# block 1

`src/rtl/round_controller_pkg.sv`:
```
// Shared types and constants for the round_controller bidding game.
package round_controller_pkg;

  typedef enum logic [2:0] {
    IDLE,
    COLLECT,
    COMPARE,
    ANNOUNCE,
    DONE
  } state_t;

  localparam int BID_W   = 7;
  localparam int SCORE_W = 4;

  localparam int A = 0;
  localparam int B = 1;
  localparam int C = 2;
  localparam int D = 3;

endpackage

```
`src/rtl/round_controller_max4.sv`:
```
// max4_select: one-hot pick of the largest of four bids, ties to the highest index.
module max4_select
  import round_controller_pkg::*;
(
  input  logic [BID_W-1:0] bids [4],
  output logic [3:0]       sel
);

  logic [BID_W-1:0] best;
  logic [1:0]       idx;

  // Scan downward; a lower index only wins if strictly larger.
  always_comb begin
    best = bids[D];
    idx  = 2'(D);
    for (int i = D - 1; i >= 0; i--) begin
      if (bids[i] > best) begin
        best = bids[i];
        idx  = 2'(i);
      end
    end
    sel      = '0;
    sel[idx] = 1'b1;
  end

endmodule

```
`src/rtl/round_controller.sv`:
```
// Four-player sealed-bid round controller; optional collect timeout under ROUND_TIMEOUT_EN.
module round_controller
  import round_controller_pkg::*;
#(
  parameter int NUM_ROUNDS     = 8,
  parameter int TIMEOUT_CYCLES = 255
) (
  input  logic               clk,
  input  logic               rst,
  input  logic               start,
  input  logic [BID_W-1:0]   bid_a,
  input  logic [BID_W-1:0]   bid_b,
  input  logic [BID_W-1:0]   bid_c,
  input  logic [BID_W-1:0]   bid_d,
  input  logic [3:0]         bid_valid,
  output logic [3:0]         bid_ack,
  output logic [3:0]         winner,
  output logic               winner_valid,
  output logic [SCORE_W-1:0] score_a,
  output logic [SCORE_W-1:0] score_b,
  output logic [SCORE_W-1:0] score_c,
  output logic [SCORE_W-1:0] score_d,
  output logic [3:0]         round_num,
  output logic               busy,
  output logic               game_over
);

  localparam logic [3:0] LastRound = 4'(NUM_ROUNDS);
  localparam logic [SCORE_W-1:0] ScoreMax = '1;

  if (NUM_ROUNDS < 1 || NUM_ROUNDS > 15 ||
      TIMEOUT_CYCLES < 1) begin : gBadCfg
    $error("round_controller: bad parameters");
  end

  state_t state;

  logic [BID_W-1:0]   bidIn  [4];
  logic [BID_W-1:0]   bidReg [4];
  logic [SCORE_W-1:0] score  [4];
  logic [3:0]         captured;
  logic [3:0]         ackNow;
  logic [3:0]         sel;
  logic               haveAll;
  logic               expired;

  assign bidIn[A] = bid_a;
  assign bidIn[B] = bid_b;
  assign bidIn[C] = bid_c;
  assign bidIn[D] = bid_d;

  assign ackNow  = (state == COLLECT) ?
                   (bid_valid & ~captured) : 4'b0;
  assign haveAll = &(captured | ackNow);

  assign bid_ack   = ackNow;
  assign busy      = state inside {COLLECT, COMPARE, ANNOUNCE};
  assign game_over = (state == DONE);

  assign score_a = score[A];
  assign score_b = score[B];
  assign score_c = score[C];
  assign score_d = score[D];

  max4_select uSel (
    .bids (bidReg),
    .sel  (sel)
  );

`ifdef ROUND_TIMEOUT_EN
  localparam int CntW = $clog2(TIMEOUT_CYCLES + 1);
  localparam logic [CntW-1:0] CntLast =
    CntW'(TIMEOUT_CYCLES - 1);

  logic [CntW-1:0] cnt;

  // Restarts every time COLLECT is (re)entered.
  always_ff @(posedge clk or posedge rst) begin
    if (rst)
      cnt <= '0;
    else if (state != COLLECT)
      cnt <= '0;
    else if (!expired)
      cnt <= cnt + 1'b1;
  end

  assign expired = (state == COLLECT) &&
                   (cnt == CntLast) && !haveAll;
`else
  assign expired = 1'b0;
`endif

  always_ff @(posedge clk or posedge rst) begin
    if (rst) begin
      state        <= IDLE;
      captured     <= '0;
      winner       <= '0;
      winner_valid <= 1'b0;
      round_num    <= '0;
      for (int i = 0; i < 4; i++) begin
        bidReg[i] <= '0;
        score[i]  <= '0;
      end
    end else begin
      winner_valid <= 1'b0;
      unique case (state)
        IDLE, DONE: begin
          if (start) begin
            captured  <= '0;
            winner    <= '0;
            round_num <= '0;
            for (int i = 0; i < 4; i++)
              score[i] <= '0;
            state <= COLLECT;
          end
        end
        COLLECT: begin
          for (int i = 0; i < 4; i++) begin
            if (ackNow[i])
              bidReg[i] <= bidIn[i];
            else if (expired && !captured[i])
              bidReg[i] <= '0;
          end
          captured <= captured | ackNow;
          if (haveAll || expired)
            state <= COMPARE;
        end
        COMPARE: begin
          winner       <= sel;
          winner_valid <= 1'b1;
          for (int i = 0; i < 4; i++) begin
            if (sel[i] && score[i] != ScoreMax)
              score[i] <= score[i] + 1'b1;
          end
          round_num <= round_num + 1'b1;
          captured  <= '0;
          state     <= ANNOUNCE;
        end
        ANNOUNCE: begin
          state <= (round_num < LastRound) ? COLLECT : DONE;
        end
        default: state <= IDLE;
      endcase
    end
  end

endmodule

```
`config.mk`:
```
export PLATFORM = sky130hd
export DESIGN_NAME = round_controller
export DESIGN_NICKNAME = d
export VERILOG_FILES = /design/src/rtl/round_controller_pkg.sv /design/src/rtl/round_controller_max4.sv /design/src/rtl/round_controller.sv
export SDC_FILE = /design/constraint.sdc
export NUM_CORES = 1
export LEC_CHECK = 0
export CAP_MARGIN = 0
export CORE_ASPECT_RATIO = 1.5
export CORE_MARGIN = 4
export CORE_UTILIZATION = 55
export DETAILED_ROUTE_END_ITERATION = 12
export PLACE_DENSITY = 0.94
export SYNTH_ARGS = -nofsm -noshare
export SYNTH_HDL_FRONTEND = slang
export SYNTH_HIERARCHICAL = 1
export SYNTH_SLANG_ARGS = --single-unit
```
`constraint.sdc`:
```
create_clock -name clk -period 10.4 [get_ports clk]
set_input_delay 1.04 -clock clk [delete_from_list [all_inputs] [get_ports clk]]
set_output_delay 1.04 -clock clk [all_outputs]
set_load 0.005 [all_outputs]
```
==> impl_metrics.py <==
# Generated from Yosys and OpenROAD reports
metrics = {
    "final_layout": {
        "num-nonclk-inverters": 32,
        "fin_cells": 467,
        "seq_area_um2": 1500,
        "ff_count": 60,
        "seq_area_share_pct": 34.8,
    },
    "yosys": {
        "ff_type": "dfrtp_1",
        "ys_sh_aoi_pct": 12.6,
        "ys_cells": 315,
        "synth-edff-count": 0,
        "async_flop_share_pct": 100,
        "ys_seq_share_pct": 43.8,
        "ys_warn_count": 6,
        "avgSynthCellArea_um2": 10.9,
        "synth_nets": 376,
    },
    "power_and_ir_drop": {
        "powerClk_mw": 0.179,
        "vdd_drop_max_mv": 0.229,
        "p_seq_share_pct": 28.5,
        "clkPwrFrac_pct": 12.3,
    },
    "routing": {
        "num_vias": 2650,
        "viasPerCell": 5.67,
    },
    "outcome": {
        "status": "complete, no violations",
    },
    "clock_tree": {
        "clock_sinks": 60,
        "cts_resized": 0,
    },
    "timing": {
        "fin_crit_sh_pct": 50.6,
        "rsz0062_at_grt": "false",
    },
    "critical_path": {
        "critPathMaxStageDelay_ns": 0.42,
        "end_kind": "flop",
    },
    "global_route": {
        "top_usage_layer": "met2",
    },
}
## routing by layer
layer	vias to the layer above	share of wire [%]
li1	1289	-
met1	1283	41
met3	15	4.4
met2	63	53
met5	-	0
met4	0	1.9
## path summary, 6_finish.rpt
path                                     endpoint
setup / recovery           score_d[3]$_DFFE_PP0P_
hold / removal              winner[2]$_DFFE_PP0P_
setup reg to reg           score_d[3]$_DFFE_PP0P_
hold reg to reg             winner[2]$_DFFE_PP0P_
max in group asynchronous   winner[1]$_DFFE_PP0P_
min in group asynchronous  score_a[1]$_DFFE_PP0P_
block_1/met1.png
The bar under the picture is 20 um long. Supply wires on this layer in gray.
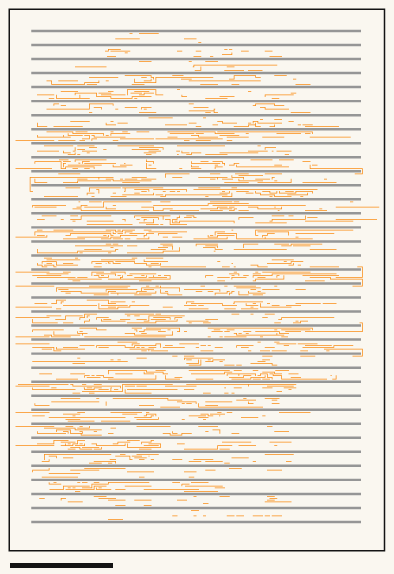
nets with wire on the layer = 418
longest straight run = 23.9 um
wire length on this layer = 3180 um
main direction = horizontal

block_1/met2.png
The bar under the picture is 20 um long.
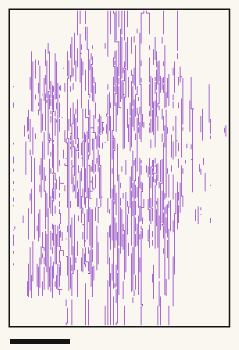
main direction = vertical
share of all routed wire = 53%
wire length on this layer = 4160 um

block_1/met3.png
Cells faint in the background.
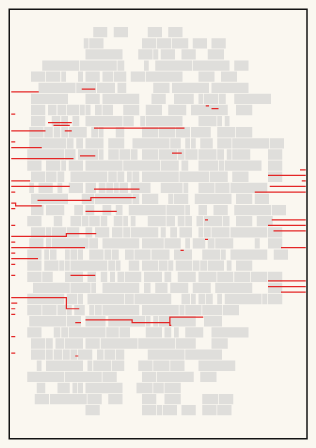
longest straight run = 21.8 um
share of all routed wire = 4.4%


# block 2

block_2/met1.png
The bar under the picture is 20 um long. Supply wires on this layer in gray.
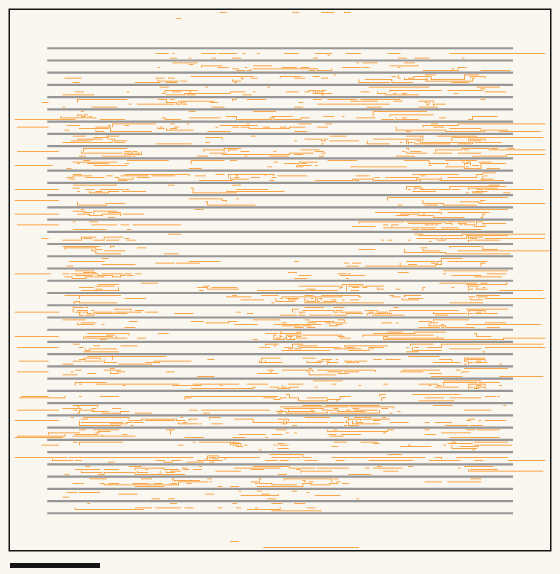
--- src/rtl/apb_req_arbiter.sv ---
// apb_req_arbiter: two-requester round-robin APB master.
// Grants one of two local requesters and runs the APB SETUP/ACCESS phases
// against an 8-bit address, 32-bit data slave. It returns read data with a
// one-cycle done pulse, and aborts with rsp_err when the slave stays silent
// for TIMEOUT ACCESS cycles.
// Every output is a flop. Control outputs are loaded from the next-state
// value, so they line up with the state register without any combinational
// path from pready/prdata.

module apb_req_arbiter #(
  parameter int TIMEOUT = 16
) (
  input  logic        pclk,
  input  logic        rst_n,
  input  logic [1:0]  req,
  input  logic [15:0] req_addr,
  input  logic [1:0]  req_write,
  input  logic [63:0] req_wdata,
  output logic [1:0]  done,
  output logic        rsp_err,
  output logic [31:0] rsp_rdata,
  output logic        busy,
  output logic [7:0]  paddr,
  output logic        psel,
  output logic        penable,
  output logic        pwrite,
  output logic [31:0] pwdata,
  input  logic        pready,
  input  logic [31:0] prdata
);

  // Last counter value before the abort fires. The count runs from 0, so the
  // abort happens on the TIMEOUT-th ACCESS cycle without pready.
  localparam logic [7:0] CNT_LAST = 8'(TIMEOUT - 1);

  typedef enum logic [1:0] {
    S_IDLE   = 2'd0,
    S_SETUP  = 2'd1,
    S_ACCESS = 2'd2,
    S_DONE   = 2'd3
  } state_t;

  state_t      r_state;
  state_t      w_next;

  logic        r_gnt;
  logic        r_last_gnt;
  logic [7:0]  r_cnt;

  logic        r_psel;
  logic        r_penable;
  logic        r_busy;
  logic [1:0]  r_done;
  logic        r_rsp_err;
  logic [31:0] r_rsp_rdata;
  logic [7:0]  r_paddr;
  logic        r_pwrite;
  logic [31:0] r_pwdata;

  logic        w_gnt;
  logic        w_cmp_ok;
  logic        w_cmp_to;
  logic        w_grant_now;

  assign psel      = r_psel;
  assign penable   = r_penable;
  assign busy      = r_busy;
  assign done      = r_done;
  assign rsp_err   = r_rsp_err;
  assign rsp_rdata = r_rsp_rdata;
  assign paddr     = r_paddr;
  assign pwrite    = r_pwrite;
  assign pwdata    = r_pwdata;

  assign w_grant_now = (r_state == S_IDLE) && (req != 2'b00);

  // Round-robin pick: a lone requester always wins; under contention the
  // requester that was not served last goes next.
  always_comb begin
    w_gnt = 1'b0;
    case (req)
      2'b01:   w_gnt = 1'b0;
      2'b10:   w_gnt = 1'b1;
      2'b11:   w_gnt = ~r_last_gnt;
      default: w_gnt = 1'b0;
    endcase
  end

  // Next-state logic. It also flags how ACCESS ends: slave response or abort.
  always_comb begin
    w_next   = r_state;
    w_cmp_ok = 1'b0;
    w_cmp_to = 1'b0;
    case (r_state)
      S_IDLE: begin
        if (req != 2'b00) begin
          w_next = S_SETUP;
        end
      end
      S_SETUP: begin
        w_next = S_ACCESS;
      end
      S_ACCESS: begin
        // pready takes priority over an abort in the same cycle.
        if (pready) begin
          w_next   = S_DONE;
          w_cmp_ok = 1'b1;
        end else if (r_cnt == CNT_LAST) begin
          w_next   = S_DONE;
          w_cmp_to = 1'b1;
        end
      end
      S_DONE: begin
        w_next = S_IDLE;
      end
      default: begin
        w_next = S_IDLE;
      end
    endcase
  end

  // State register.
  always_ff @(posedge pclk or negedge rst_n) begin
    if (!rst_n) begin
      r_state <= S_IDLE;
    end else begin
      r_state <= w_next;
    end
  end

  // APB control strobes and busy, loaded from the next state so they are
  // valid in the same cycle as the state they describe.
  always_ff @(posedge pclk or negedge rst_n) begin
    if (!rst_n) begin
      r_psel    <= 1'b0;
      r_penable <= 1'b0;
      r_busy    <= 1'b0;
    end else begin
      r_psel    <= (w_next == S_SETUP) || (w_next == S_ACCESS);
      r_penable <= (w_next == S_ACCESS);
      r_busy    <= (w_next != S_IDLE);
    end
  end

  // Completion pulse to the served requester, one cycle in DONE.
  always_ff @(posedge pclk or negedge rst_n) begin
    if (!rst_n) begin
      r_done <= 2'b00;
    end else if (w_next == S_DONE) begin
      r_done <= r_gnt ? 2'b10 : 2'b01;
    end else begin
      r_done <= 2'b00;
    end
  end

  // Grant capture. Request fields are only sampled in IDLE and then held
  // stable across SETUP and ACCESS.
  always_ff @(posedge pclk or negedge rst_n) begin
    if (!rst_n) begin
      r_gnt    <= 1'b0;
      r_paddr  <= 8'h00;
      r_pwrite <= 1'b0;
      r_pwdata <= 32'h0000_0000;
    end else if (w_grant_now) begin
      r_gnt    <= w_gnt;
      r_paddr  <= w_gnt ? req_addr[15:8]   : req_addr[7:0];
      r_pwrite <= w_gnt ? req_write[1]     : req_write[0];
      r_pwdata <= w_gnt ? req_wdata[63:32] : req_wdata[31:0];
    end
  end

  // Round-robin history. It resets to 1 so requester 0 wins the first
  // contention after reset.
  always_ff @(posedge pclk or negedge rst_n) begin
    if (!rst_n) begin
      r_last_gnt <= 1'b1;
    end else if (r_state == S_DONE) begin
      r_last_gnt <= r_gnt;
    end
  end

  // ACCESS wait counter: counts cycles without pready and clears in DONE.
  always_ff @(posedge pclk or negedge rst_n) begin
    if (!rst_n) begin
      r_cnt <= 8'h00;
    end else if (r_state == S_DONE) begin
      r_cnt <= 8'h00;
    end else if ((r_state == S_ACCESS) && !pready && (r_cnt != CNT_LAST)) begin
      r_cnt <= r_cnt + 8'd1;
    end
  end

  // Response capture. It holds until the next transfer completes. Writes and
  // aborts return zero data.
  always_ff @(posedge pclk or negedge rst_n) begin
    if (!rst_n) begin
      r_rsp_err   <= 1'b0;
      r_rsp_rdata <= 32'h0000_0000;
    end else if (w_cmp_ok) begin
      r_rsp_err   <= 1'b0;
      r_rsp_rdata <= r_pwrite ? 32'h0000_0000 : prdata;
    end else if (w_cmp_to) begin
      r_rsp_err   <= 1'b1;
      r_rsp_rdata <= 32'h0000_0000;
    end
  end

endmodule

--- config.mk ---
export PLATFORM = sky130hd
export DESIGN_NAME = apb_req_arbiter
export DESIGN_NICKNAME = d
export VERILOG_FILES = /design/src/rtl/apb_req_arbiter.sv
export SDC_FILE = /design/constraint.sdc
export NUM_CORES = 1
export LEC_CHECK = 0
export ABC_CLOCK_PERIOD_IN_PS = 1700
export CAP_MARGIN = 10
export CORE_MARGIN = 8
export CORE_UTILIZATION = 36
export DETAILED_ROUTE_END_ITERATION = 6
export HOLD_SLACK_MARGIN = 0.08
export PLACE_DENSITY = 0.72
export SKIP_LAST_GASP = 1
export SLEW_MARGIN = 5
export SYNTH_ARGS = -nofsm -noshare
export SYNTH_HDL_FRONTEND = slang
export SYNTH_SLANG_ARGS = --single-unit
--- constraint.sdc ---
create_clock -name pclk -period 1.7 [get_ports pclk]
set_input_delay 0.17 -clock pclk [delete_from_list [all_inputs] [get_ports pclk]]
set_output_delay 0.17 -clock pclk [all_outputs]
set_load 0.005 [all_outputs]
==> impl_metrics.py <==
# Generated from Yosys and OpenROAD reports
metrics = {
    "final_layout": {
        "antenna_cells": 0,
        "seq_area_share_pct": 35.4,
        "clockNetworkAreaShare_pct": 3.25,
        "num-clock-buffers": 10,
    },
    "hold_path": {
        "hp-class": "input port to asynchronous set/reset pin",
    },
    "outcome": {
        "status": "finished with violations",
        "violations": "setup timing",
    },
    "routing": {
        "avgRoutedWirePerCell_um": 17.3,
        "viasPerCell": 4.88,
        "drt_iter0_markers": 129,
        "totalWireLength_um": 11700,
        "firstDrtPassIters": 4,
        "antenna_left": 0,
    },
    "global_route": {
        "use_met1_pct": 18.4,
        "grt_pass1_wl_um": 18500,
        "grt_use_total_pct": 15.8,
    },
    "timing": {
        "slew_violations": 0,
        "fin_ws_ns": -0.00291,
        "hold_ws_ns": 0.288,
        "finalSetupViolCount": 1,
    },
    "placement": {
        "post-place-ws_ns": -0.0220,
    },
    "yosys": {
        "top_cell": "dfrtp_1",
        "ys_cells": 328,
    },
    "job": {
        "warning_count": 31,
    },
    "floorplanning": {
        "fp_util_pct": 36.4,
    },
    "critical_path": {
        "r2r_end": "penable$_DFF_PN0_",
        "r2r_start": "r_cnt[5]$_DFFE_PN0P_",
        "rrSetupSlack_ns": -0.003,
    },
    "power_and_ir_drop": {
        "vdd_drop_max_mv": 0.638,
    },
}
## Picture notes: block_2/met1.png
longest straight run = 27.6 um
nets with wire on the layer = 581
share of all routed wire = 41%
main direction = horizontal

-- through the flow --
stage          std cells  util (%)  TNS (ns)
2_1_floorplan        328         -         0
3_3_place_gp         657      57.2         0
3_5_place_dp         657      57.2    -0.119
4_1_cts              674      59.3         0
5_1_grt              679      60.1    -0.330
6_report             679      60.1  -0.00291
-- where the power goes --
group          switching, mW  internal [mW]  total (mW)
clock network          0.806          0.733        1.54
registers              0.544           3.15        3.70
logic                   1.83           2.82        4.65

# block 3

block_3/met1.png
The bar under the picture is 50 um long. Supply wires on this layer in gray.
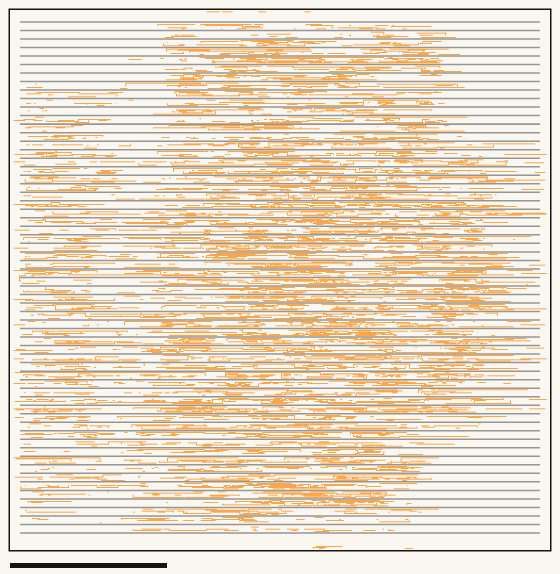
==> src/rtl/mem_subword_ctrl.sv <==
// Sub-word load/store sequencer in front of a word-only data memory.
// Byte/halfword stores are done as a read-modify-write of the containing word.
module mem_subword_ctrl #(
    parameter bit BIG_ENDIAN = 1'b1
) (
    input  logic        clock,
    input  logic        reset,
    input  logic        req_valid_in,
    output logic        req_ready_out,
    input  logic        req_we_in,
    input  logic [31:0] req_addr_in,
    input  logic [1:0]  req_size_in,
    input  logic        req_signed_in,
    input  logic [31:0] req_wdata_in,
    output logic        resp_valid_out,
    output logic [31:0] resp_rdata_out,
    output logic        resp_err_out,
    output logic [31:0] mem_addr_out,
    output logic [31:0] mem_writedata_out,
    output logic        mem_re_out,
    output logic        mem_we_out,
    output logic [1:0]  mem_size_out,
    input  logic [31:0] mem_readdata_in
);

    // state  | meaning
    // IDLE   | ready for a new request
    // ACCESS | word write, or read of the containing word
    // WRITE  | write back the merged word of a sub-word store
    // DONE   | one-cycle response pulse
    typedef enum logic [1:0] {IDLE, ACCESS, WRITE, DONE} state_t;

    localparam logic [1:0] SZ_BYTE = 2'b00;
    localparam logic [1:0] SZ_HALF = 2'b01;
    localparam logic [1:0] SZ_ILL  = 2'b10;
    localparam logic [1:0] SZ_WORD = 2'b11;

    state_t      state_q, state_d;
    logic        we_q, we_d;
    logic [31:0] addr_q, addr_d;
    logic [1:0]  size_q, size_d;
    logic        signed_q, signed_d;
    logic [31:0] wdata_q, wdata_d;
    logic        err_q, err_d;
    logic [31:0] result_q, result_d;
    logic [31:0] merged_q, merged_d;

    logic        accept;
    logic        accept_err;
    logic [4:0]  lane_sh;
    logic [15:0] lane_data;
    logic [31:0] lane_mask;
    logic [31:0] load_ext;
    logic [31:0] merge_word;

    assign req_ready_out     = (state_q == IDLE) && !reset;
    assign accept            = req_valid_in && req_ready_out;
    assign accept_err        = (req_size_in == SZ_ILL) ||
                               ((req_size_in == SZ_HALF) && req_addr_in[0]) ||
                               ((req_size_in == SZ_WORD) && (req_addr_in[1:0] != 2'b00));

    assign mem_size_out      = SZ_WORD;
    assign mem_addr_out      = {addr_q[31:2], 2'b00};
    assign mem_writedata_out = (state_q == WRITE) ? merged_q : wdata_q;
    assign resp_valid_out    = (state_q == DONE);
    assign resp_err_out      = (state_q == DONE) && err_q;
    assign resp_rdata_out    = result_q;

    // Shift that brings the addressed lane down to bit 0.
    always_comb begin
        lane_sh = 5'd0;
        if (size_q == SZ_BYTE) begin
            lane_sh = BIG_ENDIAN ? {~addr_q[1:0], 3'b000} : {addr_q[1:0], 3'b000};
        end else begin
            lane_sh = BIG_ENDIAN ? {~addr_q[1], 4'b0000} : {addr_q[1], 4'b0000};
        end
    end

    assign lane_data  = 16'(mem_readdata_in >> lane_sh);
    assign lane_mask  = ((size_q == SZ_BYTE) ? 32'h0000_00FF : 32'h0000_FFFF) << lane_sh;
    assign merge_word = (mem_readdata_in & ~lane_mask) | ((wdata_q << lane_sh) & lane_mask);

    always_comb begin
        load_ext = mem_readdata_in;
        case (size_q)
            SZ_BYTE: load_ext = signed_q ? {{24{lane_data[7]}}, lane_data[7:0]}
                                         : {24'd0, lane_data[7:0]};
            SZ_HALF: load_ext = signed_q ? {{16{lane_data[15]}}, lane_data}
                                         : {16'd0, lane_data};
            default: load_ext = mem_readdata_in;
        endcase
    end

    always_comb begin
        state_d    = state_q;
        we_d       = we_q;
        addr_d     = addr_q;
        size_d     = size_q;
        signed_d   = signed_q;
        wdata_d    = wdata_q;
        err_d      = err_q;
        result_d   = result_q;
        merged_d   = merged_q;
        mem_re_out = 1'b0;
        mem_we_out = 1'b0;

        case (state_q)
            IDLE: begin
                if (accept) begin
                    we_d     = req_we_in;
                    addr_d   = req_addr_in;
                    size_d   = req_size_in;
                    signed_d = req_signed_in;
                    wdata_d  = req_wdata_in;
                    err_d    = accept_err;
                    if (accept_err) begin
                        result_d = 32'd0;
                        state_d  = DONE;
                    end else begin
                        state_d  = ACCESS;
                    end
                end
            end
            ACCESS: begin
                if (we_q && (size_q == SZ_WORD)) begin
                    mem_we_out = 1'b1;
                    result_d   = 32'd0;
                    state_d    = DONE;
                end else if (!we_q) begin
                    mem_re_out = 1'b1;
                    result_d   = load_ext;
                    state_d    = DONE;
                end else begin
                    mem_re_out = 1'b1;
                    merged_d   = merge_word;
                    state_d    = WRITE;
                end
            end
            WRITE: begin
                mem_we_out = 1'b1;
                result_d   = 32'd0;
                state_d    = DONE;
            end
            DONE: begin
                state_d = IDLE;
            end
            default: state_d = IDLE;
        endcase
    end

    always_ff @(posedge clock) begin
        if (reset) begin
            state_q  <= IDLE;
            we_q     <= 1'b0;
            addr_q   <= 32'd0;
            size_q   <= 2'b00;
            signed_q <= 1'b0;
            wdata_q  <= 32'd0;
            err_q    <= 1'b0;
            result_q <= 32'd0;
            merged_q <= 32'd0;
        end else begin
            state_q  <= state_d;
            we_q     <= we_d;
            addr_q   <= addr_d;
            size_q   <= size_d;
            signed_q <= signed_d;
            wdata_q  <= wdata_d;
            err_q    <= err_d;
            result_q <= result_d;
            merged_q <= merged_d;
        end
    end

endmodule

==> config.mk <==
export PLATFORM = sky130hd
export DESIGN_NAME = mem_subword_ctrl
export DESIGN_NICKNAME = d
export VERILOG_FILES = /design/src/rtl/mem_subword_ctrl.sv
export SDC_FILE = /design/constraint.sdc
export NUM_CORES = 1
export LEC_CHECK = 0
export CELL_PAD_IN_SITES_DETAIL_PLACEMENT = 2
export CELL_PAD_IN_SITES_GLOBAL_PLACEMENT = 2
export CORE_MARGIN = 3
export CORE_UTILIZATION = 24
export DETAILED_ROUTE_END_ITERATION = 12
export GPL_TIMING_DRIVEN = 1
export PLACE_DENSITY = 0.79
export SLEW_MARGIN = 0
export SYNTH_ARGS = -nofsm -noshare
export SYNTH_HDL_FRONTEND = slang
export SYNTH_SLANG_ARGS = --single-unit
==> constraint.sdc <==
create_clock -name clock -period 1.65 [get_ports clock]
set_input_delay 0.2475 -clock clock [delete_from_list [all_inputs] [get_ports clock]]
set_output_delay 0.2475 -clock clock [all_outputs]
set_load 0.1 [all_outputs]
==> impl_metrics.py <==
# Generated from Yosys and OpenROAD reports
metrics = {
    "global_route": {
        "grt_use_met3_pct": 6.70,
    },
    "timing": {
        "fin_ws_ns": -0.448,
        "tightest_slew_ns": 0.790,
        "finalSetupViolCount": 171,
    },
    "yosys": {
        "synthesis.area_um2": 6650,
        "ys_sh_simple_pct": 20.3,
        "netlist_top_cells_count": "nand2_1 (155), dfxtp_1 (135), o21ai_0 (80)",
        "synth_top_area_share_pct": 40.6,
        "synthTopCellsByArea": "dfxtp_1 (41%), nand2_1 (8.8%), mux2_2 (6.8%)",
        "yosysTopAreaCell": "dfxtp_1",
    },
    "outcome": {
        "status": "finished with violations",
        "violations": "setup timing",
    },
    "power_and_ir_drop": {
        "power.density_nw_per_um2": 1710,
        "comb_power_mw": 14.2,
        "clkPwrFrac_pct": 18.3,
    },
    "placement": {
        "port_buffers": 201,
    },
    "critical_path": {
        "r2r_end": "resp_rdata_out[29]$_SDFFE_PP0P_",
        "startpoint": "state_q[0]$_SDFFE_PP0N_",
    },
    "routing": {
        "totalWireLength_um": 44500,
        "wl_met1_um": 16900,
    },
    "clock_tree": {
        "post_cts_buffers": 22,
    },
}
## Picture notes: block_3/met1.png
wire length on this layer = 16900 um
nets with wire on the layer = 1067
share of all routed wire = 38%
main direction = horizontal

## through the flow
stage                     power (mW)  worst slack (ns)  setup TNS, ns  cells
final                           22.9            -0.448         -40.27   1446
after detailed placement        14.6            -0.303         -17.64   1347
after floorplan                 10.7            -0.292         -24.69    782
after CTS                       20.4            -0.382         -21.74   1413
after global routing            23.5            -0.507         -47.64   1446
after global placement          14.4            -0.226         -14.77   1347
## worst max-delay path, cell delays in order, from the launching register on
cell	delay (ns)
dfxtp_4	0.35
inv_4	0.06
ha_4	0.17
buf_6	0.15
buf_12	0.16
mux2_4	0.33
buf_12	0.17

# block 4

block_4/met1.png
The bar under the picture is 50 um long. Supply wires on this layer in gray.
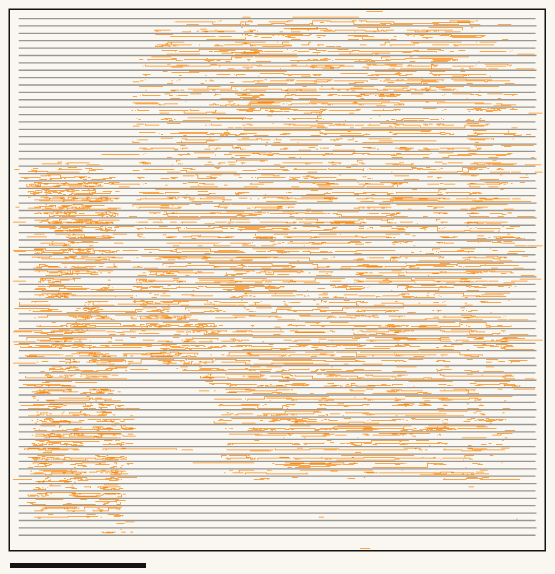
block_4/met2.png
The bar under the picture is 50 um long.
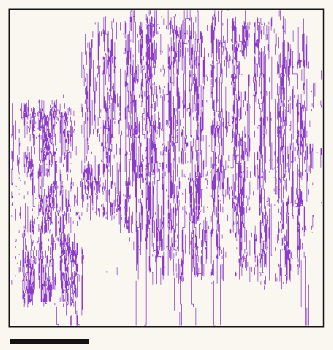
===== src/rtl/sd_capture_ctrl_if.sv =====
// Readout port of the sigma-delta capture sequencer.
// The master drives the FIFO head word and its valid flag; the slave returns ready.
// A word transfers on any clock edge where out_valid and out_ready are both high.
interface sd_capture_ctrl_if #(
    parameter int PCM_W = 24
);
    logic [PCM_W-1:0] pcm_out;
    logic             out_valid;
    logic             out_ready;

    modport master (
        output pcm_out,
        output out_valid,
        input  out_ready
    );

    modport slave (
        input  pcm_out,
        input  out_valid,
        output out_ready
    );
endinterface


===== src/rtl/sd_capture_ctrl.sv =====
// Capture sequencer wrapped around the sigma-delta decimator.
// It gates the modulator bitstream into the decimator and clears the filter before each run.
// It then discards cfg_settle PCM words, keeps cfg_count words and buffers them in a
// first-word-fall-through FIFO behind a valid/ready readout port.
// Optional feature macro: SD_CAP_TIMEOUT_EN. It adds a PCM-word watchdog and the
// err_timeout output.
module sd_capture_ctrl #(
    parameter int PCM_W       = 24,
    parameter int FIFO_DEPTH  = 16,
    parameter int CNT_W       = 16,
    parameter int FLUSH_CYC   = 8,
    parameter int TIMEOUT_CYC = 4096
) (
    input  logic                    clk,
    input  logic                    rst,
    input  logic                    start,
    input  logic                    abort,
    input  logic [CNT_W-1:0]        cfg_settle,
    input  logic [CNT_W-1:0]        cfg_count,
    input  logic                    mod_bit,
    input  logic                    mod_valid,
    output logic                    dec_bit,
    output logic                    dec_valid,
    output logic                    dec_clr,
    input  logic signed [PCM_W-1:0] pcm_in,
    input  logic                    pcm_in_valid,
    sd_capture_ctrl_if.master       rd,
    output logic                    busy,
    output logic                    done,
`ifdef SD_CAP_TIMEOUT_EN
    output logic                    err_timeout,
`endif
    output logic                    overflow
);

    localparam int AW = $clog2(FIFO_DEPTH);
    localparam int FW = $clog2(FLUSH_CYC + 1);

    // Catch unusable parameter sets at elaboration time.
    if (TIMEOUT_CYC < 2 || FLUSH_CYC < 1 || (FIFO_DEPTH & (FIFO_DEPTH - 1)) != 0) begin : g_param_check
        $error("sd_capture_ctrl: bad parameters");
    end

    typedef enum logic [2:0] {
        ST_IDLE,
        ST_FLUSH,
        ST_SETTLE,
        ST_CAPTURE,
        ST_DRAIN,
        ST_DONE
    } state_t;

    state_t           state_q;
    logic [FW-1:0]    flush_cnt_q;
    logic [CNT_W-1:0] settle_q;
    logic [CNT_W-1:0] keep_q;
    logic             dec_bit_q;
    logic             dec_valid_q;
    logic             dec_clr_q;
    logic             done_q;
    logic             overflow_q;

    // Capture FIFO storage and pointers (extra MSB distinguishes full from empty).
    logic [PCM_W-1:0] fifo_mem [FIFO_DEPTH];
    logic [AW:0]      wr_ptr_q, wr_ptr_d;
    logic [AW:0]      rd_ptr_q, rd_ptr_d;

    logic fifo_empty, fifo_full;
    logic pop, push_req, push, drop, kill;
    logic timeout_hit;

`ifdef SD_CAP_TIMEOUT_EN
    localparam int WD_W = $clog2(TIMEOUT_CYC + 1);
    logic [WD_W-1:0] wd_q;
    logic            err_timeout_q;

    // Watchdog fires on the TIMEOUT_CYC-th wordless cycle spent in SETTLE/CAPTURE.
    assign timeout_hit = (state_q == ST_SETTLE || state_q == ST_CAPTURE) && !pcm_in_valid
                         && (wd_q == WD_W'(TIMEOUT_CYC - 1));
    assign err_timeout = err_timeout_q;
`else
    assign timeout_hit = 1'b0;
`endif

    assign fifo_empty = (wr_ptr_q == rd_ptr_q);
    assign fifo_full  = (wr_ptr_q[AW] != rd_ptr_q[AW]) && (wr_ptr_q[AW-1:0] == rd_ptr_q[AW-1:0]);

    // Abort and watchdog expiry both cancel the run and empty the FIFO.
    assign kill     = abort | timeout_hit;
    assign pop      = !fifo_empty && rd.out_ready;
    assign push_req = (state_q == ST_CAPTURE) && pcm_in_valid && (keep_q != '0);
    // A simultaneous pop frees the slot, so a push at full still succeeds then.
    assign push     = push_req && (!fifo_full || pop) && !kill;
    assign drop     = push_req && fifo_full && !pop;

    assign rd.out_valid = !fifo_empty;
    assign rd.pcm_out   = fifo_mem[rd_ptr_q[AW-1:0]];

    assign dec_bit   = dec_bit_q;
    assign dec_valid = dec_valid_q;
    assign dec_clr   = dec_clr_q;
    assign done      = done_q;
    assign overflow  = overflow_q;
    assign busy      = (state_q != ST_IDLE);

    // Next FIFO pointers: cleared on kill, otherwise advanced by push/pop.
    always_comb begin
        wr_ptr_d = wr_ptr_q;
        rd_ptr_d = rd_ptr_q;
        if (kill) begin
            wr_ptr_d = '0;
            rd_ptr_d = '0;
        end else begin
            if (push) wr_ptr_d = wr_ptr_q + 1'b1;
            if (pop)  rd_ptr_d = rd_ptr_q + 1'b1;
        end
    end

    // FIFO pointer registers.
    always_ff @(posedge clk) begin
        if (rst) begin
            wr_ptr_q <= '0;
            rd_ptr_q <= '0;
        end else begin
            wr_ptr_q <= wr_ptr_d;
            rd_ptr_q <= rd_ptr_d;
        end
    end

    // FIFO storage write; the array has no reset so it can map to memory.
    always_ff @(posedge clk) begin
        if (push) fifo_mem[wr_ptr_q[AW-1:0]] <= pcm_in;
    end

    // Run sequencer with registered decimator controls and status flags.
    always_ff @(posedge clk) begin
        if (rst) begin
            state_q     <= ST_IDLE;
            flush_cnt_q <= '0;
            settle_q    <= '0;
            keep_q      <= '0;
            dec_bit_q   <= 1'b0;
            dec_valid_q <= 1'b0;
            dec_clr_q   <= 1'b0;
            done_q      <= 1'b0;
            overflow_q  <= 1'b0;
`ifdef SD_CAP_TIMEOUT_EN
            wd_q          <= '0;
            err_timeout_q <= 1'b0;
`endif
        end else if (kill) begin
            // overflow is deliberately left alone so the consumer can still see it.
            state_q     <= ST_IDLE;
            dec_bit_q   <= 1'b0;
            dec_valid_q <= 1'b0;
            dec_clr_q   <= 1'b0;
            done_q      <= 1'b0;
`ifdef SD_CAP_TIMEOUT_EN
            wd_q <= '0;
            if (timeout_hit) err_timeout_q <= 1'b1;
`endif
        end else begin
            done_q      <= 1'b0;
            dec_bit_q   <= 1'b0;
            dec_valid_q <= 1'b0;
            if (drop) overflow_q <= 1'b1;
            case (state_q)
                ST_IDLE: begin
                    if (start) begin
                        settle_q    <= cfg_settle;
                        keep_q      <= cfg_count;
                        overflow_q  <= 1'b0;
                        flush_cnt_q <= FW'(FLUSH_CYC - 1);
                        dec_clr_q   <= 1'b1;
                        state_q     <= ST_FLUSH;
`ifdef SD_CAP_TIMEOUT_EN
                        err_timeout_q <= 1'b0;
`endif
                    end
                end
                ST_FLUSH: begin
                    if (flush_cnt_q == '0) begin
                        // The stream gate opens together with the filter clear dropping.
                        dec_clr_q   <= 1'b0;
                        dec_bit_q   <= mod_bit;
                        dec_valid_q <= mod_valid;
                        state_q     <= (settle_q == '0) ? ST_CAPTURE : ST_SETTLE;
`ifdef SD_CAP_TIMEOUT_EN
                        wd_q <= '0;
`endif
                    end else begin
                        flush_cnt_q <= flush_cnt_q - 1'b1;
                    end
                end
                ST_SETTLE: begin
                    dec_bit_q   <= mod_bit;
                    dec_valid_q <= mod_valid;
                    if (pcm_in_valid) begin
                        settle_q <= settle_q - 1'b1;
                        if (settle_q == CNT_W'(1)) state_q <= ST_CAPTURE;
`ifdef SD_CAP_TIMEOUT_EN
                        wd_q <= '0;
`endif
                    end else begin
`ifdef SD_CAP_TIMEOUT_EN
                        wd_q <= wd_q + 1'b1;
`endif
                    end
                end
                ST_CAPTURE: begin
                    if (keep_q == '0) begin
                        state_q <= ST_DRAIN;
                    end else if (pcm_in_valid) begin
                        keep_q <= keep_q - 1'b1;
`ifdef SD_CAP_TIMEOUT_EN
                        wd_q <= '0;
`endif
                        if (keep_q == CNT_W'(1)) begin
                            state_q <= ST_DRAIN;
                        end else begin
                            dec_bit_q   <= mod_bit;
                            dec_valid_q <= mod_valid;
                        end
                    end else begin
                        dec_bit_q   <= mod_bit;
                        dec_valid_q <= mod_valid;
`ifdef SD_CAP_TIMEOUT_EN
                        wd_q <= wd_q + 1'b1;
`endif
                    end
                end
                ST_DRAIN: begin
                    if (fifo_empty) begin
                        done_q  <= 1'b1;
                        state_q <= ST_DONE;
                    end
                end
                ST_DONE: begin
                    state_q <= ST_IDLE;
                end
                default: begin
                    state_q <= ST_IDLE;
                end
            endcase
        end
    end

endmodule

===== src/flat_wrapper.sv =====
// flat-port wrapper written by rule: the top's interface ports become plain ports
module sd_capture_ctrl_flat 
#(
    parameter int PCM_W       = 24,
    parameter int FIFO_DEPTH  = 16,
    parameter int CNT_W       = 16,
    parameter int FLUSH_CYC   = 8,
    parameter int TIMEOUT_CYC = 4096
)
  (clk, rst, start, abort, cfg_settle, cfg_count, mod_bit, mod_valid, dec_bit, dec_valid, dec_clr, pcm_in, pcm_in_valid, busy, done, overflow, rd_pcm_out, rd_out_valid, rd_out_ready);
  sd_capture_ctrl_if #(.PCM_W(PCM_W)) rd_i ();
  input  logic clk;
  input  logic rst;
  input  logic start;
  input  logic abort;
  input  logic [CNT_W-1:0] cfg_settle;
  input  logic [CNT_W-1:0] cfg_count;
  input  logic mod_bit;
  input  logic mod_valid;
  output logic dec_bit;
  output logic dec_valid;
  output logic dec_clr;
  input  logic signed [PCM_W-1:0] pcm_in;
  input  logic pcm_in_valid;
  output logic busy;
  output logic done;
  output logic overflow;
  output wire logic [$bits(rd_i.pcm_out)-1:0] rd_pcm_out;
  output wire logic [$bits(rd_i.out_valid)-1:0] rd_out_valid;
  input wire logic [$bits(rd_i.out_ready)-1:0] rd_out_ready;
  assign rd_pcm_out = rd_i.pcm_out;
  assign rd_out_valid = rd_i.out_valid;
  assign rd_i.out_ready = rd_out_ready;
  sd_capture_ctrl #(.PCM_W(PCM_W), .FIFO_DEPTH(FIFO_DEPTH), .CNT_W(CNT_W), .FLUSH_CYC(FLUSH_CYC), .TIMEOUT_CYC(TIMEOUT_CYC)) u_core (.clk(clk), .rst(rst), .start(start), .abort(abort), .cfg_settle(cfg_settle), .cfg_count(cfg_count), .mod_bit(mod_bit), .mod_valid(mod_valid), .dec_bit(dec_bit), .dec_valid(dec_valid), .dec_clr(dec_clr), .pcm_in(pcm_in), .pcm_in_valid(pcm_in_valid), .rd(rd_i), .busy(busy), .done(done), .overflow(overflow));
endmodule

===== config.mk =====
export PLATFORM = sky130hd
export DESIGN_NAME = sd_capture_ctrl_flat
export DESIGN_NICKNAME = d
export VERILOG_FILES = /design/src/rtl/sd_capture_ctrl_if.sv /design/src/rtl/sd_capture_ctrl.sv /design/src/flat_wrapper.sv
export SDC_FILE = /design/constraint.sdc
export NUM_CORES = 1
export LEC_CHECK = 0
export ABC_AREA = 0
export CAP_MARGIN = 20
export CORE_AREA = 3 3 194 196
export CTS_CLUSTER_DIAMETER = 200
export DETAILED_ROUTE_END_ITERATION = 6
export DIE_AREA = 0 0 197 199
export GPL_TIMING_DRIVEN = 1
export PLACE_DENSITY = 0.71
export SLEW_MARGIN = 5
export SYNTH_ARGS = -nofsm -noshare
export SYNTH_HDL_FRONTEND = slang
export SYNTH_SLANG_ARGS = --single-unit

===== constraint.sdc =====
create_clock -name clk -period 9.2 [get_ports clk]
set_clock_uncertainty 0.05 [all_clocks]
set_input_delay 1.38 -clock clk [delete_from_list [all_inputs] [get_ports clk]]
set_output_delay 1.38 -clock clk [all_outputs]
set_load 0.03 [all_outputs]

==> impl_metrics.py <==
# Generated from Yosys and OpenROAD reports
metrics = {
    "outcome": {
        "status": "complete, no violations",
    },
    "routing": {
        "avgRoutedWirePerCell_um": 24.1,
    },
    "placement": {
        "place_area_um2": 19400,
    },
    "yosys": {
        "top_logic_kind": "multiplexers",
        "fa_ha_area_share_pct": 0.840,
        "synth.distinct_cells": 61,
        "netlist_top_cells_count": "edfxtp_1 (384), mux4_2 (120), dfxtp_1 (58)",
        "synth_nets": 1060,
    },
    "final_layout": {
        "final_nets": 1162,
        "nonClkBufAreaFrac_pct": 5.39,
        "num-nonclk-inverters": 18,
    },
    "power_and_ir_drop": {
        "clkPwrFrac_pct": 45.5,
    },
    "critical_path": {
        "r2r_end": "u_core.fifo_mem[2][2]$_DFFE_PP_",
    },
    "global_route": {
        "grt_use_met3_pct": 3.66,
        "grt_pass1_vias": 9658,
    },
    "hold_path": {
        "hold_path_end": "u_core.keep_q[15]$_SDFFE_PP0P_",
    },
    "job": {
        "warning_count": 33,
    },
    "timing": {
        "tightest_slew_ns": 1.13,
        "maxSlewHeadroom_pct": 24.2,
        "final.min_clock_period_ns": 5.53,
    },
}
Notes on block_4/met1.png above:
longest straight run = 50.1 um
nets with wire on the layer = 1080
main direction = horizontal

Notes on block_4/met2.png above:
longest straight run = 87.0 um
main direction = vertical

## flip-flops by register name (all words and copies together) (netlist names), 3 cells and up, named ones only
register and flops:
u_core.wr_ptr_q 5, u_core.keep_q 16, u_core.fifo_mem 384, u_core.state_q 3, u_core.settle_q 16, u_core.rd_ptr_q 5, u_core.flush_cnt_q 4
## critical path, cell delays in order, from the launching register on
cell	delay (ns)
dfxtp_4	0.94
buf_4	0.52
buf_16	0.29
mux4_2	0.55
mux4_2	0.52
clkdlybuf4s50_1	0.62
## layer usage
layer	part of all wire [%]	up-vias
li1	-	4269
met1	41	5030
met2	50	352
met3	6.5	61
met4	2.2	0
met5	0	-

# block 5

block_5/met1.png
The bar under the picture is 100 um long. Supply wires on this layer in gray.
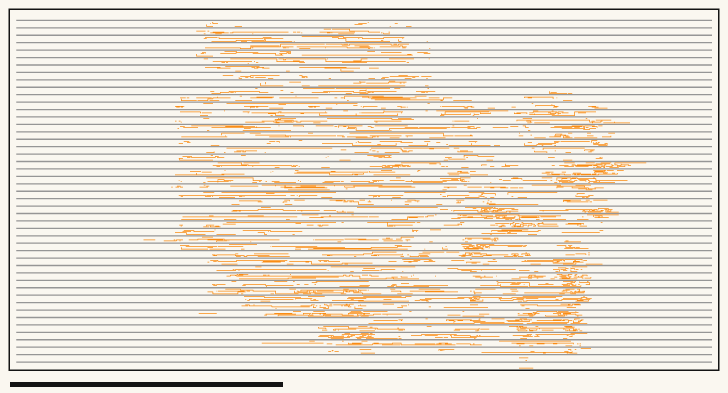
block_5/met2.png
The bar under the picture is 100 um long.
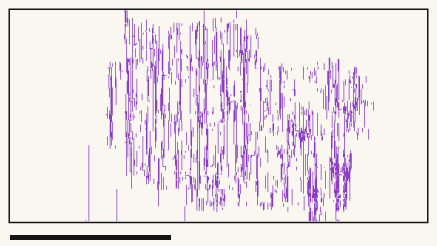
block_5/met3.png
Cells faint in the background.
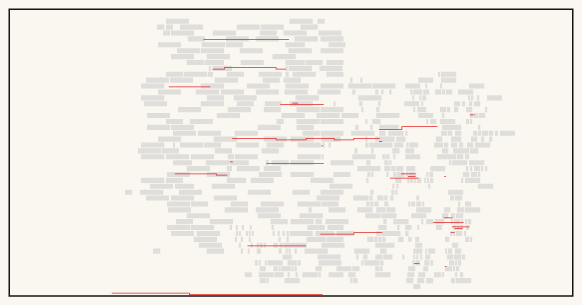
$ cat config.mk
export PLATFORM = sky130hd
export DESIGN_NAME = uart_tx_fifo
export DESIGN_NICKNAME = d
export VERILOG_FILES = /design/src/rtl/uart_tx_fifo.sv
export SDC_FILE = /design/constraint.sdc
export NUM_CORES = 1
export LEC_CHECK = 0
export CAP_MARGIN = 20
export CORE_ASPECT_RATIO = 0.5
export CORE_MARGIN = 2
export CORE_UTILIZATION = 23
export DETAILED_ROUTE_END_ITERATION = 8
export PLACE_DENSITY_LB_ADDON = 0.25
export RECOVER_POWER = 100
export SLEW_MARGIN = 40
export SYNTH_ARGS = -nofsm -noshare
export SYNTH_HDL_FRONTEND = slang
export SYNTH_SLANG_ARGS = --single-unit
$ cat constraint.sdc
create_clock -name clk -period 4.54 [get_ports clk]
set_input_delay 1.362 -clock clk [delete_from_list [all_inputs] [get_ports clk]]
set_output_delay 1.362 -clock clk [all_outputs]
set_load 0.02 [all_outputs]
$ cat src/rtl/uart_tx_fifo.sv
// -----------------------------------------------------------------------------
// uart_tx_fifo
//
// UART transmitter with an input FIFO. Bytes are accepted over a valid/ready
// handshake, queued, and serialized as start + 8 data bits (LSB first) + stop
// on o_txd. When another byte is queued at the end of a stop bit, the next
// start bit follows immediately, so consecutive frames have no idle gap.
//
// Optional feature macro: UART_TX_PARITY_EN
//   defined   : an even-parity bit is inserted between the data bits and the
//               stop bit (11-bit frame).
//   undefined : plain 8N1 (10-bit frame).
//
// Parameters
//   CLKS_PER_BIT  clock cycles per serial bit (2..65535)
//   FIFO_AW       FIFO address width, depth = 2**FIFO_AW
//
// Ports
//   clk           system clock, rising edge
//   reset         synchronous, active-low reset
//   i_data        byte to transmit
//   i_valid       i_data valid; accepted when i_valid && o_ready
//   o_ready       FIFO not full
//   o_txd         registered serial output, idles high
//   o_busy        high whenever the transmitter is not idle
//   o_fifo_count  bytes queued, not counting the byte being shifted out
// -----------------------------------------------------------------------------
module uart_tx_fifo #(
  parameter int CLKS_PER_BIT = 217,
  parameter int FIFO_AW      = 4
) (
  input  logic             clk,
  input  logic             reset,
  input  logic [7:0]       i_data,
  input  logic             i_valid,
  output logic             o_ready,
  output logic             o_txd,
  output logic             o_busy,
  output logic [FIFO_AW:0] o_fifo_count
);

  localparam int               DATA_W   = 8;
  localparam int               DEPTH    = 1 << FIFO_AW;
  localparam logic [15:0]      BIT_LAST = 16'(CLKS_PER_BIT - 1);
  localparam logic [2:0]       IDX_LAST = 3'(DATA_W - 1);
  localparam logic [FIFO_AW:0] FULL_CNT = (FIFO_AW + 1)'(DEPTH);

`ifdef UART_TX_PARITY_EN
  typedef enum logic [2:0] {
    S_IDLE   = 3'd0,
    S_START  = 3'd1,
    S_DATA   = 3'd2,
    S_PARITY = 3'd3,
    S_STOP   = 3'd4
  } state_t;
`else
  typedef enum logic [2:0] {
    S_IDLE  = 3'd0,
    S_START = 3'd1,
    S_DATA  = 3'd2,
    S_STOP  = 3'd3
  } state_t;
`endif

  // Even parity over the data byte: the parity bit makes the total count of
  // ones (data + parity) even, i.e. it is the XOR of the data bits.
  function automatic logic even_parity(input logic [DATA_W-1:0] d);
    return ^d;
  endfunction

  // FIFO storage and control
  logic [DATA_W-1:0]  mem [DEPTH];
  logic [FIFO_AW-1:0] wr_ptr;
  logic [FIFO_AW-1:0] rd_ptr;
  logic [FIFO_AW:0]   count_q;
  logic               push;
  logic               pop;
  logic               fifo_nonempty;
  logic [DATA_W-1:0]  head;

  // Transmitter state
  state_t             state_q, state_d;
  logic [15:0]        cnt_q, cnt_d;
  logic [2:0]         idx_q, idx_d;
  logic [DATA_W-1:0]  shift_q, shift_d;
  logic               txd_q, txd_d;
  logic               busy_q, busy_d;
  logic               bit_done;
`ifdef UART_TX_PARITY_EN
  logic               par_q, par_d;
`endif

  assign o_ready       = (count_q != FULL_CNT);
  assign push          = i_valid && o_ready;
  assign fifo_nonempty = (count_q != '0);
  assign head          = mem[rd_ptr];
  assign bit_done      = (cnt_q == BIT_LAST);

  assign o_txd         = txd_q;
  assign o_busy        = busy_q;
  assign o_fifo_count  = count_q;

  // ---------------------------------------------------------------------------
  // FIFO: storage is data-only; pointers and count are control.
  // ---------------------------------------------------------------------------
  always_ff @(posedge clk) begin
    if (push) begin
      mem[wr_ptr] <= i_data;
    end
  end

  always_ff @(posedge clk) begin
    if (!reset) begin
      wr_ptr  <= '0;
      rd_ptr  <= '0;
      count_q <= '0;
    end else begin
      if (push) begin
        wr_ptr <= wr_ptr + 1'b1;
      end
      if (pop) begin
        rd_ptr <= rd_ptr + 1'b1;
      end
      // Simultaneous push and pop leave the count unchanged.
      case ({push, pop})
        2'b10:   count_q <= count_q + 1'b1;
        2'b01:   count_q <= count_q - 1'b1;
        default: count_q <= count_q;
      endcase
    end
  end

  // ---------------------------------------------------------------------------
  // Transmit FSM: next-state, next-output and pop request.
  // o_txd/o_busy are computed here one cycle ahead and registered with the
  // state, so the line level always changes on the same edge as the state.
  // ---------------------------------------------------------------------------
  always_comb begin
    state_d = state_q;
    cnt_d   = cnt_q + 16'd1;
    idx_d   = idx_q;
    shift_d = shift_q;
    txd_d   = txd_q;
    busy_d  = busy_q;
    pop     = 1'b0;
`ifdef UART_TX_PARITY_EN
    par_d   = par_q;
`endif

    unique case (state_q)
      S_IDLE: begin
        cnt_d  = '0;
        txd_d  = 1'b1;
        busy_d = 1'b0;
        if (fifo_nonempty) begin
          pop     = 1'b1;
          shift_d = head;
`ifdef UART_TX_PARITY_EN
          par_d   = even_parity(head);
`endif
          state_d = S_START;
          txd_d   = 1'b0;
          busy_d  = 1'b1;
        end
      end

      S_START: begin
        if (bit_done) begin
          cnt_d   = '0;
          idx_d   = '0;
          txd_d   = shift_q[0];
          state_d = S_DATA;
        end
      end

      S_DATA: begin
        if (bit_done) begin
          cnt_d = '0;
          if (idx_q == IDX_LAST) begin
`ifdef UART_TX_PARITY_EN
            state_d = S_PARITY;
            txd_d   = par_q;
`else
            state_d = S_STOP;
            txd_d   = 1'b1;
`endif
          end else begin
            // The next bit on the line is what lands in bit 0 after the shift.
            shift_d = {1'b0, shift_q[DATA_W-1:1]};
            idx_d   = idx_q + 3'd1;
            txd_d   = shift_q[1];
          end
        end
      end

`ifdef UART_TX_PARITY_EN
      S_PARITY: begin
        if (bit_done) begin
          cnt_d   = '0;
          state_d = S_STOP;
          txd_d   = 1'b1;
        end
      end
`endif

      S_STOP: begin
        if (bit_done) begin
          cnt_d = '0;
          // Chain straight into the next frame when a byte is waiting; a byte
          // pushed on this same edge is not yet counted and goes via IDLE.
          if (fifo_nonempty) begin
            pop     = 1'b1;
            shift_d = head;
`ifdef UART_TX_PARITY_EN
            par_d   = even_parity(head);
`endif
            state_d = S_START;
            txd_d   = 1'b0;
            busy_d  = 1'b1;
          end else begin
            state_d = S_IDLE;
            txd_d   = 1'b1;
            busy_d  = 1'b0;
          end
        end
      end

      default: begin
        state_d = S_IDLE;
        cnt_d   = '0;
        idx_d   = '0;
        txd_d   = 1'b1;
        busy_d  = 1'b0;
      end
    endcase
  end

  // ---------------------------------------------------------------------------
  // Control registers: reset forces an idle line and abandons any frame.
  // ---------------------------------------------------------------------------
  always_ff @(posedge clk) begin
    if (!reset) begin
      state_q <= S_IDLE;
      cnt_q   <= '0;
      idx_q   <= '0;
      txd_q   <= 1'b1;
      busy_q  <= 1'b0;
    end else begin
      state_q <= state_d;
      cnt_q   <= cnt_d;
      idx_q   <= idx_d;
      txd_q   <= txd_d;
      busy_q  <= busy_d;
    end
  end

  // ---------------------------------------------------------------------------
  // Data registers: only meaningful after a pop loads them, so no reset.
  // ---------------------------------------------------------------------------
  always_ff @(posedge clk) begin
    shift_q <= shift_d;
`ifdef UART_TX_PARITY_EN
    par_q   <= par_d;
`endif
  end

endmodule

==> impl_metrics.py <==
# Generated from Yosys and OpenROAD reports
metrics = {
    "outcome": {
        "status": "complete, no violations",
    },
    "timing": {
        "fmax_mhz": 270,
        "hold_ws_ns": 0.454,
        "slew_violations": 0,
    },
    "yosys": {
        "ys_sh_aoi_pct": 4.64,
        "xor_share_pct": 2.22,
        "synth.distinct_cells": 55,
        "fa_ha_area_share_pct": 2.67,
        "ys_sh_simple_pct": 9.51,
    },
    "clock_tree": {
        "cts_buffer_depth": 2,
        "htree_levels": 4,
        "clock_sinks": 176,
        "cts_root_buf": "clkbuf_16",
        "path_clk_slew_ns": 0.07,
    },
    "global_route": {
        "overflow": 0,
    },
    "critical_path": {
        "worst_ep_arrival_time_ns": 4.07,
        "cp.required_ns": 4.90,
        "startpoint": "state_q[0]$_SDFFE_PN0P_",
        "crit_family": "simple AND/OR/NAND/NOR gates",
        "path_cells": "ha_1 -> or4bb_2 -> nor4_4 -> o21ai_0 -> inv_1 -> ha_1 -> buf_4 -> xor2_1 -> ha_1 -> a31o_2 -> a41oi_1 -> mux2i_1 -> mux2i_1",
        "worstSetupPathType": "flop to flop",
        "r2r_end": "o_fifo_count[2]$_SDFFE_PN0P_",
        "cpMaxStageDelayCell": "or4bb_2",
    },
    "final_layout": {
        "fin_cells": 978,
    },
    "floorplanning": {
        "n_tap_cell": 432,
    },
    "power_and_ir_drop": {
        "power.density_nw_per_um2": 538,
    },
    "routing": {
        "totalWireLength_um": 15500,
    },
}
About block_5/met1.png:
nets with wire on the layer = 535
longest straight run = 47.8 um
share of all routed wire = 48%

About block_5/met2.png:
share of all routed wire = 48%
nets with wire on the layer = 477
longest straight run = 81.1 um

About block_5/met3.png:
nets with wire on the layer = 18
wire length on this layer = 477 um

[sequential cells by signal (all words and copies together) (netlist names), named ones only]
name          count
idx_q             3
o_fifo_count      5
mem             128
o_txd             1
o_busy            1
rd_ptr            4
shift_q           8
cnt_q            16
state_q           2
wr_ptr            4
[per-layer routing]
metal,wire length (um),part of all wire [%],vias to the layer above
li1,-,-,1968
met1,7370,48,2125
met2,7470,48,52
met3,477,3.1,9
met4,195,1.3,0
met5,0,0,-
[where the power goes]
group,switching [mW],internal [mW]
Clock,0.643,0.711
Sequential,0.152,1.90
Combinational,0.701,0.581

# block 6

block_6/met1.png
The bar under the picture is 20 um long. Supply wires on this layer in gray.
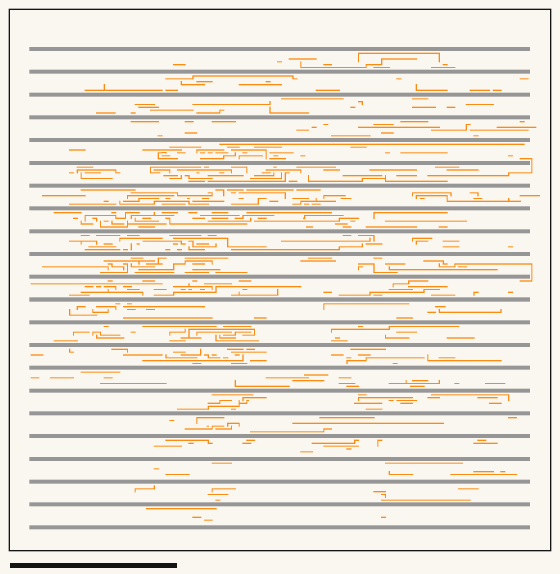
block_6/met3.png
Cells faint in the background.
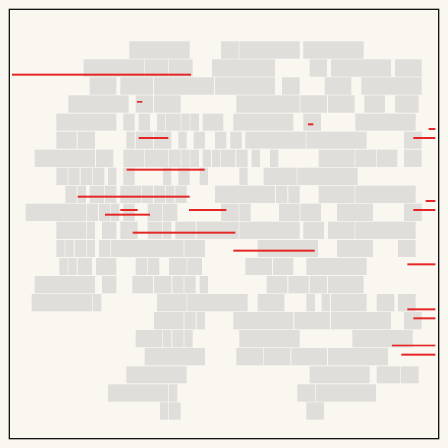
===== config.mk =====
export PLATFORM = sky130hd
export DESIGN_NAME = uart_rx_param
export DESIGN_NICKNAME = d
export VERILOG_FILES = /design/src/rtl/uart_rx_param.sv
export SDC_FILE = /design/constraint.sdc
export NUM_CORES = 1
export LEC_CHECK = 0
export CAP_MARGIN = 5
export CORE_MARGIN = 2
export CORE_UTILIZATION = 51
export CTS_CLUSTER_SIZE = 8
export DETAILED_ROUTE_END_ITERATION = 8
export HOLD_SLACK_MARGIN = 0.06
export PLACE_DENSITY = 0.78
export SYNTH_ARGS = -nofsm -noshare
export SYNTH_HDL_FRONTEND = slang
export SYNTH_SLANG_ARGS = --single-unit

===== constraint.sdc =====
create_clock -name clk2 -period 2.9 [get_ports clk2]
set_clock_uncertainty 0.1 [all_clocks]
set_input_delay 0.435 -clock clk2 [delete_from_list [all_inputs] [get_ports clk2]]
set_output_delay 0.435 -clock clk2 [all_outputs]
set_load 0.1 [all_outputs]

===== src/rtl/uart_rx_param.sv =====
// Parametrised oversampling UART receiver with parity, framing and break handling.
// Optional 3-sample majority vote per bit when UART_RX_MAJORITY_EN is defined.
`timescale 1ns/1ps
module uart_rx_param #(
    parameter int DATA_WIDTH = 8,
    parameter int PRESCALE   = 16,
    parameter int STOP_BITS  = 1
) (
    input  logic                  clk2,
    input  logic                  rst,
    input  logic                  data,
    input  logic                  parity_en,
    input  logic                  parity_type,
    output logic [DATA_WIDTH-1:0] p_data,
    output logic                  valid_data,
    output logic                  par_err,
    output logic                  stp_err,
    output logic                  busy
);

    localparam int CW = $clog2(PRESCALE);
    localparam int BW = $clog2(DATA_WIDTH + 1);
    localparam logic [CW-1:0] LAST = CW'(PRESCALE - 1);
`ifdef UART_RX_MAJORITY_EN
    localparam logic [CW-1:0] SAMP = CW'(PRESCALE / 2);
`else
    localparam logic [CW-1:0] SAMP = CW'(PRESCALE / 2 - 1);
`endif
    localparam logic [BW-1:0] LAST_BIT  = BW'(DATA_WIDTH - 1);
    localparam logic [BW-1:0] LAST_STOP = BW'(STOP_BITS - 1);

    typedef enum logic [2:0] {
        S_IDLE,
        S_START,
        S_DATA,
        S_PARITY,
        S_STOP
    } state_t;

    state_t                state_q;
    logic [1:0]            sync_q;
    logic [CW-1:0]         edge_cnt_q;
    logic [BW-1:0]         bit_cnt_q;
    logic [DATA_WIDTH-1:0] shift_q;
    logic                  armed_q;
    logic                  pen_q;
    logic                  ptype_q;
    logic                  pfail_q;
    logic                  sfail_q;

    logic line;
    logic bit_s;
    logic samp;
    logic wrap;
    logic sfail_now;

    assign line      = sync_q[1];
    assign samp      = (edge_cnt_q == SAMP);
    assign wrap      = (edge_cnt_q == LAST);
    assign sfail_now = sfail_q | ~bit_s;

    always_ff @(posedge clk2 or negedge rst) begin
        if (!rst) begin
            sync_q <= 2'b11;
        end else begin
            sync_q <= {sync_q[0], data};
        end
    end

`ifdef UART_RX_MAJORITY_EN
    logic [1:0] vote_q;

    always_ff @(posedge clk2 or negedge rst) begin
        if (!rst) begin
            vote_q <= 2'b00;
        end else if (edge_cnt_q == CW'(PRESCALE / 2 - 2)) begin
            vote_q[0] <= line;
        end else if (edge_cnt_q == CW'(PRESCALE / 2 - 1)) begin
            vote_q[1] <= line;
        end
    end

    assign bit_s = (vote_q[0] & vote_q[1]) | (vote_q[0] & line) | (vote_q[1] & line);
`else
    assign bit_s = line;
`endif

    always_ff @(posedge clk2 or negedge rst) begin
        if (!rst) begin
            state_q    <= S_IDLE;
            edge_cnt_q <= '0;
            bit_cnt_q  <= '0;
            shift_q    <= '0;
            armed_q    <= 1'b0;
            pen_q      <= 1'b0;
            ptype_q    <= 1'b0;
            pfail_q    <= 1'b0;
            sfail_q    <= 1'b0;
            p_data     <= '0;
            valid_data <= 1'b0;
            par_err    <= 1'b0;
            stp_err    <= 1'b0;
            busy       <= 1'b0;
        end else begin
            valid_data <= 1'b0;
            par_err    <= 1'b0;
            stp_err    <= 1'b0;
            if (state_q != S_IDLE) begin
                edge_cnt_q <= wrap ? '0 : edge_cnt_q + 1'b1;
            end
            unique case (state_q)
                S_IDLE: begin
                    armed_q <= line;
                    // Only a high-to-low transition starts a frame, so a break never retriggers
                    if (armed_q && !line) begin
                        state_q    <= S_START;
                        armed_q    <= 1'b0;
                        edge_cnt_q <= '0;
                        bit_cnt_q  <= '0;
                        busy       <= 1'b1;
                        pen_q      <= parity_en;
                        ptype_q    <= parity_type;
                        pfail_q    <= 1'b0;
                        sfail_q    <= 1'b0;
                    end
                end
                S_START: begin
                    if (samp && bit_s) begin
                        state_q <= S_IDLE;
                        busy    <= 1'b0;
                    end else if (wrap) begin
                        state_q <= S_DATA;
                    end
                end
                S_DATA: begin
                    if (samp) begin
                        shift_q <= {bit_s, shift_q[DATA_WIDTH-1:1]};
                    end
                    if (wrap) begin
                        if (bit_cnt_q == LAST_BIT) begin
                            bit_cnt_q <= '0;
                            state_q   <= pen_q ? S_PARITY : S_STOP;
                        end else begin
                            bit_cnt_q <= bit_cnt_q + 1'b1;
                        end
                    end
                end
                S_PARITY: begin
                    if (samp) begin
                        pfail_q <= ((^shift_q) ^ bit_s) != ~ptype_q;
                    end
                    if (wrap) begin
                        state_q <= S_STOP;
                    end
                end
                S_STOP: begin
                    if (samp) begin
                        if (bit_cnt_q == LAST_STOP) begin
                            // Leave mid-bit so a start edge late in the stop bit is caught
                            state_q    <= S_IDLE;
                            busy       <= 1'b0;
                            valid_data <= !pfail_q && !sfail_now;
                            par_err    <= pfail_q;
                            stp_err    <= sfail_now;
                            if (!pfail_q && !sfail_now) begin
                                p_data <= shift_q;
                            end
                        end else begin
                            sfail_q <= sfail_now;
                        end
                    end
                    if (wrap) begin
                        bit_cnt_q <= bit_cnt_q + 1'b1;
                    end
                end
                default: begin
                    state_q <= S_IDLE;
                    busy    <= 1'b0;
                end
            endcase
        end
    end

endmodule


==> impl_metrics.py <==
# Generated from Yosys and OpenROAD reports
metrics = {
    "job": {
        "warning_count": 27,
    },
    "yosys": {
        "xor_share_pct": 4.69,
        "ys_seq_share_pct": 51.1,
        "numSynthFlops": 38,
        "syn-instance-count": 169,
        "netlist_top_cells_count": "dfrtp_1 (36), nand2_1 (18), a21oi_1 (12), mux2_2 (12), o21ai_0 (10)",
        "top_logic_kind": "simple AND/OR/NAND/NOR gates",
    },
    "global_route": {
        "top_usage_layer": "met2",
        "grt_pass1_vias": 1309,
    },
    "critical_path": {
        "r2r_start": "edge_cnt_q[0]$_DFF_PN0_",
        "end_kind": "flop",
    },
    "timing": {
        "finalSetupViolCount": 0,
    },
    "outcome": {
        "status": "complete, no violations",
    },
    "clock_tree": {
        "clock_sinks": 38,
        "path_clk_slew_ns": 0.11,
    },
    "final_layout": {
        "final_nets": 195,
        "fin_util_pct": 61.9,
    },
    "routing": {
        "drt_iter0_markers": 42,
    },
    "power_and_ir_drop": {
        "power.switching_mw": 0.599,
    },
}
About block_6/met1.png:
main direction = horizontal
share of all routed wire = 42%
nets with wire on the layer = 178
longest straight run = 36.3 um

About block_6/met3.png:
share of all routed wire = 3.9%
nets with wire on the layer = 16
longest straight run = 26.7 um

-- flip-flops by register name, summed over array words and instances (netlist names) --
name and flops:
stp_err 1, bit_cnt_q 4, p_data 8, sfail_q 1
pen_q 1, pfail_q 1, ptype_q 1, armed_q 1
edge_cnt_q 4, par_err 1, valid_data 1, busy 1
shift_q 8, state_q 3, sync_q 2
-- area by class of cell --
type                    count  area share (%)
clock buffers               7            2.61
clock inverters             1            1.42
inverters                   6            1.07
multi-input cells         119            40.6
flip-flops and latches     38            45.1
well taps                  46            2.72
repair buffers             17            6.51

# block 7

<file path="config.mk">
export PLATFORM = sky130hd
export DESIGN_NAME = pie_tx_encoder_flat
export DESIGN_NICKNAME = d
export VERILOG_FILES = /design/src/rtl/rfid_tx_pkg.sv /design/src/rtl/pie_tx_encoder_if.sv /design/src/rtl/pie_symbol_timer.sv /design/src/rtl/pie_tx_encoder.sv /design/src/flat_wrapper.sv
export SDC_FILE = /design/constraint.sdc
export NUM_CORES = 1
export LEC_CHECK = 0
export ABC_AREA = 0
export CORE_MARGIN = 8
export CORE_UTILIZATION = 59
export CTS_CLUSTER_SIZE = 30
export DETAILED_ROUTE_END_ITERATION = 10
export HOLD_SLACK_MARGIN = 0.02
export PLACE_DENSITY_LB_ADDON = 0.2
export SYNTH_ARGS = -nofsm -noshare
export SYNTH_HDL_FRONTEND = slang
export SYNTH_SLANG_ARGS = --single-unit
</file>
<file path="constraint.sdc">
create_clock -name clk -period 7.8 [get_ports clk]
set_input_delay 0.78 -clock clk [delete_from_list [all_inputs] [get_ports clk]]
set_output_delay 0.78 -clock clk [all_outputs]
set_load 0.02 [all_outputs]
</file>
<file path="src/rtl/rfid_tx_pkg.sv">
// PIE downlink encoder shared types and default timing.
// Durations are expressed in tick periods.
package rfid_tx_pkg;

  localparam int STATE_W = 3;

  typedef enum logic [STATE_W-1:0] {
    IDLE,
    DELIM,
    DATA0,
    RTCAL,
    TRCAL,
    BITS
  } state_t;

  localparam int TARI_DEF  = 4;
  localparam int DATA1_DEF = 6;
  localparam int PW_DEF    = 2;
  localparam int DELIM_DEF = 3;
  localparam int TRCAL_DEF = 16;

  function automatic int max5(
    input int a,
    input int b,
    input int c,
    input int d,
    input int e
  );
    int m;
    m = a;
    if (b > m) m = b;
    if (c > m) m = c;
    if (d > m) m = d;
    if (e > m) m = e;
    return m;
  endfunction

endpackage

</file>
<file path="src/rtl/pie_tx_encoder_if.sv">
// Command bit stream handshake into the PIE encoder.
// A bit is consumed when in_rdy and in_vld are both high.
interface pie_tx_encoder_if;

  logic in_dat;
  logic in_vld;
  logic in_rdy;

  modport master (
    output in_dat,
    output in_vld,
    input  in_rdy
  );

  modport slave (
    input  in_dat,
    input  in_vld,
    output in_rdy
  );

endinterface

</file>
<file path="src/rtl/pie_symbol_timer.sv">
// Down-counter for one PIE symbol with the high/low compare.
// env is high while the count is at or above the pulse width.
module pie_symbol_timer #(
  parameter int CNT_W = 5
) (
  input  logic             clk,
  input  logic             rst_n,
  input  logic             tick,
  input  logic             load,
  input  logic [CNT_W-1:0] length,
  input  logic [CNT_W-1:0] pw,
  output logic             env,
  output logic             last
);

  typedef logic [CNT_W-1:0] cnt_t;

  cnt_t cnt_q;
  cnt_t pw_q;
  cnt_t dec;
  cnt_t len_m1;

  assign dec    = (cnt_q == '0) ? '0
                : cnt_q - cnt_t'(1);
  assign len_m1 = length - cnt_t'(1);
  assign last   = (cnt_q == '0);

  // load ignores tick so a frame can start on any cycle
  always_ff @(posedge clk or negedge rst_n) begin
    if (!rst_n) begin
      cnt_q <= '0;
      pw_q  <= '0;
      env   <= 1'b1;
    end else if (load) begin
      cnt_q <= len_m1;
      pw_q  <= pw;
      env   <= (len_m1 >= pw);
    end else if (tick) begin
      cnt_q <= dec;
      env   <= (dec >= pw_q);
    end
  end

endmodule

</file>
<file path="src/rtl/pie_tx_encoder.sv">
// Reader-to-tag PIE envelope generator: delimiter,
// data-0, RTcal, optional TRcal, data symbols, then CW.
module pie_tx_encoder
  import rfid_tx_pkg::*;
#(
  parameter int TARI_TICKS  = TARI_DEF,
  parameter int DATA1_TICKS = DATA1_DEF,
  parameter int PW_TICKS    = PW_DEF,
  parameter int DELIM_TICKS = DELIM_DEF,
  parameter int TRCAL_TICKS = TRCAL_DEF,
  parameter int LEN_W       = 9
) (
  input  logic             clk,
  input  logic             rst_n,
  input  logic             tick,
  input  logic             start,
  input  logic             with_trcal,
  input  logic [LEN_W-1:0] nbits,
  pie_tx_encoder_if.slave  cmd,
  output logic             tx_env,
  output logic             busy,
  output logic             done,
  output logic             underrun
);

  localparam int RTCAL_TICKS = TARI_TICKS + DATA1_TICKS;
  localparam int CNT_W = $clog2(max5(
    TARI_TICKS, DATA1_TICKS, DELIM_TICKS,
    TRCAL_TICKS, RTCAL_TICKS) + 1);

  typedef logic [CNT_W-1:0] cnt_t;

  state_t           state;
  logic             trcal_q;
  logic [LEN_W-1:0] left;

  logic t_load;
  cnt_t t_len;
  cnt_t t_pw;
  logic t_last;

  logic edge_end;
  logic at_bound;
  logic need_bit;
  logic pop;

  assign busy     = (state != IDLE);
  assign edge_end = tick && t_last && busy;
  assign at_bound = edge_end
                 && ((state == RTCAL && !trcal_q)
                  || state == TRCAL
                  || state == BITS);
  assign need_bit = at_bound && (left != '0);
  assign pop      = need_bit && cmd.in_vld;

  assign cmd.in_rdy = need_bit;

  // returning to idle loads a zero-length count with pw 0,
  // which holds the envelope at carrier-on
  always_comb begin
    t_load = 1'b0;
    t_len  = cnt_t'(1);
    t_pw   = '0;
    unique case (1'b1)
      (state == IDLE && start): begin
        t_load = 1'b1;
        t_len  = cnt_t'(DELIM_TICKS);
        t_pw   = cnt_t'(DELIM_TICKS);
      end
      (edge_end && state == DELIM): begin
        t_load = 1'b1;
        t_len  = cnt_t'(TARI_TICKS);
        t_pw   = cnt_t'(PW_TICKS);
      end
      (edge_end && state == DATA0): begin
        t_load = 1'b1;
        t_len  = cnt_t'(RTCAL_TICKS);
        t_pw   = cnt_t'(PW_TICKS);
      end
      (edge_end && state == RTCAL
        && trcal_q): begin
        t_load = 1'b1;
        t_len  = cnt_t'(TRCAL_TICKS);
        t_pw   = cnt_t'(PW_TICKS);
      end
      pop: begin
        t_load = 1'b1;
        t_len  = cmd.in_dat
               ? cnt_t'(DATA1_TICKS)
               : cnt_t'(TARI_TICKS);
        t_pw   = cnt_t'(PW_TICKS);
      end
      (at_bound && !pop): begin
        t_load = 1'b1;
      end
      default: ;
    endcase
  end

  pie_symbol_timer #(
    .CNT_W (CNT_W)
  ) u_timer (
    .clk    (clk),
    .rst_n  (rst_n),
    .tick   (tick),
    .load   (t_load),
    .length (t_len),
    .pw     (t_pw),
    .env    (tx_env),
    .last   (t_last)
  );

  always_ff @(posedge clk or negedge rst_n) begin
    if (!rst_n) begin
      state    <= IDLE;
      trcal_q  <= 1'b0;
      left     <= '0;
      done     <= 1'b0;
      underrun <= 1'b0;
    end else begin
      done     <= 1'b0;
      underrun <= 1'b0;
      unique case (state)
        IDLE: begin
          if (start) begin
            trcal_q <= with_trcal;
            left    <= nbits;
            state   <= DELIM;
          end
        end
        DELIM: begin
          if (edge_end) state <= DATA0;
        end
        DATA0: begin
          if (edge_end) state <= RTCAL;
        end
        RTCAL, TRCAL, BITS: begin
          if (edge_end) begin
            if (state == RTCAL && trcal_q) begin
              state <= TRCAL;
            end else if (left == '0) begin
              done  <= 1'b1;
              state <= IDLE;
            end else if (cmd.in_vld) begin
              left  <= left - LEN_W'(1);
              state <= BITS;
            end else begin
              underrun <= 1'b1;
              state    <= IDLE;
            end
          end
        end
        default: state <= IDLE;
      endcase
    end
  end

endmodule

</file>
<file path="src/flat_wrapper.sv">
// flat-port wrapper written by rule: the top's interface ports become plain ports
module pie_tx_encoder_flat import rfid_tx_pkg::*;
#(
  parameter int TARI_TICKS  = TARI_DEF,
  parameter int DATA1_TICKS = DATA1_DEF,
  parameter int PW_TICKS    = PW_DEF,
  parameter int DELIM_TICKS = DELIM_DEF,
  parameter int TRCAL_TICKS = TRCAL_DEF,
  parameter int LEN_W       = 9
)
  (clk, rst_n, tick, start, with_trcal, nbits, tx_env, busy, done, underrun, cmd_in_dat, cmd_in_vld, cmd_in_rdy);
  pie_tx_encoder_if cmd_i ();
  input  logic clk;
  input  logic rst_n;
  input  logic tick;
  input  logic start;
  input  logic with_trcal;
  input  logic [LEN_W-1:0] nbits;
  output logic tx_env;
  output logic busy;
  output logic done;
  output logic underrun;
  input wire logic [$bits(cmd_i.in_dat)-1:0] cmd_in_dat;
  input wire logic [$bits(cmd_i.in_vld)-1:0] cmd_in_vld;
  output wire logic [$bits(cmd_i.in_rdy)-1:0] cmd_in_rdy;
  assign cmd_i.in_dat = cmd_in_dat;
  assign cmd_i.in_vld = cmd_in_vld;
  assign cmd_in_rdy = cmd_i.in_rdy;
  pie_tx_encoder #(.TARI_TICKS(TARI_TICKS), .DATA1_TICKS(DATA1_TICKS), .PW_TICKS(PW_TICKS), .DELIM_TICKS(DELIM_TICKS), .TRCAL_TICKS(TRCAL_TICKS), .LEN_W(LEN_W)) u_core (.clk(clk), .rst_n(rst_n), .tick(tick), .start(start), .with_trcal(with_trcal), .nbits(nbits), .cmd(cmd_i), .tx_env(tx_env), .busy(busy), .done(done), .underrun(underrun));
endmodule
</file>
==> impl_metrics.py <==
# Generated from Yosys and OpenROAD reports
metrics = {
    "job": {
        "warning_count": 28,
        "drv_cap": 0,
    },
    "power_and_ir_drop": {
        "netSwitchingFraction_pct": 47.0,
        "leakagePower_nw": 0.799,
    },
    "clock_tree": {
        "post_cts_buffers": 0,
        "cts_buffer_depth": 2,
        "cts_root_buf": "clkbuf_4",
    },
    "final_layout": {
        "fin_util_pct": 69.3,
        "comb_cells": 153,
        "clockNetworkAreaShare_pct": 1.59,
        "drive_gt1_share_pct": 8.06,
    },
    "outcome": {
        "status": "complete, no violations",
    },
    "yosys": {
        "syn-instance-count": 197,
        "async_flop_share_pct": 100,
        "top_cell": "nor2_1",
    },
    "routing": {
        "firstDrtPassIters": 4,
    },
    "placement": {
        "place_area_um2": 1860,
        "gp_congestion": 0.911,
        "hpwlAfterDp_um": 3070,
    },
    "timing": {
        "fin_crit_sh_pct": 45.1,
        "rsz0062_at_grt": "false",
        "hold_ws_ns": 0.504,
    },
    "critical_path": {
        "cpMaxStageDelayCell": "clkdlybuf4s50_1",
        "worst_ep_arrival_time_ns": 2.74,
    },
    "global_route": {
        "overflow": 0,
    },
    "floorplanning": {
        "io_pins": 21,
    },
}
## cell families (layout without fill, tap and decap cells)
family	Yosys count	after routing
and+or+nand+nor	84	84
xor gates and xnor gates	2	2
AOI/OAI and AO/OA	53	53
DFF	23	23
muxes	6	6
buffers and inverters	21	35
adders and majority gates	8	8
## metal layers
| metal | track usage [%] | vias to the layer above | part of all wire, % |
|---|---|---|---|
| met3 | 3.15 | 4 | 6.2 |
| li1 | - | 745 | - |
| met1 | 22.8 | 727 | 47 |
| met2 | 26.0 | 51 | 46 |
| met5 | 0 | - | 0 |
| met4 | 4.78 | 0 | 1.0 |
block_7/final_congestion.png
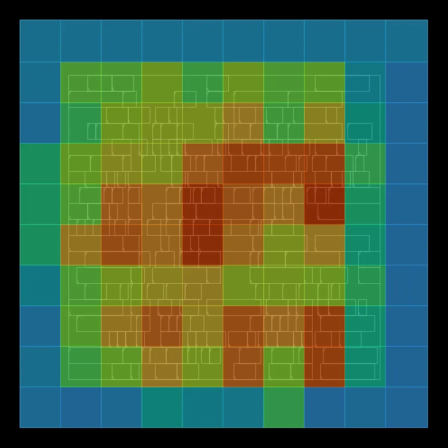
WL per Instance: 16.6 um
Most Crowded Layer GR: met2
met1 GRT Util: 22.8%

block_7/clock_map.png
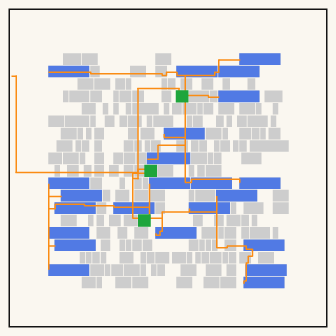
cells driving clock nets -> green  # count 3
clock wires -> orange  # length 314 um
flip-flops -> blue  # count 23
routed clock nets = 4
flops lie = spread over the die


# block 8

**config.mk**
```make
export PLATFORM = sky130hd
export DESIGN_NAME = wishbone_bus_splitter_n
export DESIGN_NICKNAME = d
export VERILOG_FILES = /design/src/rtl/wishbone_bus_splitter_n.sv
export SDC_FILE = /design/constraint.sdc
export NUM_CORES = 1
export LEC_CHECK = 0
export ABC_AREA = 1
export CAP_MARGIN = 15
export CORE_AREA = 2 2 204 206
export DETAILED_ROUTE_END_ITERATION = 16
export DIE_AREA = 0 0 206 208
export PLACE_DENSITY = 0.73
export RECOVER_POWER = 100
export REMOVE_ABC_BUFFERS = 1
export SYNTH_ARGS = -nofsm -noshare
export SYNTH_HDL_FRONTEND = slang
export SYNTH_SLANG_ARGS = --single-unit
```
**constraint.sdc**
```tcl
create_clock -name clk -period 3.3 [get_ports clk]
set_input_delay 0.66 -clock clk [delete_from_list [all_inputs] [get_ports clk]]
set_output_delay 0.66 -clock clk [all_outputs]
set_load 0.02 [all_outputs]
```
**src/rtl/wishbone_bus_splitter_n.sv**
```systemverilog
// Registered one-master-to-N-slave Wishbone classic splitter with address decode,
// one-cycle registered termination, decode-error and watchdog-timeout reporting.
//
// state | meaning
// IDLE  | waiting for a master cycle; decode happens here
// BUSY  | selected slave has cyc/stb asserted; watchdog running
// RESP  | master ack or err asserted for exactly one cycle
module wishbone_bus_splitter_n #(
    parameter int N_SLAVES   = 4,
    parameter int ADDR_WIDTH = 32,
    parameter int DATA_WIDTH = 32,
    parameter int SEL_WIDTH  = DATA_WIDTH / 8,
    parameter logic [N_SLAVES*ADDR_WIDTH-1:0] BASE_ADDRS =
        {32'h3000_3000, 32'h3000_2000, 32'h3000_1000, 32'h3000_0000},
    parameter logic [N_SLAVES*ADDR_WIDTH-1:0] ADDR_MASKS = {4{32'hFFFF_F000}},
    parameter int TIMEOUT_CYCLES = 255
) (
    input  logic                           clk,
    input  logic                           rst,
    input  logic [ADDR_WIDTH-1:0]          m_wb_adr,
    input  logic [DATA_WIDTH-1:0]          m_wb_dat_w,
    output logic [DATA_WIDTH-1:0]          m_wb_dat_r,
    input  logic                           m_wb_we,
    input  logic                           m_wb_cyc,
    input  logic                           m_wb_stb,
    input  logic [SEL_WIDTH-1:0]           m_wb_sel,
    output logic                           m_wb_ack,
    output logic                           m_wb_err,
    output logic [N_SLAVES*ADDR_WIDTH-1:0] s_wb_adr,
    output logic [N_SLAVES*DATA_WIDTH-1:0] s_wb_dat_w,
    input  logic [N_SLAVES*DATA_WIDTH-1:0] s_wb_dat_r,
    output logic [N_SLAVES*SEL_WIDTH-1:0]  s_wb_sel,
    output logic [N_SLAVES-1:0]            s_wb_we,
    output logic [N_SLAVES-1:0]            s_wb_cyc,
    output logic [N_SLAVES-1:0]            s_wb_stb,
    input  logic [N_SLAVES-1:0]            s_wb_ack,
    input  logic [N_SLAVES-1:0]            s_wb_err,
    output logic                           busy,
    output logic                           decode_err,
    output logic                           timeout_err
);

    localparam int IDX_W = (N_SLAVES > 1) ? $clog2(N_SLAVES) : 1;
    localparam int WD_W  = (TIMEOUT_CYCLES > 0) ? $clog2(TIMEOUT_CYCLES + 1) : 1;

    typedef enum logic [1:0] {
        ST_IDLE = 2'd0,
        ST_BUSY = 2'd1,
        ST_RESP = 2'd2
    } state_t;

    state_t state, state_nxt;

    logic [IDX_W-1:0]      sel_idx;
    logic                  cur_we;
    logic [WD_W-1:0]       wd_cnt;

    logic                  hit;
    logic [IDX_W-1:0]      hit_idx;
    logic                  sel_ack;
    logic                  sel_err;
    logic [DATA_WIDTH-1:0] sel_dat_r;
    logic                  wd_expired;

    logic do_load, do_drop, set_ack, set_err, set_dec, set_tmo, cap_rd, clr_rd;

    // Scan from the top so the lowest matching index is the one left standing.
    always_comb begin
        hit     = 1'b0;
        hit_idx = '0;
        for (int i = N_SLAVES - 1; i >= 0; i--) begin
            if ((m_wb_adr & ADDR_MASKS[i*ADDR_WIDTH +: ADDR_WIDTH]) ==
                BASE_ADDRS[i*ADDR_WIDTH +: ADDR_WIDTH]) begin
                hit     = 1'b1;
                hit_idx = IDX_W'(i);
            end
        end
    end

    always_comb begin
        sel_ack   = 1'b0;
        sel_err   = 1'b0;
        sel_dat_r = '0;
        for (int i = 0; i < N_SLAVES; i++) begin
            if (sel_idx == IDX_W'(i)) begin
                sel_ack   = s_wb_ack[i];
                sel_err   = s_wb_err[i];
                sel_dat_r = s_wb_dat_r[i*DATA_WIDTH +: DATA_WIDTH];
            end
        end
    end

    assign wd_expired = (TIMEOUT_CYCLES != 0) && (wd_cnt == WD_W'(TIMEOUT_CYCLES));
    assign busy       = (state != ST_IDLE);

    always_ff @(posedge clk or negedge rst) begin
        if (!rst) begin
            state <= ST_IDLE;
        end else begin
            state <= state_nxt;
        end
    end

    always_comb begin
        state_nxt = state;
        do_load   = 1'b0;
        do_drop   = 1'b0;
        set_ack   = 1'b0;
        set_err   = 1'b0;
        set_dec   = 1'b0;
        set_tmo   = 1'b0;
        cap_rd    = 1'b0;
        clr_rd    = 1'b0;
        case (state)
            ST_IDLE: begin
                if (m_wb_cyc && m_wb_stb) begin
                    if (hit) begin
                        do_load   = 1'b1;
                        state_nxt = ST_BUSY;
                    end else begin
                        set_err   = 1'b1;
                        set_dec   = 1'b1;
                        clr_rd    = 1'b1;
                        state_nxt = ST_RESP;
                    end
                end
            end
            ST_BUSY: begin
                // A master abort outranks anything the slave says this cycle.
                if (!m_wb_cyc) begin
                    do_drop   = 1'b1;
                    state_nxt = ST_IDLE;
                end else if (sel_err) begin
                    do_drop   = 1'b1;
                    set_err   = 1'b1;
                    clr_rd    = 1'b1;
                    state_nxt = ST_RESP;
                end else if (sel_ack) begin
                    do_drop   = 1'b1;
                    set_ack   = 1'b1;
                    cap_rd    = !cur_we;
                    state_nxt = ST_RESP;
                end else if (wd_expired) begin
                    do_drop   = 1'b1;
                    set_err   = 1'b1;
                    set_tmo   = 1'b1;
                    clr_rd    = 1'b1;
                    state_nxt = ST_RESP;
                end
            end
            ST_RESP: begin
                state_nxt = ST_IDLE;
            end
            default: begin
                state_nxt = ST_IDLE;
            end
        endcase
    end

    always_ff @(posedge clk or negedge rst) begin
        if (!rst) begin
            m_wb_ack    <= 1'b0;
            m_wb_err    <= 1'b0;
            m_wb_dat_r  <= '0;
            decode_err  <= 1'b0;
            timeout_err <= 1'b0;
            s_wb_adr    <= '0;
            s_wb_dat_w  <= '0;
            s_wb_sel    <= '0;
            s_wb_we     <= '0;
            s_wb_cyc    <= '0;
            s_wb_stb    <= '0;
            sel_idx     <= '0;
            cur_we      <= 1'b0;
            wd_cnt      <= '0;
        end else begin
            m_wb_ack    <= set_ack;
            m_wb_err    <= set_err;
            decode_err  <= set_dec;
            timeout_err <= set_tmo;

            // Writes leave the last read data in place; any error wipes it.
            if (clr_rd) begin
                m_wb_dat_r <= '0;
            end else if (cap_rd) begin
                m_wb_dat_r <= sel_dat_r;
            end

            if (do_load) begin
                sel_idx <= hit_idx;
                cur_we  <= m_wb_we;
                wd_cnt  <= '0;
                for (int i = 0; i < N_SLAVES; i++) begin
                    if (hit_idx == IDX_W'(i)) begin
                        s_wb_adr[i*ADDR_WIDTH +: ADDR_WIDTH]   <= m_wb_adr;
                        s_wb_dat_w[i*DATA_WIDTH +: DATA_WIDTH] <= m_wb_dat_w;
                        s_wb_sel[i*SEL_WIDTH +: SEL_WIDTH]     <= m_wb_sel;
                        s_wb_we[i]  <= m_wb_we;
                        s_wb_cyc[i] <= 1'b1;
                        s_wb_stb[i] <= 1'b1;
                    end else begin
                        s_wb_adr[i*ADDR_WIDTH +: ADDR_WIDTH]   <= '0;
                        s_wb_dat_w[i*DATA_WIDTH +: DATA_WIDTH] <= '0;
                        s_wb_sel[i*SEL_WIDTH +: SEL_WIDTH]     <= '0;
                        s_wb_we[i]  <= 1'b0;
                        s_wb_cyc[i] <= 1'b0;
                        s_wb_stb[i] <= 1'b0;
                    end
                end
            end else begin
                if (do_drop) begin
                    s_wb_cyc <= '0;
                    s_wb_stb <= '0;
                end
                if (state == ST_BUSY && TIMEOUT_CYCLES != 0) begin
                    wd_cnt <= wd_cnt + WD_W'(1);
                end
            end
        end
    end

endmodule
```
==> impl_metrics.py <==
# Generated from Yosys and OpenROAD reports
metrics = {
    "power_and_ir_drop": {
        "top_power_group": "the clock network",
        "internal-power_mw": 6.84,
        "power.switching_mw": 1.99,
        "leakagePower_nw": 11.5,
    },
    "routing": {
        "avgRoutedWirePerCell_um": 18.3,
        "totalWireLength_um": 51100,
    },
    "yosys": {
        "synth_top_area_share_pct": 57.2,
        "xor_share_pct": 0.244,
        "syn-instance-count": 1733,
        "top_logic_kind": "simple AND/OR/NAND/NOR gates",
        "ys_warn_count": 0,
    },
    "final_layout": {
        "ff_count": 329,
        "layout.area.top_class": "flip-flops and latches",
        "syn_to_final_growth_pct": 49.4,
    },
    "timing": {
        "final-hold-violation-count": 0,
        "slew_violations": 82,
        "finalSetupViolCount": 0,
    },
    "clock_tree": {
        "cts_root_buf": "clkbuf_16",
        "insertion_delay_ns": 0.54,
    },
    "outcome": {
        "violations": "capacitance limit, slew limit",
        "status": "finished with violations",
    },
    "floorplanning": {
        "fp_util_pct": 35.5,
    },
    "critical_path": {
        "path_buffers": 2,
    },
    "job": {
        "drv_cap": 1,
    },
}
## per-stage QoR
step / setup slack (ns) / total power [mW] / setup TNS, ns
6_report: 0.482 / 8.84 / 0
3_5_place_dp: 0.375 / 4.74 / 0
2_1_floorplan: -1.29 / 4.26 / -116.55
4_1_cts: 0.692 / 8.94 / 0
3_3_place_gp: 0.447 / 4.74 / 0
5_1_grt: 0.280 / 9.13 / 0
## layer usage
metal / GRT usage (%) / vias up / part of all wire (%)
li1: - / 6380 / -
met1: 27.7 / 6527 / 39
met2: 38.9 / 560 / 48
met3: 8.16 / 93 / 10
met4: 8.72 / 4 / 3.1
met5: 0 / - / 0.055
block_8/met1.png
The bar under the picture is 50 um long. Supply wires on this layer in gray.
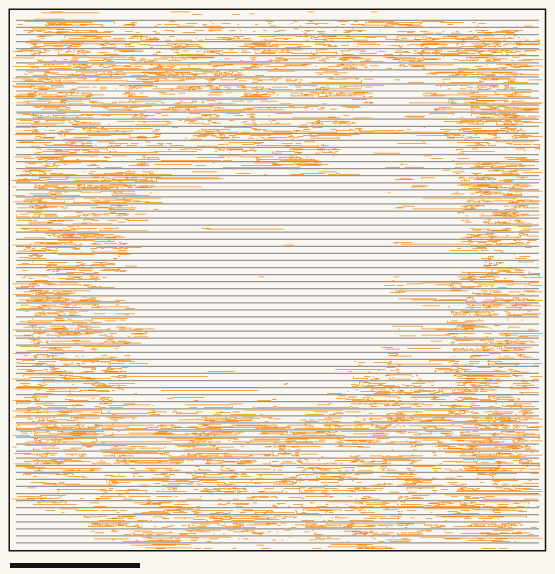
main direction = horizontal
nets with wire on the layer = 2181
wire length on this layer = 19700 um

block_8/met2.png
The bar under the picture is 50 um long.
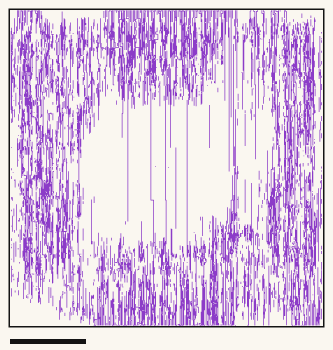
share of all routed wire = 48%
longest straight run = 104 um
wire length on this layer = 24.6 mm
nets with wire on the layer = 1965
main direction = vertical


# block 9

block_9/met1.png
The bar under the picture is 20 um long. Supply wires on this layer in gray.
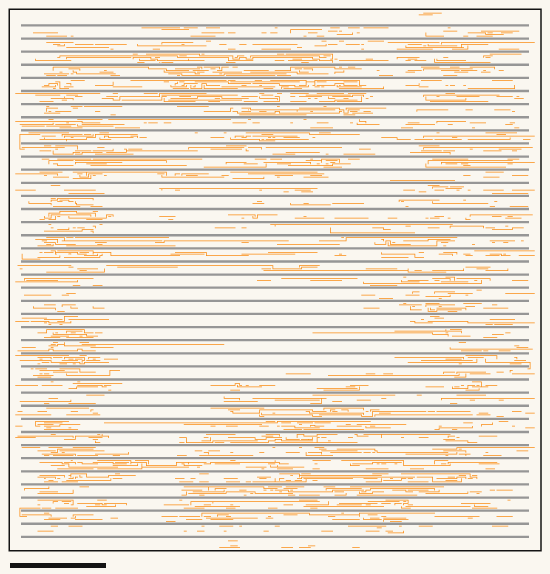
block_9/met2.png
The bar under the picture is 20 um long.
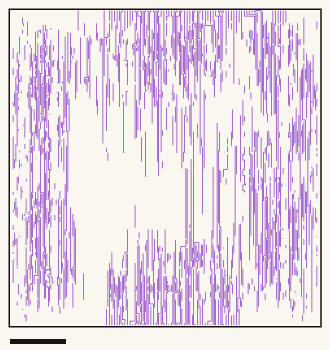
**config.mk**
```make
export PLATFORM = sky130hd
export DESIGN_NAME = data_mem_arbiter
export DESIGN_NICKNAME = d
export VERILOG_FILES = /design/src/rtl/data_mem_arbiter_pkg.sv /design/src/rtl/data_mem_arbiter_rr_arb2.sv /design/src/rtl/data_mem_arbiter.sv
export SDC_FILE = /design/constraint.sdc
export NUM_CORES = 1
export LEC_CHECK = 0
export CORE_AREA = 2 2 108 110
export DETAILED_ROUTE_END_ITERATION = 12
export DIE_AREA = 0 0 110 112
export SLEW_MARGIN = 15
export SYNTH_ARGS = -nofsm -noshare
export SYNTH_HDL_FRONTEND = slang
export SYNTH_SLANG_ARGS = --single-unit
```
**constraint.sdc**
```tcl
create_clock -name clk -period 1.5 [get_ports clk]
set_input_delay 0.3 -clock clk [delete_from_list [all_inputs] [get_ports clk]]
set_output_delay 0.3 -clock clk [all_outputs]
set_load 0.005 [all_outputs]
```
**src/rtl/data_mem_arbiter_pkg.sv**
```systemverilog
// Shared types and limits for the data memory arbiter and its round-robin picker.
// Request fields are carried at the widest supported width and cast at the top level.
package data_mem_arbiter_pkg;

  localparam int MEM_LATENCY_MAX = 4;
  localparam int ADDR_WIDTH_MAX  = 32;
  localparam int DATA_WIDTH_MAX  = 32;

  typedef struct packed {
    logic                      we;
    logic [ADDR_WIDTH_MAX-1:0] addr;
    logic [DATA_WIDTH_MAX-1:0] wdata;
    logic [2:0]                funct3;
  } mem_req_t;

  typedef enum logic {
    ARB_IDLE,
    ARB_WAIT
  } arb_state_t;

  function automatic logic [1:0] onehot2(input logic idx);
    return idx ? 2'b10 : 2'b01;
  endfunction

endpackage

```
**src/rtl/data_mem_arbiter_rr_arb2.sv**
```systemverilog
// Combinational two-way round-robin picker: a lone valid port wins outright,
// and under contention the port that was not granted last wins.
module rr_arb2
  import data_mem_arbiter_pkg::*;
(
  input  logic [1:0] valid,
  input  logic       last_grant,
  input  logic       enable,
  output logic [1:0] grant,
  output logic       grant_idx
);

  always_comb begin
    grant     = 2'b00;
    grant_idx = 1'b0;
    if (enable) begin
      case (valid)
        2'b01: begin
          grant     = 2'b01;
          grant_idx = 1'b0;
        end
        2'b10: begin
          grant     = 2'b10;
          grant_idx = 1'b1;
        end
        2'b11: begin
          grant_idx = ~last_grant;
          grant     = onehot2(~last_grant);
        end
        default: ;
      endcase
    end
  end

endmodule

```
**src/rtl/data_mem_arbiter.sv**
```systemverilog
// Shares one data memory between the core (port 0) and an external master (port 1),
// keeping at most one transaction outstanding and returning it after MEM_LATENCY cycles.
module data_mem_arbiter
  import data_mem_arbiter_pkg::*;
#(
  parameter int ADDR_WIDTH  = 32,
  parameter int DATA_WIDTH  = 32,
  parameter int MEM_LATENCY = 1
) (
  input  logic                    clk,
  input  logic                    rst,
  input  logic [1:0]              req_valid_i,
  output logic [1:0]              req_ready_o,
  input  logic [1:0]              req_we_i,
  input  logic [2*ADDR_WIDTH-1:0] req_addr_i,
  input  logic [2*DATA_WIDTH-1:0] req_wdata_i,
  input  logic [5:0]              req_funct3_i,
  output logic [1:0]              rsp_valid_o,
  output logic [DATA_WIDTH-1:0]   rsp_rdata_o,
  output logic                    mem_en_o,
  output logic                    mem_we_o,
  output logic [ADDR_WIDTH-1:0]   mem_addr_o,
  output logic [DATA_WIDTH-1:0]   mem_wdata_o,
  output logic [2:0]              mem_funct3_o,
  input  logic [DATA_WIDTH-1:0]   mem_rdata_i
);

  localparam int CNT_WIDTH = $clog2(MEM_LATENCY) + 1;
  localparam logic [CNT_WIDTH-1:0] CNT_RELOAD = CNT_WIDTH'(MEM_LATENCY - 1);

  arb_state_t           state, state_n;
  logic [CNT_WIDTH-1:0] cnt, cnt_n;
  logic                 owner, owner_n;
  logic                 owner_we, owner_we_n;
  logic                 last_grant, last_grant_n;

  logic       accept_window;
  logic       response;
  logic [1:0] grant;
  logic       grant_idx;
  logic       granted;
  mem_req_t   req [2];
  mem_req_t   sel;

  // The response cycle doubles as an accept window so back-to-back traffic sees no bubble.
  assign accept_window = (state == ARB_IDLE) || (cnt == '0);
  assign response      = (state == ARB_WAIT) && (cnt == '0);

  rr_arb2 u_rr_arb2 (
    .valid      (req_valid_i),
    .last_grant (last_grant),
    .enable     (accept_window && !rst),
    .grant      (grant),
    .grant_idx  (grant_idx)
  );

  assign granted = |grant;

  always_comb begin
    for (int p = 0; p < 2; p++) begin
      req[p].we     = req_we_i[p];
      req[p].addr   = ADDR_WIDTH_MAX'(req_addr_i[p*ADDR_WIDTH +: ADDR_WIDTH]);
      req[p].wdata  = DATA_WIDTH_MAX'(req_wdata_i[p*DATA_WIDTH +: DATA_WIDTH]);
      req[p].funct3 = req_funct3_i[p*3 +: 3];
    end
    sel = granted ? req[grant_idx] : '0;
  end

  assign req_ready_o  = grant;
  assign mem_en_o     = granted;
  assign mem_we_o     = sel.we;
  assign mem_addr_o   = ADDR_WIDTH'(sel.addr);
  assign mem_wdata_o  = DATA_WIDTH'(sel.wdata);
  assign mem_funct3_o = sel.funct3;

  // Writes are acknowledged too, but carry no read data back.
  assign rsp_valid_o = response ? onehot2(owner) : 2'b00;
  assign rsp_rdata_o = (response && !owner_we) ? mem_rdata_i : '0;

  always_ff @(posedge clk or posedge rst) begin
    if (rst) begin
      state      <= ARB_IDLE;
      cnt        <= '0;
      owner      <= 1'b0;
      owner_we   <= 1'b0;
      last_grant <= 1'b1;
    end else begin
      state      <= state_n;
      cnt        <= cnt_n;
      owner      <= owner_n;
      owner_we   <= owner_we_n;
      last_grant <= last_grant_n;
    end
  end

  always_comb begin
    state_n      = state;
    cnt_n        = cnt;
    owner_n      = owner;
    owner_we_n   = owner_we;
    last_grant_n = last_grant;
    if (granted) begin
      state_n      = ARB_WAIT;
      cnt_n        = CNT_RELOAD;
      owner_n      = grant_idx;
      owner_we_n   = sel.we;
      last_grant_n = grant_idx;
    end else if (state == ARB_WAIT) begin
      if (cnt != '0) begin
        cnt_n = cnt - CNT_WIDTH'(1);
      end else begin
        state_n = ARB_IDLE;
      end
    end
  end

endmodule

```
==> impl_metrics.py <==
# Generated from Yosys and OpenROAD reports
metrics = {
    "yosys": {
        "fa_ha_area_share_pct": 0,
        "synth_nets": 483,
        "netlist_top_cells_count": "a21oi_1 (68), o2111ai_1 (68), o21ai_1 (68)",
    },
    "outcome": {
        "violations": "setup timing",
        "status": "finished with violations",
    },
    "global_route": {
        "grt_use_total_pct": 22.3,
        "top_usage_layer": "met2",
    },
    "floorplanning": {
        "dieHeight_um": 112,
        "n_tap_cell": 143,
    },
    "timing": {
        "fin_ws_ns": -0.425,
        "maxSlewHeadroom_pct": 78.2,
        "finalSetupViolCount": 103,
    },
    "routing": {
        "met2WireLength_um": 7910,
    },
    "placement": {
        "port_buffers": 276,
    },
    "power_and_ir_drop": {
        "leakagePower_nw": 2.44,
        "vdd_drop_max_mv": 0.366,
    },
    "final_layout": {
        "area.share.combinational_pct": 35.1,
        "layout_top_cell": "clkdlybuf4s50_1",
    },
    "clock_tree": {
        "cts_root_buf": "clkbuf_16",
    },
    "critical_path": {
        "startpoint": "last_grant$_DFFE_PP1P_",
        "r2r_start": "last_grant$_DFFE_PP1P_",
    },
}
## Picture notes: block_9/met1.png
wire length on this layer = 5850 um
main direction = horizontal
nets with wire on the layer = 664
longest straight run = 37.7 um
share of all routed wire = 38%

## Picture notes: block_9/met2.png
wire length on this layer = 7910 um
nets with wire on the layer = 698
share of all routed wire = 51%

[stage by stage]
stage / hold WS [ns] / setup TNS [ns] / util [%] / cells / cell area [um^2]
after detailed placement: 0.505 / -62.59 / 45.0 / 703 / 5020
after global routing: 0.384 / -33.01 / 55.4 / 756 / 6190
final: 0.366 / -27.08 / 55.4 / 756 / 6190
after global placement: 0.501 / -61.19 / 45.0 / 703 / 5020
after CTS: 0.349 / -31.28 / 50.7 / 751 / 5660
after floorplan: 0.218 / 0 / - / 311 / 1940

# block 10

block_10/met1.png
The bar under the picture is 20 um long. Supply wires on this layer in gray.
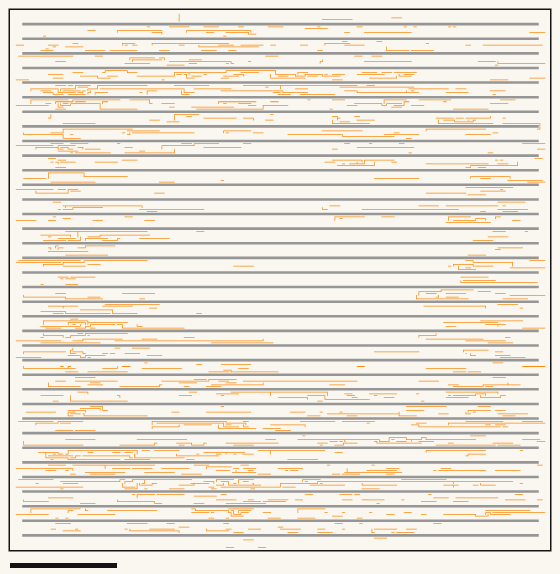
block_10/met2.png
The bar under the picture is 20 um long.
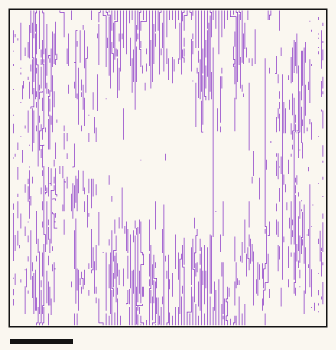
block_10/met3.png
Cells faint in the background.
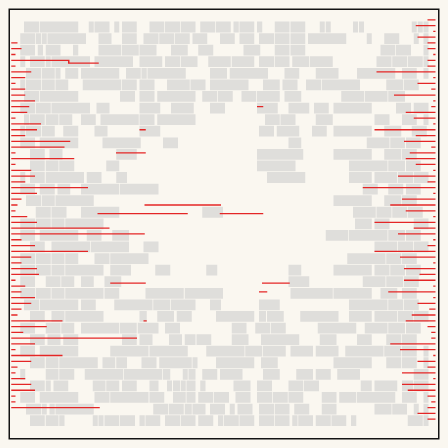
$ cat config.mk
export PLATFORM = sky130hd
export DESIGN_NAME = byteswap_sched_flat
export DESIGN_NICKNAME = d
export VERILOG_FILES = /design/src/rtl/byteswap_sched_pkg.sv /design/src/rtl/byteswap_sched_if.sv /design/src/rtl/byteswap64.sv /design/src/rtl/byteswap_sched_rr_arb2.sv /design/src/rtl/byteswap_sched.sv /design/src/flat_wrapper.sv
export SDC_FILE = /design/constraint.sdc
export NUM_CORES = 1
export LEC_CHECK = 0
export CAP_MARGIN = 20
export CORE_MARGIN = 2
export CORE_UTILIZATION = 39
export CTS_CLUSTER_DIAMETER = 60
export DETAILED_ROUTE_END_ITERATION = 7
export PLACE_DENSITY = 0.95
export SLEW_MARGIN = 20
export SYNTH_ARGS = -nofsm -noshare
export SYNTH_HDL_FRONTEND = slang
export SYNTH_SLANG_ARGS = --single-unit
$ cat constraint.sdc
create_clock -name clk -period 4.27 [get_ports clk]
set_input_delay 0.427 -clock clk [delete_from_list [all_inputs] [get_ports clk]]
set_output_delay 0.427 -clock clk [all_outputs]
set_load 0.01 [all_outputs]
$ cat src/rtl/byteswap_sched_pkg.sv
// byteswap_sched shared types: slot state encoding and port tags.
// Imported by the arbiter and the top (import byteswap_pkg::*).
package byteswap_pkg;

    typedef enum logic [1:0] {
        EMPTY  = 2'd0,
        FULL32 = 2'd1,
        FULL64 = 2'd2
    } state_t;

    localparam logic PORT32 = 1'b0;
    localparam logic PORT64 = 1'b1;

endpackage

$ cat src/rtl/byteswap_sched_if.sv
// Request/response channels of byteswap_sched (32-bit and 64-bit ports).
// master = requester/consumer side, slave = byteswap_sched side.
interface byteswap_sched_if;

    logic        req32_valid;
    logic [31:0] req32_data;
    logic        req32_ready;
    logic        req64_valid;
    logic [63:0] req64_data;
    logic        req64_ready;
    logic        rsp32_valid;
    logic [31:0] rsp32_data;
    logic        rsp32_ready;
    logic        rsp64_valid;
    logic [63:0] rsp64_data;
    logic        rsp64_ready;

    modport master (
        output req32_valid, req32_data,
        input  req32_ready,
        output req64_valid, req64_data,
        input  req64_ready,
        input  rsp32_valid, rsp32_data,
        output rsp32_ready,
        input  rsp64_valid, rsp64_data,
        output rsp64_ready
    );

    modport slave (
        input  req32_valid, req32_data,
        output req32_ready,
        input  req64_valid, req64_data,
        output req64_ready,
        output rsp32_valid, rsp32_data,
        input  rsp32_ready,
        output rsp64_valid, rsp64_data,
        input  rsp64_ready
    );

endinterface

$ cat src/rtl/byteswap64.sv
// Combinational 64-bit byte reversal.
// Ports: i_data in 64, o_data out 64 (byte 0 <-> byte 7, ...).
module byteswap64 (
    input  logic [63:0] i_data,
    output logic [63:0] o_data
);

    for (genvar g = 0; g < 8; g++) begin : g_byte
        assign o_data[8*g +: 8] = i_data[8*(7-g) +: 8];
    end

endmodule

$ cat src/rtl/byteswap_sched_rr_arb2.sv
// rr_arb2: 2-way round-robin arbiter, pointer moves only on accept.
// Ports: clk, rst_n, i_free, i_req0/1 in; o_rdy0/1, o_acc, o_port out.
module rr_arb2
    import byteswap_pkg::*;
#(
    parameter logic PRIO = 1'b0
) (
    input  logic clk,
    input  logic rst_n,
    input  logic i_free,
    input  logic i_req0,
    input  logic i_req1,
    output logic o_rdy0,
    output logic o_rdy1,
    output logic o_acc,
    output logic o_port
);

    // r_ptr names the port that wins the next contest.
    logic r_ptr;
    logic w_acc0;
    logic w_acc1;

    // Each ready looks only at the other port's valid, so a ready
    // never depends on its own valid.
    assign o_rdy0 = i_free & (~i_req1 | (r_ptr == PORT32));
    assign o_rdy1 = i_free & (~i_req0 | (r_ptr == PORT64));
    assign w_acc0 = i_req0 & o_rdy0;
    assign w_acc1 = i_req1 & o_rdy1;
    assign o_acc  = w_acc0 | w_acc1;
    assign o_port = w_acc1 ? PORT64 : PORT32;

    always_ff @(posedge clk or negedge rst_n) begin
        if (!rst_n) begin
            r_ptr <= PRIO;
        end else if (o_acc) begin
            r_ptr <= ~o_port;
        end
    end

endmodule

$ cat src/rtl/byteswap_sched.sv
// byteswap_sched: one byteswap64 shared by a 32-bit and a 64-bit port,
// round-robin arbitrated, one-deep registered result slot.
// Ports: clk, rst_n, bus (byteswap_sched_if.slave), busy,
// cnt32/cnt64/stall_cnt (CNT_W, live only with BYTESWAP_SCHED_STATS_EN).
module byteswap_sched
    import byteswap_pkg::*;
#(
    parameter int PRIO_64 = 0,
    parameter int CNT_W   = 16
) (
    input  logic               clk,
    input  logic               rst_n,
    byteswap_sched_if.slave    bus,
    output logic               busy,
    output logic [CNT_W-1:0]   cnt32,
    output logic [CNT_W-1:0]   cnt64,
    output logic [CNT_W-1:0]   stall_cnt
);

    state_t      r_state;
    logic [63:0] r_slot;
    logic        w_hs32;
    logic        w_hs64;
    logic        w_free;
    logic        w_acc;
    logic        w_port;
    logic [63:0] w_mux;
    logic [63:0] w_swap;

    assign w_hs32 = bus.rsp32_valid & bus.rsp32_ready;
    assign w_hs64 = bus.rsp64_valid & bus.rsp64_ready;
    // Slot drains and refills in the same cycle; gated by rst_n so the
    // request readies read 0 while reset is held.
    assign w_free = rst_n & ((r_state == EMPTY) | w_hs32 | w_hs64);

    rr_arb2 #(
        .PRIO (PRIO_64 != 0)
    ) u_arb (
        .clk    (clk),
        .rst_n  (rst_n),
        .i_free (w_free),
        .i_req0 (bus.req32_valid),
        .i_req1 (bus.req64_valid),
        .o_rdy0 (bus.req32_ready),
        .o_rdy1 (bus.req64_ready),
        .o_acc  (w_acc),
        .o_port (w_port)
    );

    assign w_mux = (w_port == PORT64) ? bus.req64_data
                                      : {32'h0, bus.req32_data};

    byteswap64 u_swap (
        .i_data (w_mux),
        .o_data (w_swap)
    );

    always_ff @(posedge clk or negedge rst_n) begin
        if (!rst_n) begin
            r_state <= EMPTY;
            r_slot  <= '0;
        end else if (w_free) begin
            if (w_acc) begin
                r_state <= (w_port == PORT64) ? FULL64 : FULL32;
                r_slot  <= w_swap;
            end else begin
                r_state <= EMPTY;
            end
        end
    end

    assign bus.rsp32_valid = (r_state == FULL32);
    assign bus.rsp64_valid = (r_state == FULL64);
    // A 32-bit word sits in the low half of the mux, so its swap
    // lands in the high half.
    assign bus.rsp32_data  = r_slot[63:32];
    assign bus.rsp64_data  = r_slot;
    assign busy            = (r_state != EMPTY);

`ifdef BYTESWAP_SCHED_STATS_EN
    localparam logic [CNT_W-1:0] C_ONE = CNT_W'(1);

    logic [CNT_W-1:0] r_cnt32;
    logic [CNT_W-1:0] r_cnt64;
    logic [CNT_W-1:0] r_stall;

    always_ff @(posedge clk or negedge rst_n) begin
        if (!rst_n) begin
            r_cnt32 <= '0;
            r_cnt64 <= '0;
            r_stall <= '0;
        end else begin
            if (w_hs32) r_cnt32 <= r_cnt32 + C_ONE;
            if (w_hs64) r_cnt64 <= r_cnt64 + C_ONE;
            if ((bus.rsp32_valid & ~bus.rsp32_ready) |
                (bus.rsp64_valid & ~bus.rsp64_ready))
                r_stall <= r_stall + C_ONE;
        end
    end

    assign cnt32     = r_cnt32;
    assign cnt64     = r_cnt64;
    assign stall_cnt = r_stall;
`else
    assign cnt32     = '0;
    assign cnt64     = '0;
    assign stall_cnt = '0;
`endif

endmodule

$ cat src/flat_wrapper.sv
// flat-port wrapper written by rule: the top's interface ports become plain ports
module byteswap_sched_flat import byteswap_pkg::*;
#(
    parameter int PRIO_64 = 0,
    parameter int CNT_W   = 16
)
  (clk, rst_n, busy, cnt32, cnt64, stall_cnt, bus_req32_valid, bus_req32_data, bus_req32_ready, bus_req64_valid, bus_req64_data, bus_req64_ready, bus_rsp32_valid, bus_rsp32_data, bus_rsp32_ready, bus_rsp64_valid, bus_rsp64_data, bus_rsp64_ready);
  byteswap_sched_if bus_i ();
  input  logic clk;
  input  logic rst_n;
  output logic busy;
  output logic [CNT_W-1:0] cnt32;
  output logic [CNT_W-1:0] cnt64;
  output logic [CNT_W-1:0] stall_cnt;
  input wire logic [$bits(bus_i.req32_valid)-1:0] bus_req32_valid;
  input wire logic [$bits(bus_i.req32_data)-1:0] bus_req32_data;
  output wire logic [$bits(bus_i.req32_ready)-1:0] bus_req32_ready;
  input wire logic [$bits(bus_i.req64_valid)-1:0] bus_req64_valid;
  input wire logic [$bits(bus_i.req64_data)-1:0] bus_req64_data;
  output wire logic [$bits(bus_i.req64_ready)-1:0] bus_req64_ready;
  output wire logic [$bits(bus_i.rsp32_valid)-1:0] bus_rsp32_valid;
  output wire logic [$bits(bus_i.rsp32_data)-1:0] bus_rsp32_data;
  input wire logic [$bits(bus_i.rsp32_ready)-1:0] bus_rsp32_ready;
  output wire logic [$bits(bus_i.rsp64_valid)-1:0] bus_rsp64_valid;
  output wire logic [$bits(bus_i.rsp64_data)-1:0] bus_rsp64_data;
  input wire logic [$bits(bus_i.rsp64_ready)-1:0] bus_rsp64_ready;
  assign bus_i.req32_valid = bus_req32_valid;
  assign bus_i.req32_data = bus_req32_data;
  assign bus_req32_ready = bus_i.req32_ready;
  assign bus_i.req64_valid = bus_req64_valid;
  assign bus_i.req64_data = bus_req64_data;
  assign bus_req64_ready = bus_i.req64_ready;
  assign bus_rsp32_valid = bus_i.rsp32_valid;
  assign bus_rsp32_data = bus_i.rsp32_data;
  assign bus_i.rsp32_ready = bus_rsp32_ready;
  assign bus_rsp64_valid = bus_i.rsp64_valid;
  assign bus_rsp64_data = bus_i.rsp64_data;
  assign bus_i.rsp64_ready = bus_rsp64_ready;
  byteswap_sched #(.PRIO_64(PRIO_64), .CNT_W(CNT_W)) u_core (.clk(clk), .rst_n(rst_n), .bus(bus_i), .busy(busy), .cnt32(cnt32), .cnt64(cnt64), .stall_cnt(stall_cnt));
endmodule
==> impl_metrics.py <==
# Generated from Yosys and OpenROAD reports
metrics = {
    "outcome": {
        "status": "complete, no violations",
    },
    "final_layout": {
        "fin_area_um2": 5520,
        "clockNetworkAreaShare_pct": 3.67,
    },
    "routing": {
        "avgRoutedWirePerCell_um": 15.8,
        "met2WireLength_um": 4660,
        "totalWireLength_um": 8900,
    },
    "yosys": {
        "ys_sh_simple_pct": 0.964,
        "async_flop_share_pct": 100,
        "fa_ha_area_share_pct": 0,
        "avgSynthCellArea_um2": 13.1,
        "ys_cells": 277,
        "ys_warn_count": 0,
    },
    "timing": {
        "maxSlewHeadroom_pct": 45.4,
        "tns_ns": 0,
        "slew_violations": 0,
    },
    "job": {
        "warning_count": 26,
    },
    "clock_tree": {
        "clock_sinks": 67,
        "cts_root_buf": "clkbuf_8",
    },
    "critical_path": {
        "path_cells": "clkdlybuf4s50_1 -> and3b_1 -> a31oi_4 -> a21oi_1 -> clkdlybuf4s50_1",
    },
    "global_route": {
        "grt_use_total_pct": 17.2,
        "use_met1_pct": 18.7,
        "grt_pass1_wl_um": 13500,
    },
    "hold_path": {
        "hp-class": "input port to asynchronous set/reset pin",
    },
    "floorplanning": {
        "io_pins": 251,
    },
    "power_and_ir_drop": {
        "p_total_mw": 3.70,
    },
}
Notes on block_10/met1.png above:
main direction = horizontal
share of all routed wire = 38%

Notes on block_10/met2.png above:
wire length on this layer = 4660 um
share of all routed wire = 52%

Notes on block_10/met3.png above:
share of all routed wire = 8.6%
main direction = horizontal
longest straight run = 31.1 um
nets with wire on the layer = 135

## per-stage QoR
stage / utilization, % / cells / setup WS [ns]
final: 60.3 / 564 / 1.94
after global routing: 60.3 / 564 / 1.87
after CTS: 60.0 / 563 / 1.77
after detailed placement: 57.8 / 547 / 1.40
after global placement: 57.8 / 547 / 1.53
after floorplan: - / 324 / 2.55
## report_power, final
group          internal (mW)  switching [mW]  total [mW]  leakage (nW)
clock network          0.285           0.244       0.529         0.102
logic                   1.27           0.711        1.98          1.54
registers              0.941           0.248        1.19         0.831
total                   2.49            1.20        3.70          2.47

# block 11

block_11/met2.png
The bar under the picture is 50 um long.
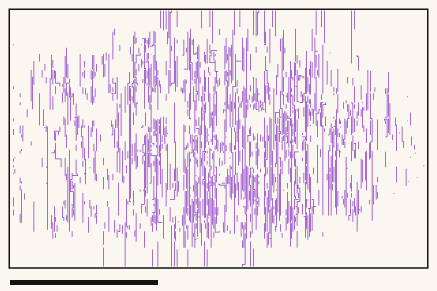
File: src/rtl/cosim_driver_pkg.sv
// Shared types and defaults for the co-simulation reset sequencer.
// State encoding, default timing constants and a width helper.
package cosim_driver_pkg;

  typedef enum logic [2:0] {
    ST_IDLE      = 3'd0,
    ST_RESET     = 3'd1,
    ST_HANDSHAKE = 3'd2,
    ST_RUN       = 3'd3,
    ST_DONE      = 3'd4,
    ST_FAULT     = 3'd5
  } state_e;

  localparam int DEF_RESET_CYCLES   = 4;
  localparam int DEF_TIMEOUT_CYCLES = 1024;

  // Counter width able to hold 0..n-1, never narrower than one bit.
  function automatic int cnt_w(input int n);
    return (n > 1) ? $clog2(n) : 1;
  endfunction

endpackage

File: src/rtl/cosim_cycle_counter.sv
// Run-length counter: clear, enable and terminal compare.
// A zero limit never produces a terminal hit, so the count wraps.
module cosim_cycle_counter #(
  parameter int CYCLE_W = 32
) (
  input  logic               clk,
  input  logic               rst,
  input  logic               clr,
  input  logic               en,
  input  logic [CYCLE_W-1:0] limit,
  output logic [CYCLE_W-1:0] count,
  output logic               hit
);

  logic [CYCLE_W-1:0] count_q, count_d;
  logic [CYCLE_W-1:0] count_inc;

  assign count_inc = count_q + CYCLE_W'(1);

  // Next count: clear wins over enable.
  always_comb begin
    count_d = count_q;
    if (clr) begin
      count_d = '0;
    end else if (en) begin
      count_d = count_inc;
    end
  end

  // Count register.
  always_ff @(posedge clk) begin
    if (rst) begin
      count_q <= '0;
    end else begin
      count_q <= count_d;
    end
  end

  // Terminal: this increment lands on a nonzero limit.
  always_comb begin
    hit = (limit != '0) && (count_inc == limit);
  end

  assign count = count_q;

endmodule

File: src/rtl/cosim_reset_sequencer.sv
// Staggered reset release and bounded run for cosim domains.
// Optional handshake watchdog: ESI_COSIM_RESET_TIMEOUT_EN.
module cosim_reset_sequencer
  import cosim_driver_pkg::*;
#(
  parameter int NUM_CHANNELS   = 4,
  parameter int RESET_CYCLES   = DEF_RESET_CYCLES,
  parameter int CYCLE_W        = 32,
  parameter int TIMEOUT_CYCLES = DEF_TIMEOUT_CYCLES
) (
  input  logic                    clk,
  input  logic                    rst,
  input  logic                    start,
  input  logic [CYCLE_W-1:0]      cycle_limit,
  input  logic [NUM_CHANNELS-1:0] chan_ready,
  output logic [NUM_CHANNELS-1:0] chan_rst,
  output logic                    running,
  output logic                    done,
  output logic                    timeout,
  output logic [CYCLE_W-1:0]      cycle_count,
  output logic [2:0]              state
);

  localparam int RW = cnt_w(RESET_CYCLES);
  localparam int IW = cnt_w(NUM_CHANNELS);
  localparam logic [RW-1:0] R_LAST = RW'(RESET_CYCLES - 1);
  localparam logic [IW-1:0] I_LAST = IW'(NUM_CHANNELS - 1);

  if (NUM_CHANNELS < 1 || NUM_CHANNELS > 16 ||
      RESET_CYCLES < 1 || TIMEOUT_CYCLES < 1 ||
      CYCLE_W < 1) begin : g_param_err
    $error("cosim_reset_sequencer: bad parameter");
  end

  state_e                  state_q, state_d;
  logic [CYCLE_W-1:0]      limit_q, limit_d;
  logic [RW-1:0]           rcnt_q, rcnt_d;
  logic [IW-1:0]           idx_q, idx_d;
  logic [NUM_CHANNELS-1:0] chan_rst_q, chan_rst_d;
  logic                    running_q, done_q;
  logic                    cnt_clr, cnt_en, cnt_hit;
  logic                    rdy_cur;
  logic                    to_hit;

  // Only the most recently released channel is listened to.
  assign rdy_cur = chan_ready[idx_q];
  assign cnt_en  = (state_q == ST_RUN);

  // Sequencer next state.
  always_comb begin
    state_d = state_q;
    limit_d = limit_q;
    rcnt_d  = rcnt_q;
    idx_d   = idx_q;
    cnt_clr = 1'b0;
    unique case (state_q)
      ST_IDLE, ST_DONE, ST_FAULT: begin
        if (start) begin
          state_d = ST_RESET;
          limit_d = cycle_limit;
          rcnt_d  = '0;
          idx_d   = '0;
          cnt_clr = 1'b1;
        end
      end
      ST_RESET: begin
        if (rcnt_q == R_LAST) begin
          state_d = ST_HANDSHAKE;
          idx_d   = '0;
        end else begin
          rcnt_d = rcnt_q + RW'(1);
        end
      end
      ST_HANDSHAKE: begin
        if (rdy_cur) begin
          if (idx_q == I_LAST) begin
            state_d = ST_RUN;
          end else begin
            idx_d = idx_q + IW'(1);
          end
        end else if (to_hit) begin
          state_d = ST_FAULT;
          cnt_clr = 1'b1;
        end
      end
      ST_RUN: begin
        if (cnt_hit) begin
          state_d = ST_DONE;
        end
      end
      default: begin
        state_d = ST_IDLE;
      end
    endcase
  end

  // Channel resets: channels 0..idx released while handshaking.
  always_comb begin
    chan_rst_d = '1;
    if (state_d == ST_RUN) begin
      chan_rst_d = '0;
    end else if (state_d == ST_HANDSHAKE) begin
      for (int i = 0; i < NUM_CHANNELS; i++) begin
        chan_rst_d[i] = (i > int'(idx_d));
      end
    end
  end

  // Sequencer registers; rst overrides any start.
  always_ff @(posedge clk) begin
    if (rst) begin
      state_q    <= ST_IDLE;
      limit_q    <= '0;
      rcnt_q     <= '0;
      idx_q      <= '0;
      chan_rst_q <= '1;
      running_q  <= 1'b0;
      done_q     <= 1'b0;
    end else begin
      state_q    <= state_d;
      limit_q    <= limit_d;
      rcnt_q     <= rcnt_d;
      idx_q      <= idx_d;
      chan_rst_q <= chan_rst_d;
      running_q  <= (state_d == ST_RUN);
      done_q     <= (state_d == ST_DONE);
    end
  end

  cosim_cycle_counter #(
    .CYCLE_W (CYCLE_W)
  ) u_cnt (
    .clk   (clk),
    .rst   (rst),
    .clr   (cnt_clr),
    .en    (cnt_en),
    .limit (limit_q),
    .count (cycle_count),
    .hit   (cnt_hit)
  );

`ifdef ESI_COSIM_RESET_TIMEOUT_EN
  localparam int WW = cnt_w(TIMEOUT_CYCLES);
  localparam logic [WW-1:0] W_LAST = WW'(TIMEOUT_CYCLES - 1);

  logic [WW-1:0] wcnt_q, wcnt_d;
  logic          timeout_q;

  assign to_hit = (wcnt_q == W_LAST);

  // Wait count restarts whenever a channel is released.
  always_comb begin
    wcnt_d = wcnt_q;
    if (state_q != ST_HANDSHAKE || rdy_cur) begin
      wcnt_d = '0;
    end else if (!to_hit) begin
      wcnt_d = wcnt_q + WW'(1);
    end
  end

  // Watchdog and fault flag registers.
  always_ff @(posedge clk) begin
    if (rst) begin
      wcnt_q    <= '0;
      timeout_q <= 1'b0;
    end else begin
      wcnt_q    <= wcnt_d;
      timeout_q <= (state_d == ST_FAULT);
    end
  end

  assign timeout = timeout_q;
`else
  assign to_hit  = 1'b0;
  assign timeout = 1'b0;
`endif

  assign chan_rst = chan_rst_q;
  assign running  = running_q;
  assign done     = done_q;
  assign state    = state_q;

endmodule
File: config.mk
export PLATFORM = sky130hd
export DESIGN_NAME = cosim_reset_sequencer
export DESIGN_NICKNAME = d
export VERILOG_FILES = /design/src/rtl/cosim_driver_pkg.sv /design/src/rtl/cosim_cycle_counter.sv /design/src/rtl/cosim_reset_sequencer.sv
export SDC_FILE = /design/constraint.sdc
export NUM_CORES = 1
export LEC_CHECK = 0
export CAP_MARGIN = 20
export CORE_ASPECT_RATIO = 0.6
export CORE_MARGIN = 3
export CORE_UTILIZATION = 40
export CTS_CLUSTER_SIZE = 20
export DETAILED_ROUTE_END_ITERATION = 12
export PLACE_DENSITY = 0.63
export REMOVE_ABC_BUFFERS = 1
export SETUP_SLACK_MARGIN = 0.15
export SYNTH_ARGS = -nofsm -noshare
export SYNTH_HDL_FRONTEND = slang
export SYNTH_SLANG_ARGS = --single-unit
File: constraint.sdc
create_clock -name clk -period 2.6 [get_ports clk]
set_clock_uncertainty 0.1 [all_clocks]
set_input_delay 0.39 -clock clk [delete_from_list [all_inputs] [get_ports clk]]
set_output_delay 0.39 -clock clk [all_outputs]
set_load 0.005 [all_outputs]
==> impl_metrics.py <==
# Generated from Yosys and OpenROAD reports
metrics = {
    "routing": {
        "drc_errors": 0,
        "wl_met1_um": 7060,
        "wl_met3_um": 1470,
        "viasPerCell": 5.45,
    },
    "critical_path": {
        "r2r_cells": 10,
        "path_buffers": 2,
        "cp-start-kind": "flop",
        "worstSetupPathType": "flop to flop",
    },
    "final_layout": {
        "num-nonclk-inverters": 10,
        "fin_area_um2": 6290,
        "ff_count": 77,
        "mi_logic_area_um2": 2840,
    },
    "timing": {
        "fin_ws_ns": -0.0242,
        "fmax_mhz": 381,
        "rsz0062_at_grt": "true",
        "finalSetupViolCount": 2,
    },
    "clock_tree": {
        "cts_tree": "yes",
        "cts_buffers": 9,
    },
    "placement": {
        "post-place-ws_ns": -0.191,
        "place_area_um2": 5620,
    },
    "yosys": {
        "ys_seq_share_pct": 35.4,
        "async_flop_share_pct": 0,
        "top_cell": "nand2_1",
    },
    "job": {
        "warning_count": 27,
    },
    "outcome": {
        "violations": "setup timing",
        "status": "finished with violations",
    },
}
About block_11/met2.png:
nets with wire on the layer = 589
main direction = vertical
longest straight run = 37.1 um
share of all routed wire = 39%
wire length on this layer = 5650 um

==> layout by cell type (no fill, tap or decap), types with 3 or more instances in the layout <==
master and count:
nand2_1 97, clkdlybuf4s50_1 79, buf_4 68, dfxtp_1 61, nor2_1 53, a21oi_1 45
xnor2_1 39, xor2_1 30, nand4_1 18, dfxtp_2 13, o21ai_0 12, nor3_1 11
nor4_1 11, nand3_1 11, inv_1 10, clkbuf_16 9, or3_1 7, buf_6 7
nor4_4 6, nor3_2 6, nand3_2 5, nand2b_1 4, and4_1 4, nor2_2 3
nand4_4 3, o211ai_1 3, clkinvlp_4 3, dfxtp_4 3


==> screenshots <==
Routing congestion.
Plate I
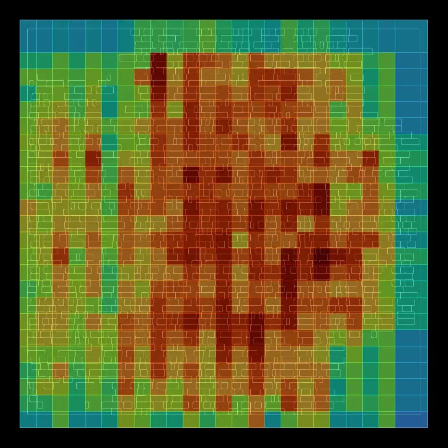
Plate II
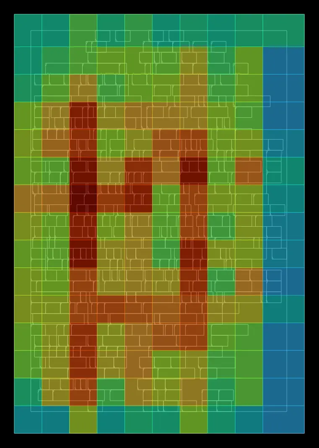
Plate III
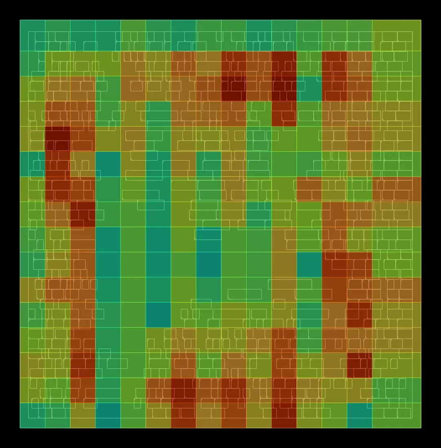
Plate IV
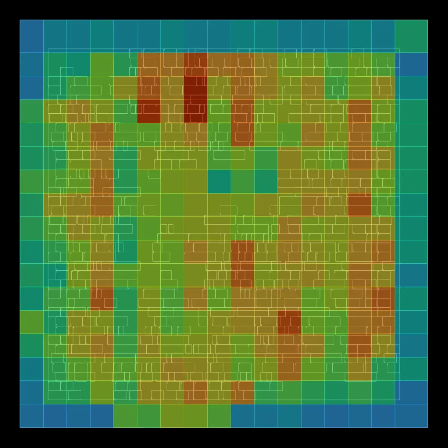
Plate V
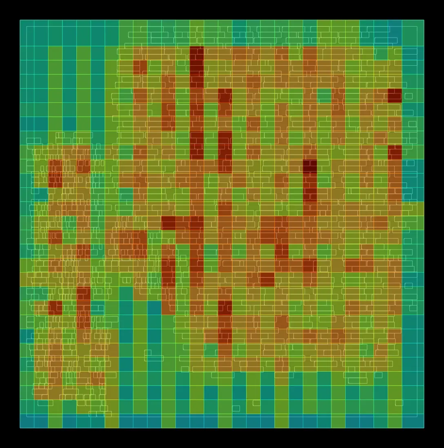
Plate VI
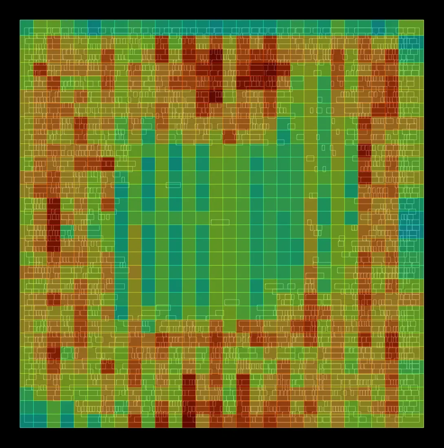
Of these, most wire per cell: Plate I
Of these, lowest track usage: Plate IV
For block 8, see Plate VI.
For block 9, see Plate III.
For block 4, see Plate V.
For block 1, see Plate II.
For block 2, see Plate IV.
For block 3, see Plate I.


==> screenshots <==
Routing congestion.
panel A
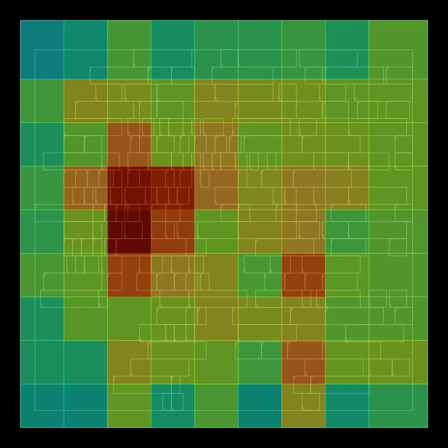
panel B
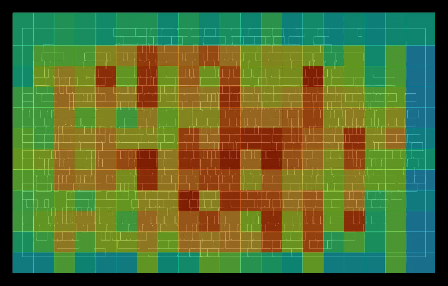
panel C
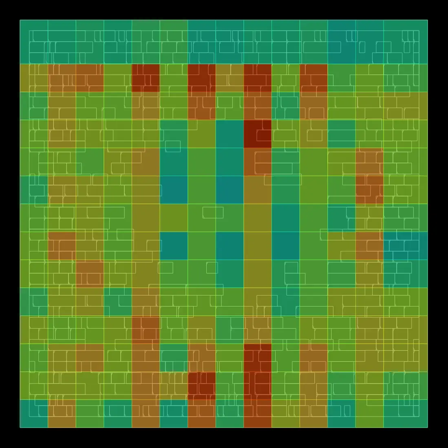
- highest track usage: panel B
Block 11 is panel B.
Block 10 is panel C.
Block 6 is panel A.

No activity file was given, so power comes from the tool's default toggle rates.
